==================== block 1
Fig. 1: block 1, where the registers sit
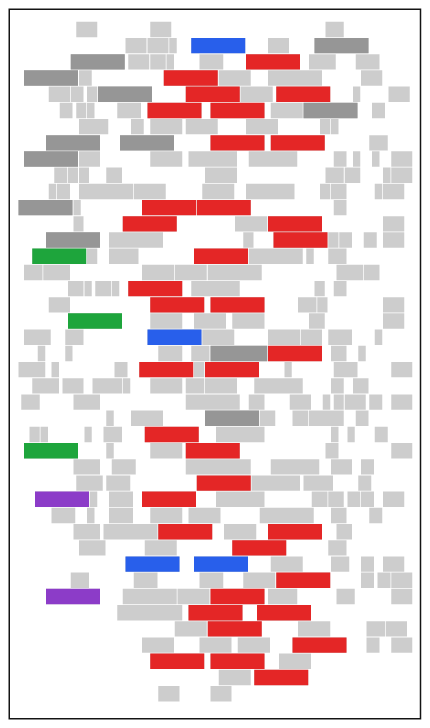

===== config.mk =====
export PLATFORM = sky130hd
export DESIGN_NAME = mod_99_rx_byte_stage_flat
export DESIGN_NICKNAME = d
export VERILOG_FILES = /design/src/rtl/mod_99_rx_byte_stage_pkg.sv /design/src/rtl/mod_99_rx_byte_stage_if.sv /design/src/rtl/mod_99_rx_byte_fifo.sv /design/src/rtl/mod_99_rx_byte_stage.sv /design/src/flat_wrapper.sv
export SDC_FILE = /design/constraint.sdc
export NUM_CORES = 1
export LEC_CHECK = 0
export CAP_MARGIN = 20
export CELL_PAD_IN_SITES_DETAIL_PLACEMENT = 0
export CELL_PAD_IN_SITES_GLOBAL_PLACEMENT = 2
export CORE_ASPECT_RATIO = 1.75
export CORE_UTILIZATION = 40
export CTS_CLUSTER_SIZE = 8
export DETAILED_ROUTE_END_ITERATION = 10
export PLACE_DENSITY_LB_ADDON = 0.12
export SLEW_MARGIN = 30
export SYNTH_ARGS = -nofsm -noshare
export SYNTH_HDL_FRONTEND = slang
export SYNTH_HIERARCHICAL = 1
export SYNTH_SLANG_ARGS = --single-unit

===== constraint.sdc =====
create_clock -name clk -period 3.69 [get_ports clk]
set_input_delay 0.369 -clock clk [delete_from_list [all_inputs] [get_ports clk]]
set_output_delay 0.369 -clock clk [all_outputs]
set_load 0.02 [all_outputs]

===== src/rtl/mod_99_rx_byte_stage_pkg.sv =====
// Shared constants, state encodings and the head-byte classifier for the
// 802.3br receive byte stage.
package mod_99_rx_byte_stage_pkg;

  localparam logic [7:0] PREAMBLE = 8'h55;
  localparam logic [7:0] SFD      = 8'hD5;
  localparam logic [7:0] SMD_V    = 8'h07;
  localparam logic [7:0] SMD_R    = 8'h19;
  localparam logic [7:0] SMD_S0   = 8'hE6;
  localparam logic [7:0] SMD_S1   = 8'h4C;
  localparam logic [7:0] SMD_S2   = 8'h7F;
  localparam logic [7:0] SMD_S3   = 8'hB3;
  localparam logic [7:0] SMD_C0   = 8'h61;
  localparam logic [7:0] SMD_C1   = 8'h52;
  localparam logic [7:0] SMD_C2   = 8'h9E;
  localparam logic [7:0] SMD_C3   = 8'h2A;
  localparam logic [2:0] FRAG_NONE = 3'b111;

  typedef enum logic [1:0] {
    WAIT_IDLE = 2'd0,
    IDLE      = 2'd1,
    ASSEMBLE  = 2'd2,
    DRAIN     = 2'd3
  } rx_state_e;

  typedef enum logic {
    PHASE_LO = 1'b0,
    PHASE_HI = 1'b1
  } nibble_phase_e;

  typedef struct packed {
    logic       pream;
    logic       s;
    logic       c;
    logic       e;
    logic       v;
    logic       r;
    logic       err;
    logic       frame_hit;
    logic [1:0] frame_cnt;
    logic [2:0] frag_cnt;
  } byte_decode_t;

  // Context-free: the same byte can be an SMD-S and a frag count at once.
  function automatic byte_decode_t decode_byte(input logic valid,
                                               input logic [7:0] data,
                                               input logic err_bit);
    byte_decode_t d;
    d = '0;
    d.frag_cnt = FRAG_NONE;
    if (valid) begin
      d.pream = (data == PREAMBLE);
      d.e     = (data == SFD);
      d.v     = (data == SMD_V);
      d.r     = (data == SMD_R);
      case (data)
        SMD_S0: begin d.s = 1'b1; d.frame_cnt = 2'd0; d.frag_cnt = 3'd0; end
        SMD_S1: begin d.s = 1'b1; d.frame_cnt = 2'd1; d.frag_cnt = 3'd1; end
        SMD_S2: begin d.s = 1'b1; d.frame_cnt = 2'd2; d.frag_cnt = 3'd2; end
        SMD_S3: begin d.s = 1'b1; d.frame_cnt = 2'd3; d.frag_cnt = 3'd3; end
        SMD_C0: begin d.c = 1'b1; d.frame_cnt = 2'd0; end
        SMD_C1: begin d.c = 1'b1; d.frame_cnt = 2'd1; end
        SMD_C2: begin d.c = 1'b1; d.frame_cnt = 2'd2; end
        SMD_C3: begin d.c = 1'b1; d.frame_cnt = 2'd3; end
        default: ;
      endcase
      d.frame_hit = d.s | d.c;
      d.err = err_bit | ~(d.pream | d.e | d.v | d.r | d.s | d.c);
    end
    return d;
  endfunction

endpackage


===== src/rtl/mod_99_rx_byte_stage_if.sv =====
// MII receive side plus consumer-facing byte/decode bus of the receive byte stage.
interface mod_99_rx_byte_stage_if;
  logic       RX_DV;
  logic       RX_ER;
  logic [3:0] RXD;
  logic       rByteTake;
  logic       rRxDv;
  logic       rByteReady;
  logic [7:0] rRxData;
  logic       Pream;
  logic       S;
  logic       C;
  logic       E;
  logic       V;
  logic       R;
  logic       ERR;
  logic [1:0] rxFrameCnt;
  logic [2:0] rxFragCnt;
  logic       overrun;
  logic       odd_nibble;

  modport master (
    output RX_DV, RX_ER, RXD, rByteTake,
    input  rRxDv, rByteReady, rRxData, Pream, S, C, E, V, R, ERR,
           rxFrameCnt, rxFragCnt, overrun, odd_nibble
  );

  modport slave (
    input  RX_DV, RX_ER, RXD, rByteTake,
    output rRxDv, rByteReady, rRxData, Pream, S, C, E, V, R, ERR,
           rxFrameCnt, rxFragCnt, overrun, odd_nibble
  );
endinterface


===== src/rtl/mod_99_rx_byte_fifo.sv =====
// Small byte FIFO; each entry is {err_bit, data[7:0]}. A push while full is
// only taken when a pop frees the head slot in the same clock.
module mod_99_rx_byte_fifo #(
  parameter int DEPTH = 4,
  parameter int PTR_W = 2
) (
  input  logic       clk,
  input  logic       reset_begin,
  input  logic       push,
  input  logic [8:0] push_data,
  input  logic       pop,
  output logic [8:0] head,
  output logic       full,
  output logic       empty,
  output logic       one_left
);

  logic [8:0]       mem_q [DEPTH];
  logic [8:0]       mem_d [DEPTH];
  logic [PTR_W-1:0] wr_ptr_q, wr_ptr_d;
  logic [PTR_W-1:0] rd_ptr_q, rd_ptr_d;
  logic [PTR_W:0]   count_q, count_d;
  logic             do_push;
  logic             do_pop;

  // DEPTH is a power of two, so the count MSB alone means full.
  assign full     = count_q[PTR_W];
  assign empty    = (count_q == '0);
  assign one_left = (count_q == {{PTR_W{1'b0}}, 1'b1});
  assign head     = mem_q[rd_ptr_q];
  assign do_pop   = pop && !empty;
  assign do_push  = push && (!full || do_pop);

  always_comb begin
    mem_d    = mem_q;
    wr_ptr_d = wr_ptr_q;
    rd_ptr_d = rd_ptr_q;
    count_d  = count_q;
    if (do_push) begin
      mem_d[wr_ptr_q] = push_data;
      wr_ptr_d        = wr_ptr_q + 1'b1;
    end
    if (do_pop) begin
      rd_ptr_d = rd_ptr_q + 1'b1;
    end
    if (do_push && !do_pop) begin
      count_d = count_q + 1'b1;
    end else if (do_pop && !do_push) begin
      count_d = count_q - 1'b1;
    end
  end

  always_ff @(posedge clk or posedge reset_begin) begin
    if (reset_begin) begin
      for (int i = 0; i < DEPTH; i++) begin
        mem_q[i] <= '0;
      end
      wr_ptr_q <= '0;
      rd_ptr_q <= '0;
      count_q  <= '0;
    end else begin
      mem_q    <= mem_d;
      wr_ptr_q <= wr_ptr_d;
      rd_ptr_q <= rd_ptr_d;
      count_q  <= count_d;
    end
  end

endmodule


===== src/rtl/mod_99_rx_byte_stage.sv =====
// MII nibble-to-byte assembler feeding a byte FIFO, with combinational
// classification of the head byte for the 802.3br receive FSM.
module mod_99_rx_byte_stage
  import mod_99_rx_byte_stage_pkg::*;
#(
  parameter int FIFO_DEPTH = 4,
  parameter int PTR_W      = 2
) (
  input logic                    clk,
  input logic                    reset_begin,
  mod_99_rx_byte_stage_if.slave  rx
);

  rx_state_e     state_q, state_d;
  nibble_phase_e phase_q, phase_d;
  logic [3:0]    lo_nib_q, lo_nib_d;
  logic          lo_err_q, lo_err_d;
  logic          drop_flag_q, drop_flag_d;
  logic          rx_dv_q, rx_dv_d;
  logic          overrun_q, overrun_d;
  logic          odd_nibble_q, odd_nibble_d;
  logic [1:0]    frame_cnt_q, frame_cnt_d;

  logic          push_req;
  logic          pop_req;
  logic          push_err;
  logic          drop;
  logic [8:0]    fifo_head;
  logic          fifo_full;
  logic          fifo_empty;
  logic          fifo_one_left;
  byte_decode_t  dec;

  mod_99_rx_byte_fifo #(
    .DEPTH (FIFO_DEPTH),
    .PTR_W (PTR_W)
  ) u_fifo (
    .clk         (clk),
    .reset_begin (reset_begin),
    .push        (push_req),
    .push_data   ({push_err, rx.RXD, lo_nib_q}),
    .pop         (rx.rByteTake),
    .head        (fifo_head),
    .full        (fifo_full),
    .empty       (fifo_empty),
    .one_left    (fifo_one_left)
  );

  // A byte dropped on overrun taints the next byte that does get in.
  assign push_err = rx.RX_ER | lo_err_q | drop_flag_q;
  assign pop_req  = rx.rByteTake && !fifo_empty;
  assign drop     = push_req && fifo_full && !pop_req;
  assign dec      = decode_byte(!fifo_empty, fifo_head[7:0], fifo_head[8]);

  always_comb begin
    state_d      = state_q;
    phase_d      = phase_q;
    lo_nib_d     = lo_nib_q;
    lo_err_d     = lo_err_q;
    drop_flag_d  = drop_flag_q;
    rx_dv_d      = rx_dv_q;
    frame_cnt_d  = frame_cnt_q;
    overrun_d    = 1'b0;
    odd_nibble_d = 1'b0;
    push_req     = 1'b0;

    case (state_q)
      WAIT_IDLE: begin
        if (!rx.RX_DV) state_d = IDLE;
      end
      IDLE: begin
        if (rx.RX_DV) begin
          state_d  = ASSEMBLE;
          lo_nib_d = rx.RXD;
          lo_err_d = rx.RX_ER;
          phase_d  = PHASE_HI;
        end
      end
      ASSEMBLE: begin
        if (rx.RX_DV) begin
          if (phase_q == PHASE_LO) begin
            lo_nib_d = rx.RXD;
            lo_err_d = rx.RX_ER;
            phase_d  = PHASE_HI;
          end else begin
            push_req = 1'b1;
            phase_d  = PHASE_LO;
          end
        end else begin
          state_d      = DRAIN;
          phase_d      = PHASE_LO;
          odd_nibble_d = (phase_q == PHASE_HI);
        end
      end
      DRAIN: begin
        if (rx.RX_DV) begin
          state_d  = ASSEMBLE;
          lo_nib_d = rx.RXD;
          lo_err_d = rx.RX_ER;
          phase_d  = PHASE_HI;
        end else if (fifo_empty || (pop_req && fifo_one_left)) begin
          state_d = IDLE;
        end
      end
      default: state_d = WAIT_IDLE;
    endcase

    if (drop) begin
      overrun_d   = 1'b1;
      drop_flag_d = 1'b1;
    end else if (push_req) begin
      drop_flag_d = 1'b0;
    end

    // Leaving DRAIN always drops rRxDv, giving a gap before the next frame.
    if (state_q == DRAIN && state_d != DRAIN) begin
      rx_dv_d = 1'b0;
    end else if (push_req) begin
      rx_dv_d = 1'b1;
    end

    if (dec.frame_hit) frame_cnt_d = dec.frame_cnt;
  end

  always_ff @(posedge clk or posedge reset_begin) begin
    if (reset_begin) begin
      state_q      <= WAIT_IDLE;
      phase_q      <= PHASE_LO;
      lo_nib_q     <= '0;
      lo_err_q     <= 1'b0;
      drop_flag_q  <= 1'b0;
      rx_dv_q      <= 1'b0;
      overrun_q    <= 1'b0;
      odd_nibble_q <= 1'b0;
      frame_cnt_q  <= '0;
    end else begin
      state_q      <= state_d;
      phase_q      <= phase_d;
      lo_nib_q     <= lo_nib_d;
      lo_err_q     <= lo_err_d;
      drop_flag_q  <= drop_flag_d;
      rx_dv_q      <= rx_dv_d;
      overrun_q    <= overrun_d;
      odd_nibble_q <= odd_nibble_d;
      frame_cnt_q  <= frame_cnt_d;
    end
  end

  assign rx.rRxDv      = rx_dv_q;
  assign rx.rByteReady = !fifo_empty;
  assign rx.rRxData    = fifo_empty ? 8'h00 : fifo_head[7:0];
  assign rx.Pream      = dec.pream;
  assign rx.S          = dec.s;
  assign rx.C          = dec.c;
  assign rx.E          = dec.e;
  assign rx.V          = dec.v;
  assign rx.R          = dec.r;
  assign rx.ERR        = dec.err;
  assign rx.rxFrameCnt = dec.frame_hit ? dec.frame_cnt : frame_cnt_q;
  assign rx.rxFragCnt  = dec.frag_cnt;
  assign rx.overrun    = overrun_q;
  assign rx.odd_nibble = odd_nibble_q;

endmodule


===== src/flat_wrapper.sv =====
// flat-port wrapper written by rule: the top's interface ports become plain ports
module mod_99_rx_byte_stage_flat import mod_99_rx_byte_stage_pkg::*;
#(
  parameter int FIFO_DEPTH = 4,
  parameter int PTR_W      = 2
)
  (clk, reset_begin, rx_RX_DV, rx_RX_ER, rx_RXD, rx_rByteTake, rx_rRxDv, rx_rByteReady, rx_rRxData, rx_Pream, rx_S, rx_C, rx_E, rx_V, rx_R, rx_ERR, rx_rxFrameCnt, rx_rxFragCnt, rx_overrun, rx_odd_nibble);
  mod_99_rx_byte_stage_if rx_i ();
  input logic clk;
  input logic reset_begin;
  input wire logic [$bits(rx_i.RX_DV)-1:0] rx_RX_DV;
  input wire logic [$bits(rx_i.RX_ER)-1:0] rx_RX_ER;
  input wire logic [$bits(rx_i.RXD)-1:0] rx_RXD;
  input wire logic [$bits(rx_i.rByteTake)-1:0] rx_rByteTake;
  output wire logic [$bits(rx_i.rRxDv)-1:0] rx_rRxDv;
  output wire logic [$bits(rx_i.rByteReady)-1:0] rx_rByteReady;
  output wire logic [$bits(rx_i.rRxData)-1:0] rx_rRxData;
  output wire logic [$bits(rx_i.Pream)-1:0] rx_Pream;
  output wire logic [$bits(rx_i.S)-1:0] rx_S;
  output wire logic [$bits(rx_i.C)-1:0] rx_C;
  output wire logic [$bits(rx_i.E)-1:0] rx_E;
  output wire logic [$bits(rx_i.V)-1:0] rx_V;
  output wire logic [$bits(rx_i.R)-1:0] rx_R;
  output wire logic [$bits(rx_i.ERR)-1:0] rx_ERR;
  output wire logic [$bits(rx_i.rxFrameCnt)-1:0] rx_rxFrameCnt;
  output wire logic [$bits(rx_i.rxFragCnt)-1:0] rx_rxFragCnt;
  output wire logic [$bits(rx_i.overrun)-1:0] rx_overrun;
  output wire logic [$bits(rx_i.odd_nibble)-1:0] rx_odd_nibble;
  assign rx_i.RX_DV = rx_RX_DV;
  assign rx_i.RX_ER = rx_RX_ER;
  assign rx_i.RXD = rx_RXD;
  assign rx_i.rByteTake = rx_rByteTake;
  assign rx_rRxDv = rx_i.rRxDv;
  assign rx_rByteReady = rx_i.rByteReady;
  assign rx_rRxData = rx_i.rRxData;
  assign rx_Pream = rx_i.Pream;
  assign rx_S = rx_i.S;
  assign rx_C = rx_i.C;
  assign rx_E = rx_i.E;
  assign rx_V = rx_i.V;
  assign rx_R = rx_i.R;
  assign rx_ERR = rx_i.ERR;
  assign rx_rxFrameCnt = rx_i.rxFrameCnt;
  assign rx_rxFragCnt = rx_i.rxFragCnt;
  assign rx_overrun = rx_i.overrun;
  assign rx_odd_nibble = rx_i.odd_nibble;
  mod_99_rx_byte_stage #(.FIFO_DEPTH(FIFO_DEPTH), .PTR_W(PTR_W)) u_core (.clk(clk), .reset_begin(reset_begin), .rx(rx_i));
endmodule

==================== block 2
File: config.mk
export PLATFORM = sky130hd
export DESIGN_NAME = hv_bundle_saturate
export DESIGN_NICKNAME = d
export VERILOG_FILES = /design/src/rtl/hv_bundle_saturate.sv
export SDC_FILE = /design/constraint.sdc
export NUM_CORES = 1
export LEC_CHECK = 0
export CORE_MARGIN = 1
export CORE_UTILIZATION = 42
export CTS_CLUSTER_DIAMETER = 40
export DETAILED_ROUTE_END_ITERATION = 8
export GPL_ROUTABILITY_DRIVEN = 0
export MAX_ROUTING_LAYER = met4
export PLACE_DENSITY_LB_ADDON = 0.08
export SETUP_SLACK_MARGIN = 0.3
export SYNTH_ARGS = -nofsm -noshare
export SYNTH_HDL_FRONTEND = slang
export SYNTH_SLANG_ARGS = --single-unit
File: constraint.sdc
create_clock -name clk -period 7.15 [get_ports clk]
set_clock_uncertainty 0.05 [all_clocks]
set_input_delay 1.43 -clock clk [delete_from_list [all_inputs] [get_ports clk]]
set_output_delay 1.43 -clock clk [all_outputs]
set_load 0.02 [all_outputs]
File: src/rtl/hv_bundle_saturate.sv
// hv_bundle_saturate: clamped element-wise bundling of hypervectors in RAM.
// Define HV_BUNDLE_SAT_COUNT_EN to add the sat_count output and its counter.
module hv_bundle_saturate #(
  parameter int HYPERVECTOR_DIMENSIONS = 1000,
  parameter int NUM_OPERANDS = 3,
  parameter int CUT_NEG = -1,
  parameter int CUT_POS = 1
) (
  input  logic        clk,
  input  logic        reset,
  input  logic        valid,
  input  logic [20:0] addr_src,
  input  logic [20:0] stride,
  input  logic [20:0] addr_dst,
  output logic        we_n,
  output logic [20:0] waddress,
  output logic [31:0] data_wr,
  output logic [20:0] raddress,
  input  logic [31:0] data_rd,
  output logic        busy,
  output logic        done
`ifdef HV_BUNDLE_SAT_COUNT_EN
  ,
  output logic [15:0] sat_count
`endif
);

  localparam int ACC_W = 32 + $clog2(NUM_OPERANDS);
  localparam int OP_W = $clog2(NUM_OPERANDS);
  localparam logic [OP_W-1:0] OP_LAST =
    OP_W'(NUM_OPERANDS - 1);
  localparam logic [15:0] EL_LAST =
    16'(HYPERVECTOR_DIMENSIONS - 1);
  localparam logic signed [ACC_W-1:0] LO =
    ACC_W'(CUT_NEG);
  localparam logic signed [ACC_W-1:0] HI =
    ACC_W'(CUT_POS);

  typedef enum logic [1:0] {
    IDLE,
    READ,
    WRITE,
    DONE
  } state_t;

  state_t state;
  state_t state_nxt;

  logic [OP_W-1:0] op_cnt;
  logic [15:0] el_cnt;
  logic signed [ACC_W-1:0] acc;
  logic signed [ACC_W-1:0] rd_ext;
  logic signed [ACC_W-1:0] sum;
  logic lo_hit;
  logic hi_hit;
  logic [31:0] clip;

  logic [20:0] stride_q;
  logic [20:0] rd_ptr;
  logic [20:0] el_src;
  logic [20:0] dst_ptr;
  logic [20:0] raddress_q;
  logic [20:0] waddress_q;
  logic [31:0] data_wr_q;

  assign rd_ext = {{(ACC_W-32){data_rd[31]}}, data_rd};
  assign sum = acc + rd_ext;
  assign lo_hit = sum < LO;
  assign hi_hit = sum > HI;

  // clamp the full-width sum; the bounds always fit in 32 bits
  always_comb begin
    clip = sum[31:0];
    unique case (1'b1)
      lo_hit: clip = LO[31:0];
      hi_hit: clip = HI[31:0];
      default: clip = sum[31:0];
    endcase
  end

  // state register
  always_ff @(posedge clk) begin
    if (reset) state <= IDLE;
    else state <= state_nxt;
  end

  // next state and RAM-side outputs; idle ports replay last value
  always_comb begin
    state_nxt = state;
    we_n = 1'b1;
    busy = 1'b0;
    done = 1'b0;
    raddress = raddress_q;
    waddress = waddress_q;
    data_wr = data_wr_q;
    unique case (state)
      IDLE: begin
        if (valid) state_nxt = READ;
      end
      READ: begin
        busy = 1'b1;
        raddress = rd_ptr;
        if (op_cnt == OP_LAST) state_nxt = WRITE;
      end
      WRITE: begin
        busy = 1'b1;
        we_n = 1'b0;
        waddress = dst_ptr;
        data_wr = clip;
        if (el_cnt == EL_LAST) state_nxt = DONE;
        else state_nxt = READ;
      end
      DONE: begin
        done = 1'b1;
        state_nxt = IDLE;
      end
    endcase
  end

  // address walk, operand accumulation and output hold registers
  always_ff @(posedge clk) begin
    if (reset) begin
      op_cnt <= '0;
      el_cnt <= '0;
      acc <= '0;
      stride_q <= '0;
      rd_ptr <= '0;
      el_src <= '0;
      dst_ptr <= '0;
      raddress_q <= '0;
      waddress_q <= '0;
      data_wr_q <= '0;
    end else begin
      unique case (state)
        IDLE: begin
          if (valid) begin
            rd_ptr <= addr_src;
            el_src <= addr_src;
            dst_ptr <= addr_dst;
            stride_q <= stride;
            op_cnt <= '0;
            el_cnt <= '0;
            acc <= '0;
          end
        end
        READ: begin
          raddress_q <= rd_ptr;
          if (op_cnt != '0) acc <= sum;
          if (op_cnt == OP_LAST) begin
            op_cnt <= '0;
          end else begin
            op_cnt <= op_cnt + OP_W'(1);
            rd_ptr <= rd_ptr + stride_q;
          end
        end
        WRITE: begin
          waddress_q <= dst_ptr;
          data_wr_q <= clip;
          acc <= '0;
          el_src <= el_src + 21'd1;
          rd_ptr <= el_src + 21'd1;
          dst_ptr <= dst_ptr + 21'd1;
          el_cnt <= el_cnt + 16'd1;
        end
        default: ;
      endcase
    end
  end

`ifdef HV_BUNDLE_SAT_COUNT_EN
  // per-job count of clamped elements, sticks at all-ones
  always_ff @(posedge clk) begin
    if (reset) begin
      sat_count <= '0;
    end else if (state == IDLE && valid) begin
      sat_count <= '0;
    end else if (state == WRITE && (lo_hit || hi_hit)
                 && sat_count != 16'hFFFF) begin
      sat_count <= sat_count + 16'd1;
    end
  end
`endif

endmodule

Fig. 2: block 2, zoomed window
Bar = 20 um. Region (18, 18) to (68, 68) um. Cells in gray, sequential cells in the stronger gray; small squares are vias.
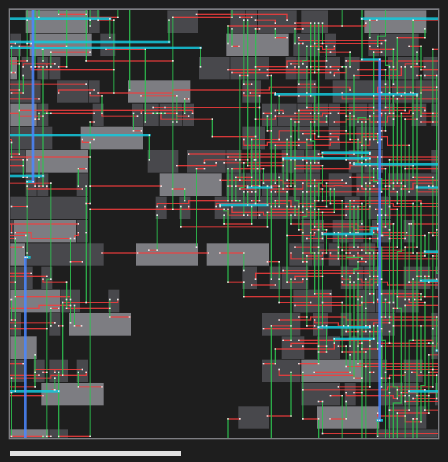
- metal 1: red
- metal 2: green
- metal 3: cyan
- metal 4: blue
- netlist names of flops here include: data_wr_q (9), acc (7)
- most frequent: nor2_1 (33), dfxtp_1 (16)
- cells with their middle in the window: 147
- sequential cells in the window: 16

==> run notes, block 2 <==
Physical implementation.

- In this run the most used layer during global routing was met2.
- The maximum number of buffers from clock root to sink is 3.
- Power comes to approximately 0.0065 W.
- The number of DRC violations after detailed-routing iteration 0 is roughly 660.
- The wire length reported by the detailed router is roughly 35,000 um.
- After synthesis, the share of flip-flops with an asynchronous set or reset is 0%.
- The terminating pin of the worst hold path is acc[30]$_SDFFE_PP0P_.
- The script logs the mean routed wire length per placed instance as about 16 um.
- The number of antenna violations at the first check in global routing is 8.
- Among all flip-flop cells after synthesis, the most frequent one is dfxtp_1.
- The setup-violating endpoint count in the final report is 0.
- The count of hold buffers inserted by post-cts repair is 0.
- Per the synthesis report, the AND-OR/OR-AND share of the synthesized area is around a fifth.
- In this run the tools logged warnings totalling 30.
- The placement row count is around 62.
- STA lists the startpoint of the worst register-to-register path as acc[4]$_SDFFE_PP0P_.
- The flow ran to the end, and the final reports show no timing, DRC or antenna violations.
- The classification of the worst setup path is in -> out.
- The logic depth of the worst setup path including buffers is 14.
- The detailed router put a total of about 17,000 um of wire on met1.
- The maximum clock frequency is between 0.15 and 0.2 GHz.
block 2: state kept, by name (all words and copies together) (netlist names):
register    count
waddress_q     21
rd_ptr         21
dst_ptr        21
data_wr_q      32
stride_q       21
el_cnt         16
acc            34
el_src         21
op_cnt          2
state           2
raddress_q     21
block 2: worst reg2reg max path, delay by kind of cell, from the launching register on:
kind	cells	cell delay, ps
AOI/OAI and AO/OA	5	1230
buffers and inverters	4	950
adders and majority gates	1	390
and+or+nand+nor	3	390
muxes	1	340
DFF	1	320
block 2: cell type report:
type / count / area [um^2] / area share [%]
Multi-Input combinational cell: 1261 / 7686 / 48.72
Sequential cell: 212 / 4244 / 26.90
Timing Repair Buffer: 195 / 1903 / 12.06
Clock buffer: 46 / 1031 / 6.535
Tap cell: 384 / 480.5 / 3.045
Clock inverter: 20 / 289.0 / 1.832
Inverter: 33 / 123.9 / 0.7851
Antenna cell: 8 / 20.02 / 0.1269
block 2: power by group:
part / total (W) / switching, W / internal, W
Clock: 0.00187 / 0.000623 / 0.00124
Combinational: 0.00296 / 0.00178 / 0.00119
Sequential: 0.00170 / 0.000227 / 0.00148
Fig. 3: block 1, cell outlines without signal wires
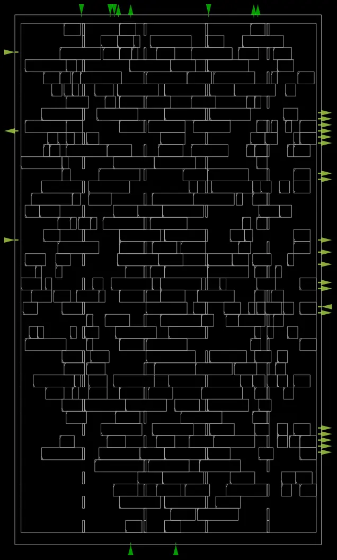
floorplan row count: 42
final cell utilization of the core: 51.54%

Fig. 4: block 1, routed metal, one color a layer
Bar = 20 um. Only two layers are drawn.
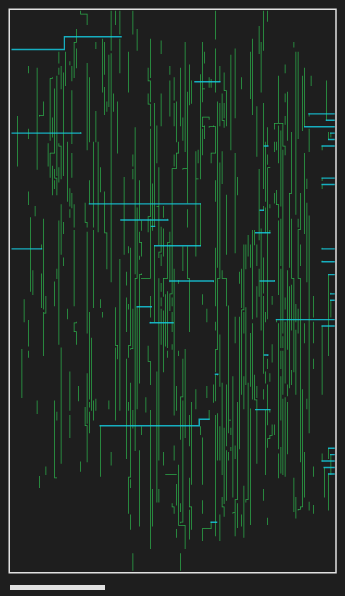
- metal 3: cyan (wire length 202 um)
- metal 2: green (wire length 3,790 um)

About Fig. 1:
- u_core/lo_nib_q: blue (sequential cells 4)
- u_core/u_fifo/mem_q: red (sequential cells 36)
- u_core/u_fifo/wr_ptr_q: purple (sequential cells 2)
- u_core/u_fifo/count_q: green (sequential cells 3)
- not colored: 12

==> run notes, block 1 <==
Physical implementation.

- The number of pins exceeding their max-slew limit in the final report is 0.
- The cell area after synthesis is 3122 um^2.
- For this run the aggregate overflow at the end of global routing stands at 0.
- The count of antenna diodes in the layout is 0.
- The count of hold buffers inserted by post-cts repair is 0.
- The flow ran to the end, and the final reports show no timing, DRC or antenna violations.
- The global-route total usage across every layer is 19.45%.
- TritonCTS built the clock tree.
- After detailed routing, the total wire length is just under 7000 um.
- Registers are responsible for 29.9% of the overall power.
- The detailed-route via count is ~2.0k.
- Counting tap cells, the placed design contains a total of 352 instances.
- In the routed design, unresolved DRC markers number 0.
- The classification of the worst setup path is reg -> out.
- The register with the most flip-flops is u_core/u_fifo/mem_q.
- The top power group is combinational cells.
- The internal power is ~0.0025 W.
- In this run the vertical extent of the chip is 118.9 um.
- The clock network power is roughly 0.00092 W.
block 1: final cells by class:
cell class / instances / area (um^2)
multi-input combinational: 151 / 1563
tap: 88 / 110.1
clock inverter: 4 / 73.82
sequential: 57 / 1428
inverter: 15 / 56.30
clock buffer: 12 / 266.5
fill: 697 / 3667
timing repair buffer: 43 / 402.9
block 1: metal layers:
layer	wire (um)	vias to the layer above	part of all wire [%]	global-route usage, %
met3	201	16	3.0	4.406
li1	-	922	-	-
met5	0	-	0	0
met4	231	0	3.4	10.59
met2	3786	44	56	33.15
met1	2571	1004	38	21.30
block 1: repair_timing:
item                                    in CTS  in global routing
buffers inserted                             2                  0
endpoints found under the setup margin       2                  1
hold endpoints to repair                     0                  0
resized                                      4                  1
pin swaps                                    0                  0
block 1: per-stage QoR:
stage          power, W  setup slack (ps)
2_1_floorplan  0.002310             744.6
3_3_place_gp   0.002842             261.7
3_5_place_dp   0.002856             232.3
4_1_cts        0.003828             51.44
5_1_grt        0.004035             2.079
6_report       0.003786             164.2

==> notes/layouts.md <==
Pictures saved along the way, in no particular order.

Placement by cell class.
Fill, decap, tap and diode cells in gray.
(a)
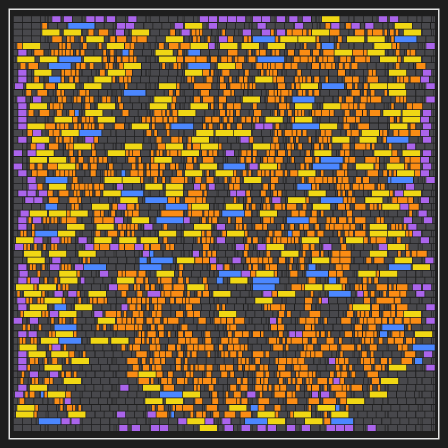
(b)
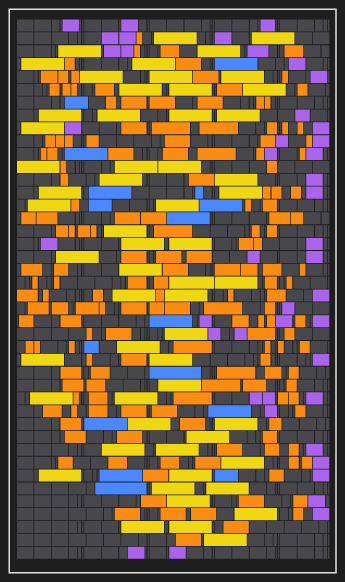
(b) is block 1.
(a) is block 2.
Of these, most cells: (a)
Of these, most sequential cells: (a)


==================== block 3
Fig. 5: block 3, where the registers sit
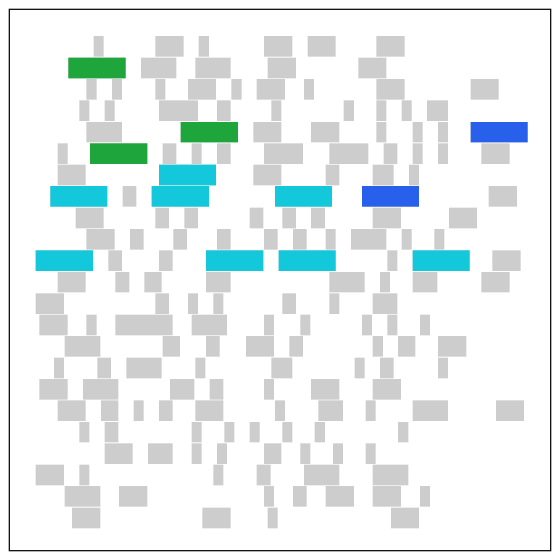

<file path="config.mk">
export PLATFORM = sky130hd
export DESIGN_NAME = satd_ctrl_diff_flat
export DESIGN_NICKNAME = d
export VERILOG_FILES = /design/src/rtl/satd_ctrl_diff_if.sv /design/src/rtl/satd_ctrl_diff.sv /design/src/flat_wrapper.sv
export SDC_FILE = /design/constraint.sdc
export NUM_CORES = 1
export LEC_CHECK = 0
export ABC_AREA = 1
export CELL_PAD_IN_SITES_DETAIL_PLACEMENT = 2
export CELL_PAD_IN_SITES_GLOBAL_PLACEMENT = 2
export CORE_MARGIN = 2
export CORE_UTILIZATION = 23
export DETAILED_ROUTE_END_ITERATION = 10
export PLACE_DENSITY_LB_ADDON = 0.15
export SYNTH_ARGS = -nofsm -noshare
export SYNTH_HDL_FRONTEND = slang
export SYNTH_SLANG_ARGS = --single-unit
</file>
<file path="constraint.sdc">
create_clock -name clk -period 6.36 [get_ports clk]
set_clock_uncertainty 0.2 [all_clocks]
set_input_delay 1.908 -clock clk [delete_from_list [all_inputs] [get_ports clk]]
set_output_delay 1.908 -clock clk [all_outputs]
set_load 0.01 [all_outputs]
</file>
<file path="src/rtl/satd_ctrl_diff_if.sv">
// satd_ctrl_diff_if
// Groups the pixel inputs and the sequencer/residual outputs of satd_ctrl_diff.
//   org, cur    : 8-bit unsigned pixels (original, current/predicted)
//   out_signal  : 10-bit decoded control vector
//   state       : 2-bit phase (0 IDLE, 1 DIFF, 2 HAD, 3 ACC)
//   count       : 3-bit cycle index within the phase
//   diff        : 8-bit registered saturated residual, two's complement
// master drives the pixels and observes the outputs; slave is the design side.
interface satd_ctrl_diff_if;
  logic [7:0] org;
  logic [7:0] cur;
  logic [9:0] out_signal;
  logic [1:0] state;
  logic [2:0] count;
  logic [7:0] diff;

  modport master (
    output org,
    output cur,
    input  out_signal,
    input  state,
    input  count,
    input  diff
  );

  modport slave (
    input  org,
    input  cur,
    output out_signal,
    output state,
    output count,
    output diff
  );
endinterface

</file>
<file path="src/rtl/satd_ctrl_diff.sv">
// satd_ctrl_diff
// Front-end sequencer and residual unit of the SATD datapath. A free-running
// frame FSM walks DIFF -> HAD -> ACC (8 cycles each, 24-cycle period) after
// leaving IDLE, and decodes enables/strobes onto out_signal. During DIFF the
// residual org - cur is registered, saturated to the signed 8-bit range.
// Ports:
//   clk : clock, rising edge
//   rst : synchronous active-high reset, priority over all other logic
//   bus : satd_ctrl_diff_if.slave (org, cur in; out_signal, state, count, diff out)
module satd_ctrl_diff (
  input  logic             clk,
  input  logic             rst,
  satd_ctrl_diff_if.slave  bus
);

  typedef enum logic [1:0] {
    ST_IDLE = 2'd0,
    ST_DIFF = 2'd1,
    ST_HAD  = 2'd2,
    ST_ACC  = 2'd3
  } state_t;

  state_t     state_r;
  state_t     next_state_s;
  logic [2:0] count_r;
  logic [2:0] next_count_s;
  logic [7:0] diff_r;
  logic [9:0] out_signal_s;
  logic       diff_en_s;

  // Widen both pixels with a zero MSB so the 9-bit difference is exact
  // (-255..+255), then clamp into [-128, +127]. Bits [8:7] disagreeing
  // means the value left the 8-bit signed range.
  function automatic logic [7:0] sat8_sub(input logic [7:0] a, input logic [7:0] b);
    logic [8:0] d;
    logic [7:0] r;
    d = {1'b0, a} - {1'b0, b};
    case (d[8:7])
      2'b01:   r = 8'h7F;
      2'b10:   r = 8'h80;
      default: r = d[7:0];
    endcase
    return r;
  endfunction

  // Phase/count register.
  always_ff @(posedge clk) begin
    if (rst) begin
      state_r <= ST_IDLE;
      count_r <= 3'd0;
    end else begin
      state_r <= next_state_s;
      count_r <= next_count_s;
    end
  end

  // Next-state logic: IDLE leaves unconditionally; phases advance on count wrap.
  always_comb begin
    next_state_s = state_r;
    next_count_s = count_r + 3'd1;
    case (state_r)
      ST_IDLE: begin
        next_state_s = ST_DIFF;
        next_count_s = 3'd0;
      end
      ST_DIFF: begin
        if (count_r == 3'd7) begin
          next_state_s = ST_HAD;
        end else begin
          next_state_s = ST_DIFF;
        end
      end
      ST_HAD: begin
        if (count_r == 3'd7) begin
          next_state_s = ST_ACC;
        end else begin
          next_state_s = ST_HAD;
        end
      end
      ST_ACC: begin
        if (count_r == 3'd7) begin
          next_state_s = ST_DIFF;
        end else begin
          next_state_s = ST_ACC;
        end
      end
      default: begin
        next_state_s = ST_IDLE;
        next_count_s = 3'd0;
      end
    endcase
  end

  // Control vector decode from the current phase and count.
  always_comb begin
    out_signal_s      = 10'd0;
    out_signal_s[0]   = (state_r == ST_DIFF);
    out_signal_s[1]   = (state_r == ST_HAD);
    out_signal_s[2]   = (state_r == ST_ACC);
    out_signal_s[3]   = (state_r != ST_IDLE) && (count_r == 3'd0);
    out_signal_s[4]   = (state_r != ST_IDLE) && (count_r == 3'd7);
    out_signal_s[5]   = (state_r == ST_IDLE);
    out_signal_s[6]   = (state_r == ST_ACC) && (count_r == 3'd7);
    out_signal_s[7]   = (state_r != ST_IDLE) && (count_r[2] == 1'b0);
    out_signal_s[8]   = (state_r == ST_DIFF) && (count_r == 3'd0);
    out_signal_s[9]   = 1'b0;
  end

  assign diff_en_s = out_signal_s[0];

  // Residual register: samples only while in DIFF, otherwise holds.
  always_ff @(posedge clk) begin
    if (rst) begin
      diff_r <= 8'h00;
    end else if (diff_en_s) begin
      diff_r <= sat8_sub(bus.org, bus.cur);
    end else begin
      diff_r <= diff_r;
    end
  end

  assign bus.out_signal = out_signal_s;
  assign bus.state      = state_r;
  assign bus.count      = count_r;
  assign bus.diff       = diff_r;

endmodule

</file>
<file path="src/flat_wrapper.sv">
// flat-port wrapper written by rule: the top's interface ports become plain ports
module satd_ctrl_diff_flat 
  (clk, rst, bus_org, bus_cur, bus_out_signal, bus_state, bus_count, bus_diff);
  satd_ctrl_diff_if bus_i ();
  input  logic clk;
  input  logic rst;
  input wire logic [$bits(bus_i.org)-1:0] bus_org;
  input wire logic [$bits(bus_i.cur)-1:0] bus_cur;
  output wire logic [$bits(bus_i.out_signal)-1:0] bus_out_signal;
  output wire logic [$bits(bus_i.state)-1:0] bus_state;
  output wire logic [$bits(bus_i.count)-1:0] bus_count;
  output wire logic [$bits(bus_i.diff)-1:0] bus_diff;
  assign bus_i.org = bus_org;
  assign bus_i.cur = bus_cur;
  assign bus_out_signal = bus_i.out_signal;
  assign bus_state = bus_i.state;
  assign bus_count = bus_i.count;
  assign bus_diff = bus_i.diff;
  satd_ctrl_diff u_core (.clk(clk), .rst(rst), .bus(bus_i));
endmodule
</file>
==================== block 4
$ cat config.mk
export PLATFORM = sky130hd
export DESIGN_NAME = cpu_oci_dct_packer
export DESIGN_NICKNAME = d
export VERILOG_FILES = /design/src/rtl/cpu_oci_trace_pkg.sv /design/src/rtl/cpu_oci_dct_outreg.sv /design/src/rtl/cpu_oci_dct_packer.sv
export SDC_FILE = /design/constraint.sdc
export NUM_CORES = 1
export LEC_CHECK = 0
export ABC_AREA = 1
export CAP_MARGIN = 25
export CELL_PAD_IN_SITES_DETAIL_PLACEMENT = 1
export CELL_PAD_IN_SITES_GLOBAL_PLACEMENT = 1
export CORE_MARGIN = 2
export CORE_UTILIZATION = 36
export CTS_BUF_LIST = sky130_fd_sc_hd__clkbuf_8
export CTS_CLUSTER_DIAMETER = 120
export DETAILED_ROUTE_END_ITERATION = 8
export PLACE_DENSITY_LB_ADDON = 0.1
export SYNTH_ARGS = -nofsm -noshare
export SYNTH_HDL_FRONTEND = slang
export SYNTH_SLANG_ARGS = --single-unit
$ cat constraint.sdc
create_clock -name clk -period 2.9 [get_ports clk]
set_clock_uncertainty 0.15 [all_clocks]
set_input_delay 0.435 -clock clk [delete_from_list [all_inputs] [get_ports clk]]
set_output_delay 0.435 -clock clk [all_outputs]
set_load 0.02 [all_outputs]
$ cat src/rtl/cpu_oci_trace_pkg.sv
// rtl/cpu_oci_trace_pkg.sv - shared trace atom/word widths and packing helper
package cpu_oci_trace_pkg;

    localparam int ATOM_W         = 3;
    localparam int ATOMS_PER_WORD = 10;
    localparam int TRACE_WORD_W   = ATOM_W * ATOMS_PER_WORD;
    localparam int CNT_W          = 4;

    typedef logic [ATOM_W-1:0]       trace_atom_t;
    typedef logic [TRACE_WORD_W-1:0] trace_word_t;

    localparam logic [CNT_W-1:0] FULL_CNT = CNT_W'(ATOMS_PER_WORD);

    // Slot ATOMS_PER_WORD shifts the atom out entirely, yielding zero.
    function automatic trace_word_t place_atom(input trace_atom_t atom, input logic [CNT_W-1:0] slot);
        return trace_word_t'(atom) << (ATOM_W * int'(slot));
    endfunction

endpackage

$ cat src/rtl/cpu_oci_dct_outreg.sv
// rtl/cpu_oci_dct_outreg.sv - single-entry valid/ready register for packed trace words
module cpu_oci_dct_outreg
    import cpu_oci_trace_pkg::*;
(
    input  logic             clk,
    input  logic             reset_n,
    input  logic             load_i,
    input  trace_word_t      data_i,
    input  logic [CNT_W-1:0] count_i,
    input  logic             ready_i,
    output logic             valid_o,
    output trace_word_t      data_o,
    output logic [CNT_W-1:0] count_o
);

    logic             valid_q;
    trace_word_t      data_q;
    logic [CNT_W-1:0] count_q;

    // The caller only asserts load_i when the slot is empty or draining this edge.
    always_ff @(posedge clk) begin
        if (!reset_n) begin
            valid_q <= 1'b0;
            data_q  <= '0;
            count_q <= '0;
        end else if (load_i) begin
            valid_q <= 1'b1;
            data_q  <= data_i;
            count_q <= count_i;
        end else if (ready_i) begin
            valid_q <= 1'b0;
        end
    end

    assign valid_o = valid_q;
    assign data_o  = data_q;
    assign count_o = count_q;

endmodule

$ cat src/rtl/cpu_oci_dct_packer.sv
// rtl/cpu_oci_dct_packer.sv - packs 3-bit trace atoms into 30-bit words with flush and end-of-trace drain
module cpu_oci_dct_packer
    import cpu_oci_trace_pkg::*;
(
    input  logic        clk,
    input  logic        reset_n,
    input  logic        atom_valid,
    input  logic [2:0]  atom_data,
    output logic        atom_ready,
    input  logic        flush,
    input  logic        trace_stop,
    output logic [29:0] dct_buffer,
    output logic [3:0]  dct_count,
    output logic        tw_valid,
    output logic [29:0] tw_data,
    output logic [3:0]  tw_count,
    input  logic        tw_ready,
    output logic        test_ending,
    output logic        test_has_ended
);

    trace_word_t      buf_q, buf_d, buf_app, load_data;
    logic [CNT_W-1:0] cnt_q, cnt_d, cnt_app, load_cnt, acc_inc;
    logic             pend_q, pend_d;
    logic             ending_q, ended_q;
    logic             load_ok, full_q, accept, flush_evt, emit;

    assign load_ok    = !tw_valid || tw_ready;
    assign full_q     = (cnt_q == FULL_CNT);
    assign atom_ready = reset_n && !ending_q && (!full_q || load_ok);
    assign accept     = atom_valid && atom_ready;
    assign flush_evt  = flush || trace_stop || pend_q;
    assign acc_inc    = {{(CNT_W-1){1'b0}}, accept};

    always_comb begin
        buf_d     = buf_q;
        cnt_d     = cnt_q;
        pend_d    = pend_q;
        emit      = 1'b0;
        load_data = buf_q;
        load_cnt  = cnt_q;
        buf_app   = accept ? (buf_q | place_atom(atom_data, cnt_q)) : buf_q;
        cnt_app   = cnt_q + acc_inc;
        if (full_q) begin
            // A held full word leaves first; a same-cycle atom starts the next word.
            if (load_ok) begin
                emit   = 1'b1;
                buf_d  = accept ? place_atom(atom_data, '0) : '0;
                cnt_d  = acc_inc;
                pend_d = flush_evt && accept;
            end else begin
                pend_d = flush_evt;
            end
        end else if (cnt_app == FULL_CNT || (flush_evt && cnt_app != '0)) begin
            if (load_ok) begin
                emit      = 1'b1;
                load_data = buf_app;
                load_cnt  = cnt_app;
                buf_d     = '0;
                cnt_d     = '0;
                pend_d    = 1'b0;
            end else begin
                buf_d  = buf_app;
                cnt_d  = cnt_app;
                pend_d = flush_evt;
            end
        end else begin
            buf_d  = buf_app;
            cnt_d  = cnt_app;
            pend_d = 1'b0;
        end
    end

    always_ff @(posedge clk) begin
        if (!reset_n) begin
            buf_q    <= '0;
            cnt_q    <= '0;
            pend_q   <= 1'b0;
            ending_q <= 1'b0;
            ended_q  <= 1'b0;
        end else begin
            buf_q    <= buf_d;
            cnt_q    <= cnt_d;
            pend_q   <= pend_d;
            ending_q <= ending_q || trace_stop;
            ended_q  <= ended_q || (ending_q && cnt_q == '0 && !pend_q && !tw_valid);
        end
    end

    cnt_le_full: assert property (@(posedge clk) disable iff (!reset_n) cnt_q <= FULL_CNT);

    cpu_oci_dct_outreg u_outreg (
        .clk     (clk),
        .reset_n (reset_n),
        .load_i  (emit),
        .data_i  (load_data),
        .count_i (load_cnt),
        .ready_i (tw_ready),
        .valid_o (tw_valid),
        .data_o  (tw_data),
        .count_o (tw_count)
    );

    assign dct_buffer     = buf_q;
    assign dct_count      = cnt_q;
    assign test_ending    = ending_q;
    assign test_has_ended = ended_q;

endmodule

==================== block 5
## config.mk

```make
export PLATFORM = sky130hd
export DESIGN_NAME = vis_frame_ctrl
export DESIGN_NICKNAME = d
export VERILOG_FILES = /design/src/rtl/vis_frame_ctrl.sv
export SDC_FILE = /design/constraint.sdc
export NUM_CORES = 1
export LEC_CHECK = 0
export CAP_MARGIN = 25
export CORE_MARGIN = 2
export CORE_UTILIZATION = 61
export CTS_BUF_LIST = sky130_fd_sc_hd__clkbuf_2
export DETAILED_ROUTE_END_ITERATION = 8
export PLACE_DENSITY_LB_ADDON = 0.3
export SYNTH_ARGS = -nofsm -noshare
export SYNTH_HDL_FRONTEND = slang
export SYNTH_SLANG_ARGS = --single-unit
```

## constraint.sdc

```tcl
create_clock -name vis_clock -period 8.9 [get_ports vis_clock]
set_input_delay 1.78 -clock vis_clock [delete_from_list [all_inputs] [get_ports vis_clock]]
set_output_delay 1.78 -clock vis_clock [all_outputs]
set_load 0.03 [all_outputs]
```

## src/rtl/vis_frame_ctrl.sv

```systemverilog
// vis_frame_ctrl
// Integration-period and output-bank controller for the correlator back end.
// A block counter frames groups of COUNT-sample blocks and qualifies the
// accumulator with first/last flags. A separate write side steers accumulator
// words into a two-bank visibility SRAM, hands full banks to the reader and
// drops whole frames when no bank is free.
//
// Ports
//   vis_clock      correlator clock
//   reset_n        synchronous, active-low reset
//   enable_i       level: run integrations
//   nblk_i         blocks per frame, latched on IDLE->RUN (0 behaves as 1)
//   blk_done_i     pulse: one block finished
//   vis_first_o    current block is the first of its frame
//   vis_last_o     current block is the last of its frame
//   vis_start_o    1-cycle pulse on entering RUN from IDLE
//   vis_frame_o    1-cycle pulse after the block that ends a frame
//   acc_valid_i    accumulator output word valid
//   wr_en_o        SRAM write strobe (registered)
//   wr_bank_o      SRAM bank select (registered)
//   wr_addr_o      SRAM word address (registered)
//   rd_ready_o     rd_bank_o holds a complete frame
//   rd_bank_o      bank for the reader
//   rd_release_i   pulse: reader finished rd_bank_o
//   overflow_o     sticky: at least one frame dropped
//   frame_cnt_o    (stats build) completed frames
//   drop_cnt_o     (stats build) dropped frames, saturating
//
// Build option: define VIS_FRAME_CTRL_STATS_EN to add frame_cnt_o/drop_cnt_o.
// OBITS must satisfy 2**OBITS >= CORES*TRATE.
module vis_frame_ctrl #(
    parameter int CORES = 18,
    parameter int TRATE = 30,
    parameter int OBITS = 10,
    parameter int KBITS = 16
) (
    input  logic             vis_clock,
    input  logic             reset_n,
    input  logic             enable_i,
    input  logic [KBITS-1:0] nblk_i,
    input  logic             blk_done_i,
    output logic             vis_first_o,
    output logic             vis_last_o,
    output logic             vis_start_o,
    output logic             vis_frame_o,
    input  logic             acc_valid_i,
    output logic             wr_en_o,
    output logic             wr_bank_o,
    output logic [OBITS-1:0] wr_addr_o,
    output logic             rd_ready_o,
    output logic             rd_bank_o,
    input  logic             rd_release_i,
`ifdef VIS_FRAME_CTRL_STATS_EN
    output logic [31:0]      frame_cnt_o,
    output logic [15:0]      drop_cnt_o,
`endif
    output logic             overflow_o
);

    localparam int TOTAL = CORES * TRATE;
    localparam logic [OBITS-1:0] LAST_ADDR = OBITS'(TOTAL - 1);

    // state | meaning
    // IDLE  | not integrating; blk_done_i ignored
    // RUN   | integrating, enable_i high
    // STOP  | enable_i dropped; finishing the current frame
    typedef enum logic [1:0] {
        ST_IDLE = 2'd0,
        ST_RUN  = 2'd1,
        ST_STOP = 2'd2
    } state_t;

    state_t           state, state_nxt;
    logic [KBITS-1:0] nblk, nblk_nxt;
    logic [KBITS-1:0] blk_cnt, blk_cnt_nxt;
    logic             start_nxt, frame_nxt;
    logic             running, blk_end;

    assign running = (state != ST_IDLE);
    assign blk_end = (blk_cnt == nblk - KBITS'(1));

    always_ff @(posedge vis_clock) begin
        if (!reset_n) begin
            state       <= ST_IDLE;
            nblk        <= KBITS'(1);
            blk_cnt     <= '0;
            vis_start_o <= 1'b0;
            vis_frame_o <= 1'b0;
        end else begin
            state       <= state_nxt;
            nblk        <= nblk_nxt;
            blk_cnt     <= blk_cnt_nxt;
            vis_start_o <= start_nxt;
            vis_frame_o <= frame_nxt;
        end
    end

    always_comb begin
        state_nxt   = state;
        nblk_nxt    = nblk;
        blk_cnt_nxt = blk_cnt;
        start_nxt   = 1'b0;
        frame_nxt   = 1'b0;

        if (running && blk_done_i) begin
            frame_nxt   = blk_end;
            blk_cnt_nxt = blk_end ? '0 : blk_cnt + KBITS'(1);
        end

        case (state)
            ST_IDLE: begin
                if (enable_i) begin
                    state_nxt   = ST_RUN;
                    nblk_nxt    = (nblk_i == '0) ? KBITS'(1) : nblk_i;
                    blk_cnt_nxt = '0;
                    start_nxt   = 1'b1;
                end
            end
            ST_RUN: begin
                // Enable falling on the very block that closes a frame has
                // nothing left to finish, so go straight to IDLE.
                if (!enable_i)
                    state_nxt = (blk_done_i && blk_end) ? ST_IDLE : ST_STOP;
            end
            ST_STOP: begin
                if (enable_i)
                    state_nxt = ST_RUN;
                else if (blk_done_i && blk_end)
                    state_nxt = ST_IDLE;
            end
            default: state_nxt = ST_IDLE;
        endcase
    end

    assign vis_first_o = running && (blk_cnt == '0);
    assign vis_last_o  = running && blk_end;

    logic [OBITS-1:0] wr_ptr;
    logic             wbank, drop, rd_bank, overflow;
    logic [1:0]       full, full_seen, rel_mask, set_mask;
    logic             rel_ok, first_word, last_word, drop_eff;

    assign rel_ok     = rd_release_i && full[rd_bank];
    assign rel_mask   = rel_ok ? (rd_bank ? 2'b10 : 2'b01) : 2'b00;
    // A release in the same cycle is applied before the drop check sees it.
    assign full_seen  = full & ~rel_mask;
    assign first_word = acc_valid_i && (wr_ptr == '0);
    assign last_word  = acc_valid_i && (wr_ptr == LAST_ADDR);
    assign drop_eff   = (wr_ptr == '0) ? full_seen[wbank] : drop;
    assign set_mask   = (last_word && !drop_eff) ? (wbank ? 2'b10 : 2'b01) : 2'b00;

    always_ff @(posedge vis_clock) begin
        if (!reset_n) begin
            wr_en_o   <= 1'b0;
            wr_bank_o <= 1'b0;
            wr_addr_o <= '0;
            wr_ptr    <= '0;
            wbank     <= 1'b0;
            drop      <= 1'b0;
            full      <= 2'b00;
            rd_bank   <= 1'b0;
            overflow  <= 1'b0;
        end else begin
            wr_en_o   <= acc_valid_i && !drop_eff;
            wr_bank_o <= wbank;
            wr_addr_o <= wr_ptr;
            full      <= full_seen | set_mask;
            if (rel_ok)
                rd_bank <= ~rd_bank;
            if (first_word && drop_eff)
                overflow <= 1'b1;
            if (acc_valid_i) begin
                drop <= drop_eff;
                if (last_word) begin
                    wr_ptr <= '0;
                    if (!drop_eff)
                        wbank <= ~wbank;
                end else begin
                    wr_ptr <= wr_ptr + OBITS'(1);
                end
            end
        end
    end

    assign rd_ready_o = full[rd_bank];
    assign rd_bank_o  = rd_bank;
    assign overflow_o = overflow;

`ifdef VIS_FRAME_CTRL_STATS_EN
    always_ff @(posedge vis_clock) begin
        if (!reset_n) begin
            frame_cnt_o <= '0;
            drop_cnt_o  <= '0;
        end else begin
            if (vis_frame_o)
                frame_cnt_o <= frame_cnt_o + 32'd1;
            if (first_word && drop_eff && (drop_cnt_o != 16'hFFFF))
                drop_cnt_o <= drop_cnt_o + 16'd1;
        end
    end
`endif

endmodule

```

==================== block 6
**src/rtl/execute_cc.sv**
```systemverilog
// Y86-64 execute stage: 64-bit ALU, branch/cmov condition
// evaluation and the architectural ZF/SF/OF register.
module execute_cc #(
  parameter int WIDTH      = 64,
  parameter int STACK_STEP = 8
) (
  input  logic             clk,
  input  logic             rst_n,
  input  logic [3:0]       icode,
  input  logic [3:0]       ifun,
  input  logic [WIDTH-1:0] valA,
  input  logic [WIDTH-1:0] valB,
  input  logic [WIDTH-1:0] valC,
  input  logic             cc_en,
  output logic [WIDTH-1:0] valE,
  output logic             Cnd,
  output logic             ZF,
  output logic             SF,
  output logic             OF,
  output logic             exe_error
);

  localparam int MSB = WIDTH - 1;
  localparam logic [WIDTH-1:0] STEP = WIDTH'(STACK_STEP);

  localparam logic [3:0] I_CMOV  = 4'h2;
  localparam logic [3:0] I_IRMOV = 4'h3;
  localparam logic [3:0] I_RMMOV = 4'h4;
  localparam logic [3:0] I_MRMOV = 4'h5;
  localparam logic [3:0] I_OPQ   = 4'h6;
  localparam logic [3:0] I_JXX   = 4'h7;
  localparam logic [3:0] I_CALL  = 4'h8;
  localparam logic [3:0] I_RET   = 4'h9;
  localparam logic [3:0] I_PUSH  = 4'hA;
  localparam logic [3:0] I_POP   = 4'hB;

  logic             zf_q, sf_q, of_q;
  logic [WIDTH-1:0] alu_res;
  logic             alu_ovf;
  logic             alu_ok;
  logic             cond;
  logic             cond_ok;
  logic             cc_we;

  // OPq arithmetic with signed-overflow detection
  always_comb begin
    alu_res = '0;
    alu_ovf = 1'b0;
    alu_ok  = 1'b1;
    case (ifun)
      4'd0: begin
        alu_res = valB + valA;
        alu_ovf = (valA[MSB] == valB[MSB]) &&
                  (alu_res[MSB] != valA[MSB]);
      end
      4'd1: begin
        alu_res = valB - valA;
        alu_ovf = (valB[MSB] != valA[MSB]) &&
                  (alu_res[MSB] != valB[MSB]);
      end
      4'd2:    alu_res = valB & valA;
      4'd3:    alu_res = valB ^ valA;
      default: alu_ok  = 1'b0;
    endcase
  end

  // Condition from the flags as they stand before this edge
  always_comb begin
    cond    = 1'b0;
    cond_ok = 1'b1;
    case (ifun)
      4'd0:    cond = 1'b1;
      4'd1:    cond = (sf_q ^ of_q) | zf_q;
      4'd2:    cond = sf_q ^ of_q;
      4'd3:    cond = zf_q;
      4'd4:    cond = !zf_q;
      4'd5:    cond = !(sf_q ^ of_q);
      4'd6:    cond = !(sf_q ^ of_q) && !zf_q;
      default: cond_ok = 1'b0;
    endcase
  end

  // Result select per instruction, error and CC write enable
  always_comb begin
    valE      = '0;
    Cnd       = 1'b0;
    exe_error = 1'b0;
    cc_we     = 1'b0;
    case (icode)
      I_CMOV: begin
        if (cond_ok) begin
          valE = valA;
          Cnd  = cond;
        end else begin
          exe_error = 1'b1;
        end
      end
      I_IRMOV: valE = valC;
      I_RMMOV,
      I_MRMOV: valE = valB + valC;
      I_OPQ: begin
        if (alu_ok) begin
          valE  = alu_res;
          cc_we = cc_en;
        end else begin
          exe_error = 1'b1;
        end
      end
      I_JXX: begin
        if (cond_ok) Cnd = cond;
        else exe_error = 1'b1;
      end
      I_CALL,
      I_PUSH: valE = valB - STEP;
      I_RET,
      I_POP: valE = valB + STEP;
      default: valE = '0;
    endcase
  end

  // Condition-code register; reset beats an OPq update
  always_ff @(posedge clk) begin
    if (!rst_n) begin
      zf_q <= 1'b1;
      sf_q <= 1'b0;
      of_q <= 1'b0;
    end else if (cc_we) begin
      zf_q <= (alu_res == '0);
      sf_q <= alu_res[MSB];
      of_q <= alu_ovf;
    end
  end

  assign ZF = zf_q;
  assign SF = sf_q;
  assign OF = of_q;

endmodule

```
**config.mk**
```make
export PLATFORM = sky130hd
export DESIGN_NAME = execute_cc
export DESIGN_NICKNAME = d
export VERILOG_FILES = /design/src/rtl/execute_cc.sv
export SDC_FILE = /design/constraint.sdc
export NUM_CORES = 1
export LEC_CHECK = 0
export ABC_AREA = 1
export CAP_MARGIN = 5
export CELL_PAD_IN_SITES_DETAIL_PLACEMENT = 0
export CELL_PAD_IN_SITES_GLOBAL_PLACEMENT = 2
export CORE_UTILIZATION = 25
export CTS_CLUSTER_SIZE = 40
export DETAILED_ROUTE_END_ITERATION = 10
export GPL_TIMING_DRIVEN = 0
export PLACE_DENSITY = 0.78
export REMOVE_ABC_BUFFERS = 1
export SLEW_MARGIN = 20
export SYNTH_ARGS = -nofsm -noshare
export SYNTH_HDL_FRONTEND = slang
export SYNTH_SLANG_ARGS = --single-unit
export TNS_END_PERCENT = 5
```
**constraint.sdc**
```tcl
create_clock -name clk -period 5.8 [get_ports clk]
set_input_delay 1.16 -clock clk [delete_from_list [all_inputs] [get_ports clk]]
set_output_delay 1.16 -clock clk [all_outputs]
set_load 0.03 [all_outputs]
```
Fig. 6: block 6, routed metal, one color a layer
Bar = 100 um. Only two layers are drawn.
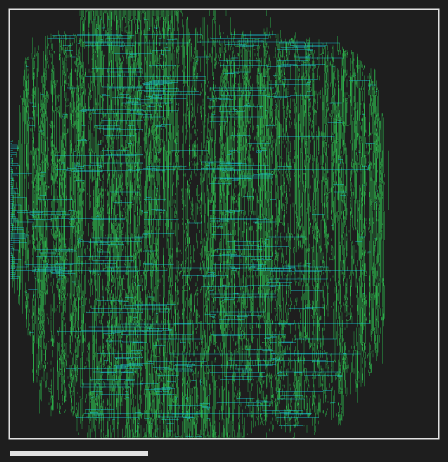
- metal 3: cyan (wire length 8,630 um)
- metal 2: green (wire length 66.0 mm)
wirelength, routed: 146,200 um
count of vias placed by the detailed router: 32.58k
total global routing track utilization: 28.91%

==> run notes, block 6 <==
Physical implementation.

- The terminating pin of the worst hold path is ZF$_SDFFE_PN1P_.
- Setup repair after global routing could not meet its margin everywhere.
- Of the total power, the share spent switching nets is 65.90%.
- The cell family with the largest share of critical-path delay is simple AND/OR/NAND/NOR gates.
- The fill cell total of the finished layout is 11.10k.
- The aggregate global routing overflow is 0.
- The post-detailed-route count of antenna-violating nets is 0.
- The smallest setup slack after layout is -177.5 ps.
- The flow ran to the end, but the final reports show violations.
- The largest driver fanout on the critical path is 4.
- The synthesized design contains 3 register bits.
- The data arrival time reported for the critical path is 4820 ps.
- The checks that failed: setup timing.
- The maximum vdd ir drop is 0.05756 mV.
- The endpoint of the most critical register-to-register path is SF$_SDFFE_PN0P_.
- The count of distinct cell types in the synthesized netlist is between 50 and 60.
- The final timing report counts setup violations totalling 13.
- The layout contains a multi-input combinational cell count of 3,804.
- The effective utilization at floorplan is 25.38%.
- In this run, the synthesized area fraction spent on adder and majority cells is recorded as a little over an eighth.
- Checking max transition, the worst relative margin is between 40 and 50%.
- The library cells used most frequently in the layout, excluding fill and tap cells, are 1,478 x nand2_1, 798 x inv_1, 464 x nor2_1, 345 x nand3_1, 341 x a21oi_1.
==> block 6: layer usage <==
metal | GRT usage (%) | share of wire, %
met5 | 0 | 0
met4 | 10.10 | 4.0
met3 | 2.129 | 5.9
met2 | 47.64 | 45
met1 | 39.34 | 45
==> block 6: cells in the mapped netlist, types with 7 or more instances <==
master,instances,area (um^2)
nand2_1,1497,5619
inv_1,799,2999
nor2_1,493,1851
a21oi_1,366,1832
nand3_1,363,1817
ha_1,250,3128
o21ai_0,234,1171
inv_2,113,424.2
nand4_1,74,462.9
nor2_2,56,350.3
a22oi_1,50,375.4
o22ai_1,47,294.0
buf_4,38,285.3
buf_2,36,180.2
nand3b_1,33,247.7
nor3_1,33,165.2
clkbuf_1,32,120.1
o21ai_1,31,155.2
or2_2,29,181.4
o21bai_1,26,195.2
a31oi_1,22,137.6
a21o_1,18,135.1
o2111ai_1,18,157.7
nand2_2,16,100.1
o211ai_1,16,120.1
o21a_1,16,120.1
clkinv_1,15,56.30
a221oi_1,13,113.9
nor2_4,13,146.4
nor3_2,10,100.1
nor4_1,9,56.30
a211oi_1,8,60.06
xor2_1,8,70.07
a21boi_0,7,52.55
and2_1,7,43.79
xnor2_1,7,61.31
Fig. 7: block 5, cell outlines without signal wires
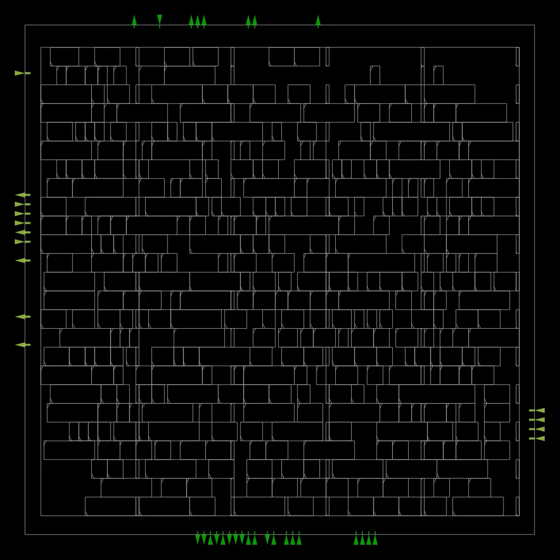
final cell utilization of the core: 75.10%
number of standard cells in the layout, taps in and fillers out: 445
share of cell area taken by flip-flops and latches: 36.12%

==> run notes, block 5 <==
Physical implementation.

- The number of cells on the worst reg-to-reg path is 8.
- The floorplan step defined a core boundary enclosing about 4700 um^2.
- Of the total power, registers draw 53.9%.
- The cell-mix breakdown from Yosys lists the XOR/XNOR area share as around an eighth.
- The run finished with clean final reports.
- The global-route wire length before repair is 11,070 um.
- The sequential power is ~0.00030 W.
- In this run the remaining antenna-violating nets after routing total 0.
- In the final routed layout, each cell accounts on average for 14.89 um.
- The placement row count is 25.
- The clock network is responsible for between 30% and 40% of the overall power.
- The count of tool warnings is 28.
- The combinational group power is 0.0000724 W.
- The wire length reported by the detailed router is ~6600 um.
- The met1 usage is approximately 31%.
- The total setup buffers inserted after CTS is 0.
- The worst-case max-slew headroom was logged as between 20% and 30%.
- The area growth from synthesis to layout is 18.77%.
- The internal power is slightly above 0.0004 W.
- Counting every sink on the clock net gives roughly 64.
- The met2 track utilization from global routing is ~47%.
- The count of input and output buffers is 40.
- The global-route met3 utilization is under 10%.
- Once iteration 0 of detailed routing completed, the report listed 158 DRC markers.
- The post-synthesis cell count is 334.
- The maximum clock frequency is ~0.18 GHz.
- For this run, the chip area from Yosys synthesis comes to approximately 3000 um^2.
[block 5: through the flow]
step,total power (W),util (%),area [um^2],setup slack [ps]
after floorplan,0.0003553,-,2987,3998
after global placement,0.0003784,72.58,3428,3889
after detailed placement,0.0003796,72.58,3428,3844
after CTS,0.0005643,75.10,3547,3272
after global routing,0.0005817,75.10,3547,3163
final,0.0005606,75.10,3547,3325
[block 5: per-layer routing]
metal | share of wire [%] | up-vias | wire length [um]
li1 | - | 1280 | -
met1 | 43 | 1218 | 2833
met2 | 50 | 57 | 3315
met3 | 5.4 | 11 | 355
met4 | 1.8 | 0 | 119
met5 | 0 | - | 0
[block 5: worst max-delay path, cell delays in order (launching register included)]
cell and delay, ps:
dfxtp_1 380, inv_1 90, ha_1 200, or4b_2 720, or4_1 580, o21ai_2 90, o2111ai_4 150, nor4_1 360
clkdlybuf4s50_1 740
[block 5: area by class of cell]
| class | count | area [um^2] |
|---|---|---|
| inverters | 8 | 30.03 |
| multi-input cells | 251 | 1625 |
| clock inverters | 5 | 73.82 |
| clock buffers | 9 | 45.04 |
| flip-flops and latches | 64 | 1281 |
| fillers | 357 | 1176 |
| repair buffers | 41 | 407.9 |
| well taps | 67 | 83.83 |
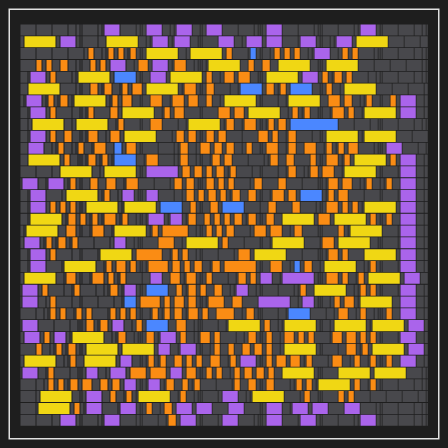
Fig. 8. Placement by cell class (block 4).
Fill, decap, tap and diode cells in gray.
- clock drivers and dummy loads: blue (cells 15; share of their area 4.4%)
- remaining buffers and delay cells: purple (cells 100; share of their area 23%)
- combinational and other logic: orange (cells 328; share of their area 38%)
- sequential cells: yellow (cells 72; share of their area 34%)

Fig. 9: block 4, where the registers sit
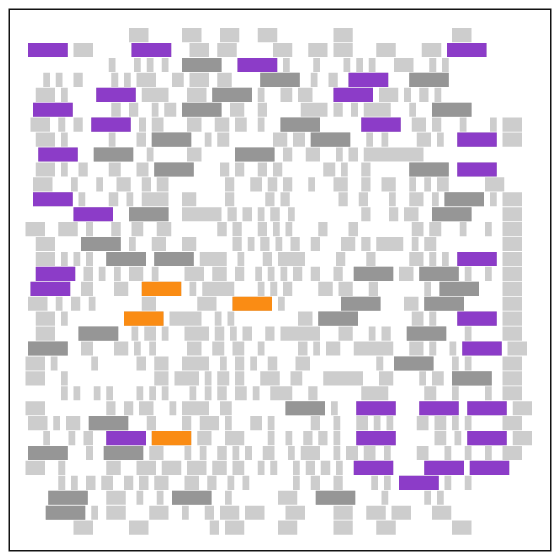
- u_outreg.data_o: purple (sequential cells 30; where all over the die)
- dct_count: orange (sequential cells 4)
- not colored: 38

==> run notes, block 4 <==
Physical implementation.

- The run finished with clean final reports.
- The leakage power total is 1.769 nW.
- The share of total power in combinational logic is between 10% and 20%.
- Warnings raised by the tools during the run amount to 26.
- The source of the worst hold timing path is u_outreg.data_o[16]$_SDFFE_PN0P_.
- The routed via count divided by cell count is about 4.9.
- Row generation in the floorplan step produced 34 rows.
- The number of synthesized flops with an enable pin is 0.
- The worst path needs 2598 ps of the cycle, external delays included.
- The setup-violating endpoint count in the final report is 0.
- The cell-mix breakdown from Yosys lists the adder-cell area share as less than 1%.
- The leading register cell type out of synthesis is dfxtp_1.
- The largest area contributor in the synthesized netlist is dfxtp_1.
- The most common cell in the synthesized netlist is nand2_1.
- The worst slack at placement is -56.57 ps.
- The net count of the finished layout is roughly 520.
- Synthesis inferred 72 register bits.
- The fraction of power spent switching nets is between 20% and 30%.
- Power attributed to sequential cells is between 0.001 and 0.0015 W.
- The warning tally printed by Yosys for this design is 0.
- The worst setup path endpoint is dct_buffer[29]$_SDFFE_PN0N_.
- The chip area estimate from yosys synthesis is 3209 um^2.
- For reference, the final report shows the hold violation count at 0.
- The portion of total power attributed to the clock network is a little under two fifths.
- The total of cells resized after clock tree synthesis is 0.
- The setup slack on the worst flop-to-flop path is about 370 ps.
- The effective utilization at floorplan is 36.98%.
- The main area contributors are dfxtp_1 45%, nand3_1 10%, nand2_1 9.7%.
-- block 4: area by class of cell --
class,count,area [um^2],area share [%]
tap,108,135.1,3.078
timing repair buffer,100,988.4,22.51
clock inverter,5,50.05,1.140
clock buffer,10,137.6,3.135
sequential,72,1441,32.83
multi-input combinational,273,1426,32.49
inverter,55,211.5,4.816
-- block 4: stage by stage --
stage                     hold WS, ps  cell area (um^2)  power [W]  std cells
after floorplan                 371.9              3209   0.001183        422
after global placement          278.6              4203   0.001287        608
after detailed placement        281.7              4203   0.001291        608
after CTS                       298.6              4390   0.002066        623
after global routing            320.3              4390   0.002126        623
final                           296.9              4390   0.002042        623
-- block 4: worst max-delay path, stage by stage --
cell and delay, ps:
clkdlybuf4s50_1 400, nor2_1 160, nand3_2 100, nand3_2 80, inv_1 60, ha_1 190
ha_1 200, inv_1 80, nand2_2 70, nand2_2 90, nand3_1 70, nand2_1 140
nand3_2 130, nand2_4 130, nor2_8 60, inv_4 80, buf_12 170, nor2_1 50
-- block 4: per-layer routing --
metal	track usage, %	routed length (um)
met3	4.043	415
met4	7.798	114
met5	0	0
met2	34.01	4585
met1	28.00	4569
Fig. 10: block 3, placement by cell class
Fill, decap, tap and diode cells in gray.
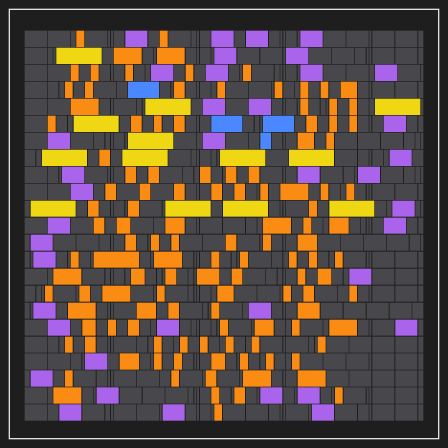
- clock drivers and dummy loads: blue (cells 4; share of their area 3.4%)
- sequential cells: yellow (cells 13; share of their area 19%)
- remaining buffers and delay cells: purple (cells 39; share of their area 28%)
- combinational and other logic: orange (cells 120; share of their area 50%)

Fig. 11: block 3, routed metal, one color a layer
Bar = 20 um. Only two layers are drawn.
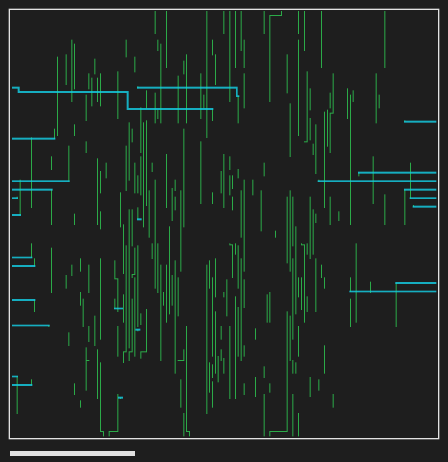
- metal 3: cyan (wire length 166 um)
- metal 2: green (wire length 1,410 um)

Notes on Fig. 5 above:
- u_core.bus.state: blue (sequential cells 2)
- u_core.bus.diff: cyan (sequential cells 8)
- u_core.bus.count: green (sequential cells 3)
register cell area after layout: 260.3 um^2
sequential group power: 0.0000923 W
share of cell area taken by flip-flops and latches: 18.04%
final cell utilization of the core: 36.07%

==> run notes, block 3 <==
Physical implementation.

- Timing would allow up to between 0.2 and 0.25 GHz.
- The report counts max-capacitance violations totalling 0.
- The cell area that synthesis handed to floorplanning was roughly 960 um^2.
- According to the floorplan log, the row count is 23.
- The post-route minimum period is ~4500 ps.
- Per the synthesis report, the simple-gate share of the synthesized area is between 20 and 25%.
- The worst-skew pair later-pin latency is 240 ps.
- The most common cell in the synthesized netlist is inv_1.
- Per the layout report, the design carries around 470 filler cells.
- The top logic cell family in the synthesized netlist is simple AND/OR/NAND/NOR gates.
- The number of pins exceeding their max-slew limit in the final report is 0.
- The internal power of the cells totals approximately 0.00018 W.
- The kind of end point of the critical path is a register.
- Tap insertion was completed with roughly 50 tapcells.
- The number of synthesized register bits is 13.
- The TritonCTS clock tree is built.
- The total I/O pin count is 41.
- The run finished with clean final reports.
- The depth of the worst hold-timing path is 1.
- The power report attributes to the sequential group a share of around a third.
- Counting endpoints that fail hold in the final report gives 0.
- Buffers added to address setup during post-CTS repair amount to 0.
- In the post-synthesis netlist, the biggest area contributors are dfxtp_1 27%, ha_1 17%, inv_1 11%.
-- block 3: power by group through the flow --
stage          logic [W]  registers, W  clock network (W)
5_1_grt         0.000114     0.0000933          0.0000816
3_3_place_gp   0.0000970     0.0000940                  0
6_report        0.000100     0.0000923          0.0000739
3_5_place_dp    0.000102     0.0000942                  0
4_1_cts         0.000103     0.0000926          0.0000782
2_1_floorplan  0.0000545     0.0000967                  0
-- block 3: critical path, delay by kind of cell --
family / cells / cell delay, ps
simple gates: 6 / 470
buf+inv: 3 / 660
compound gates: 3 / 600
fa+ha+maj: 3 / 840
-- block 3: path summary, 6_finish.rpt --
check                                      start                              end  slack [ps]
setup / recovery                      bus_cur[0]  u_core.bus.diff[3]$_SDFFE_PP0P_        1810
hold / removal    u_core.bus.count[0]$_SDFF_PP0_   u_core.bus.count[0]$_SDFF_PP0_         270
setup reg to reg  u_core.bus.state[1]$_SDFF_PP0_  u_core.bus.diff[3]$_SDFFE_PP0P_        4850
hold reg to reg   u_core.bus.count[0]$_SDFF_PP0_   u_core.bus.count[0]$_SDFF_PP0_         270

==> gallery <==
Wiring heat map.
Plate I
Bar = 20 um. The die is cut into 14 by 14 equal tiles; black is low, pale yellow is high, scaled to the fullest tile. Values are wire area over tile area, all layers added.
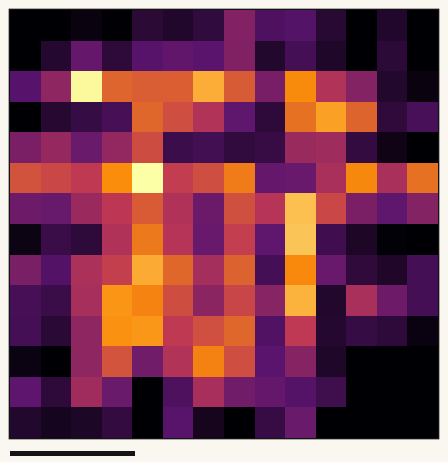
Plate II
Bar = 20 um. The die is cut into 20 by 20 equal tiles; black is low, pale yellow is high, scaled to the fullest tile. Values are wire area over tile area, all layers added.
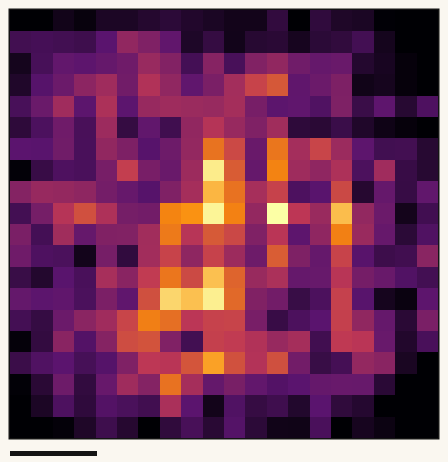
Plate III
Bar = 100 um. The die is cut into 31 by 31 equal tiles; black is low, pale yellow is high, scaled to the fullest tile. Values are wire area over tile area, all layers added.
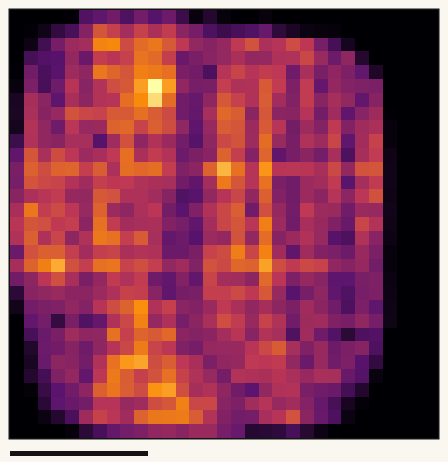
Plate IV
Bar = 20 um. The die is cut into 15 by 15 equal tiles; black is low, pale yellow is high, scaled to the fullest tile. Values are wire area over tile area, all layers added.
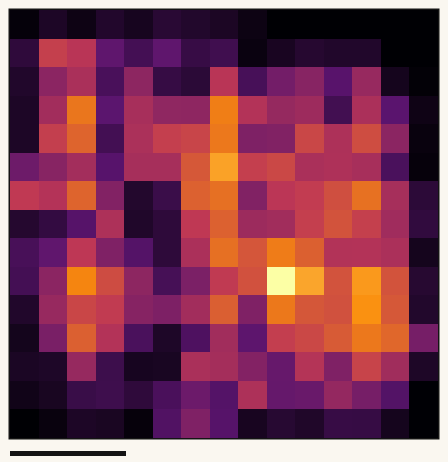
block 3 -> Plate I
block 4 -> Plate II
block 5 -> Plate IV
block 6 -> Plate III
- smallest die: Plate I



==> screenshots <==
Cell outlines without signal wires.
panel A
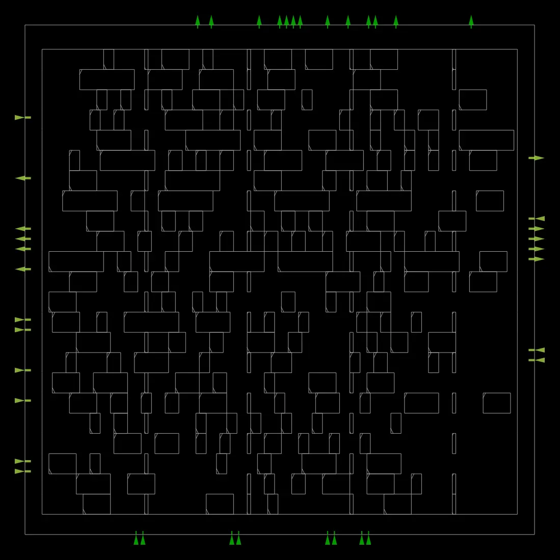
panel B
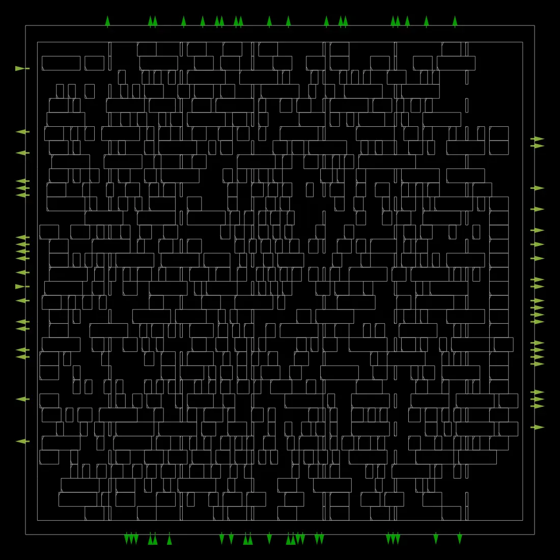
panel C
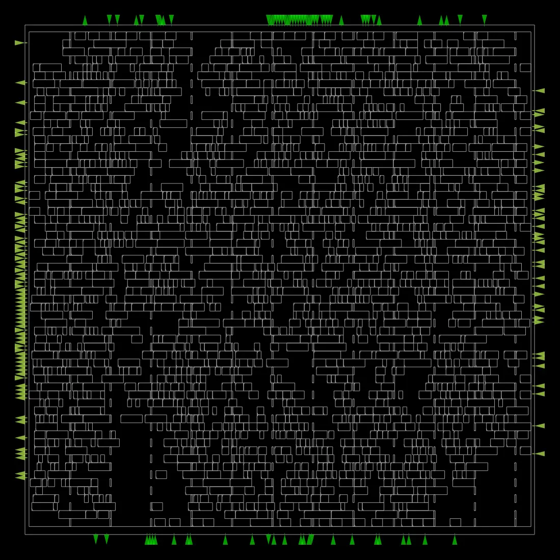
panel D
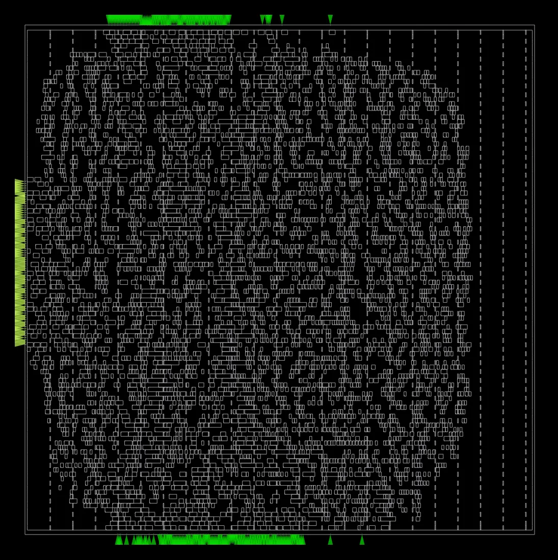
Panel A is block 3.
Panel B is block 4.
Panel C is block 2.
Panel D is block 6.
The one with the most cells is panel D.
The one with the fewest cells is panel A.

No activity file was given, so power comes from the tool's default toggle rates.
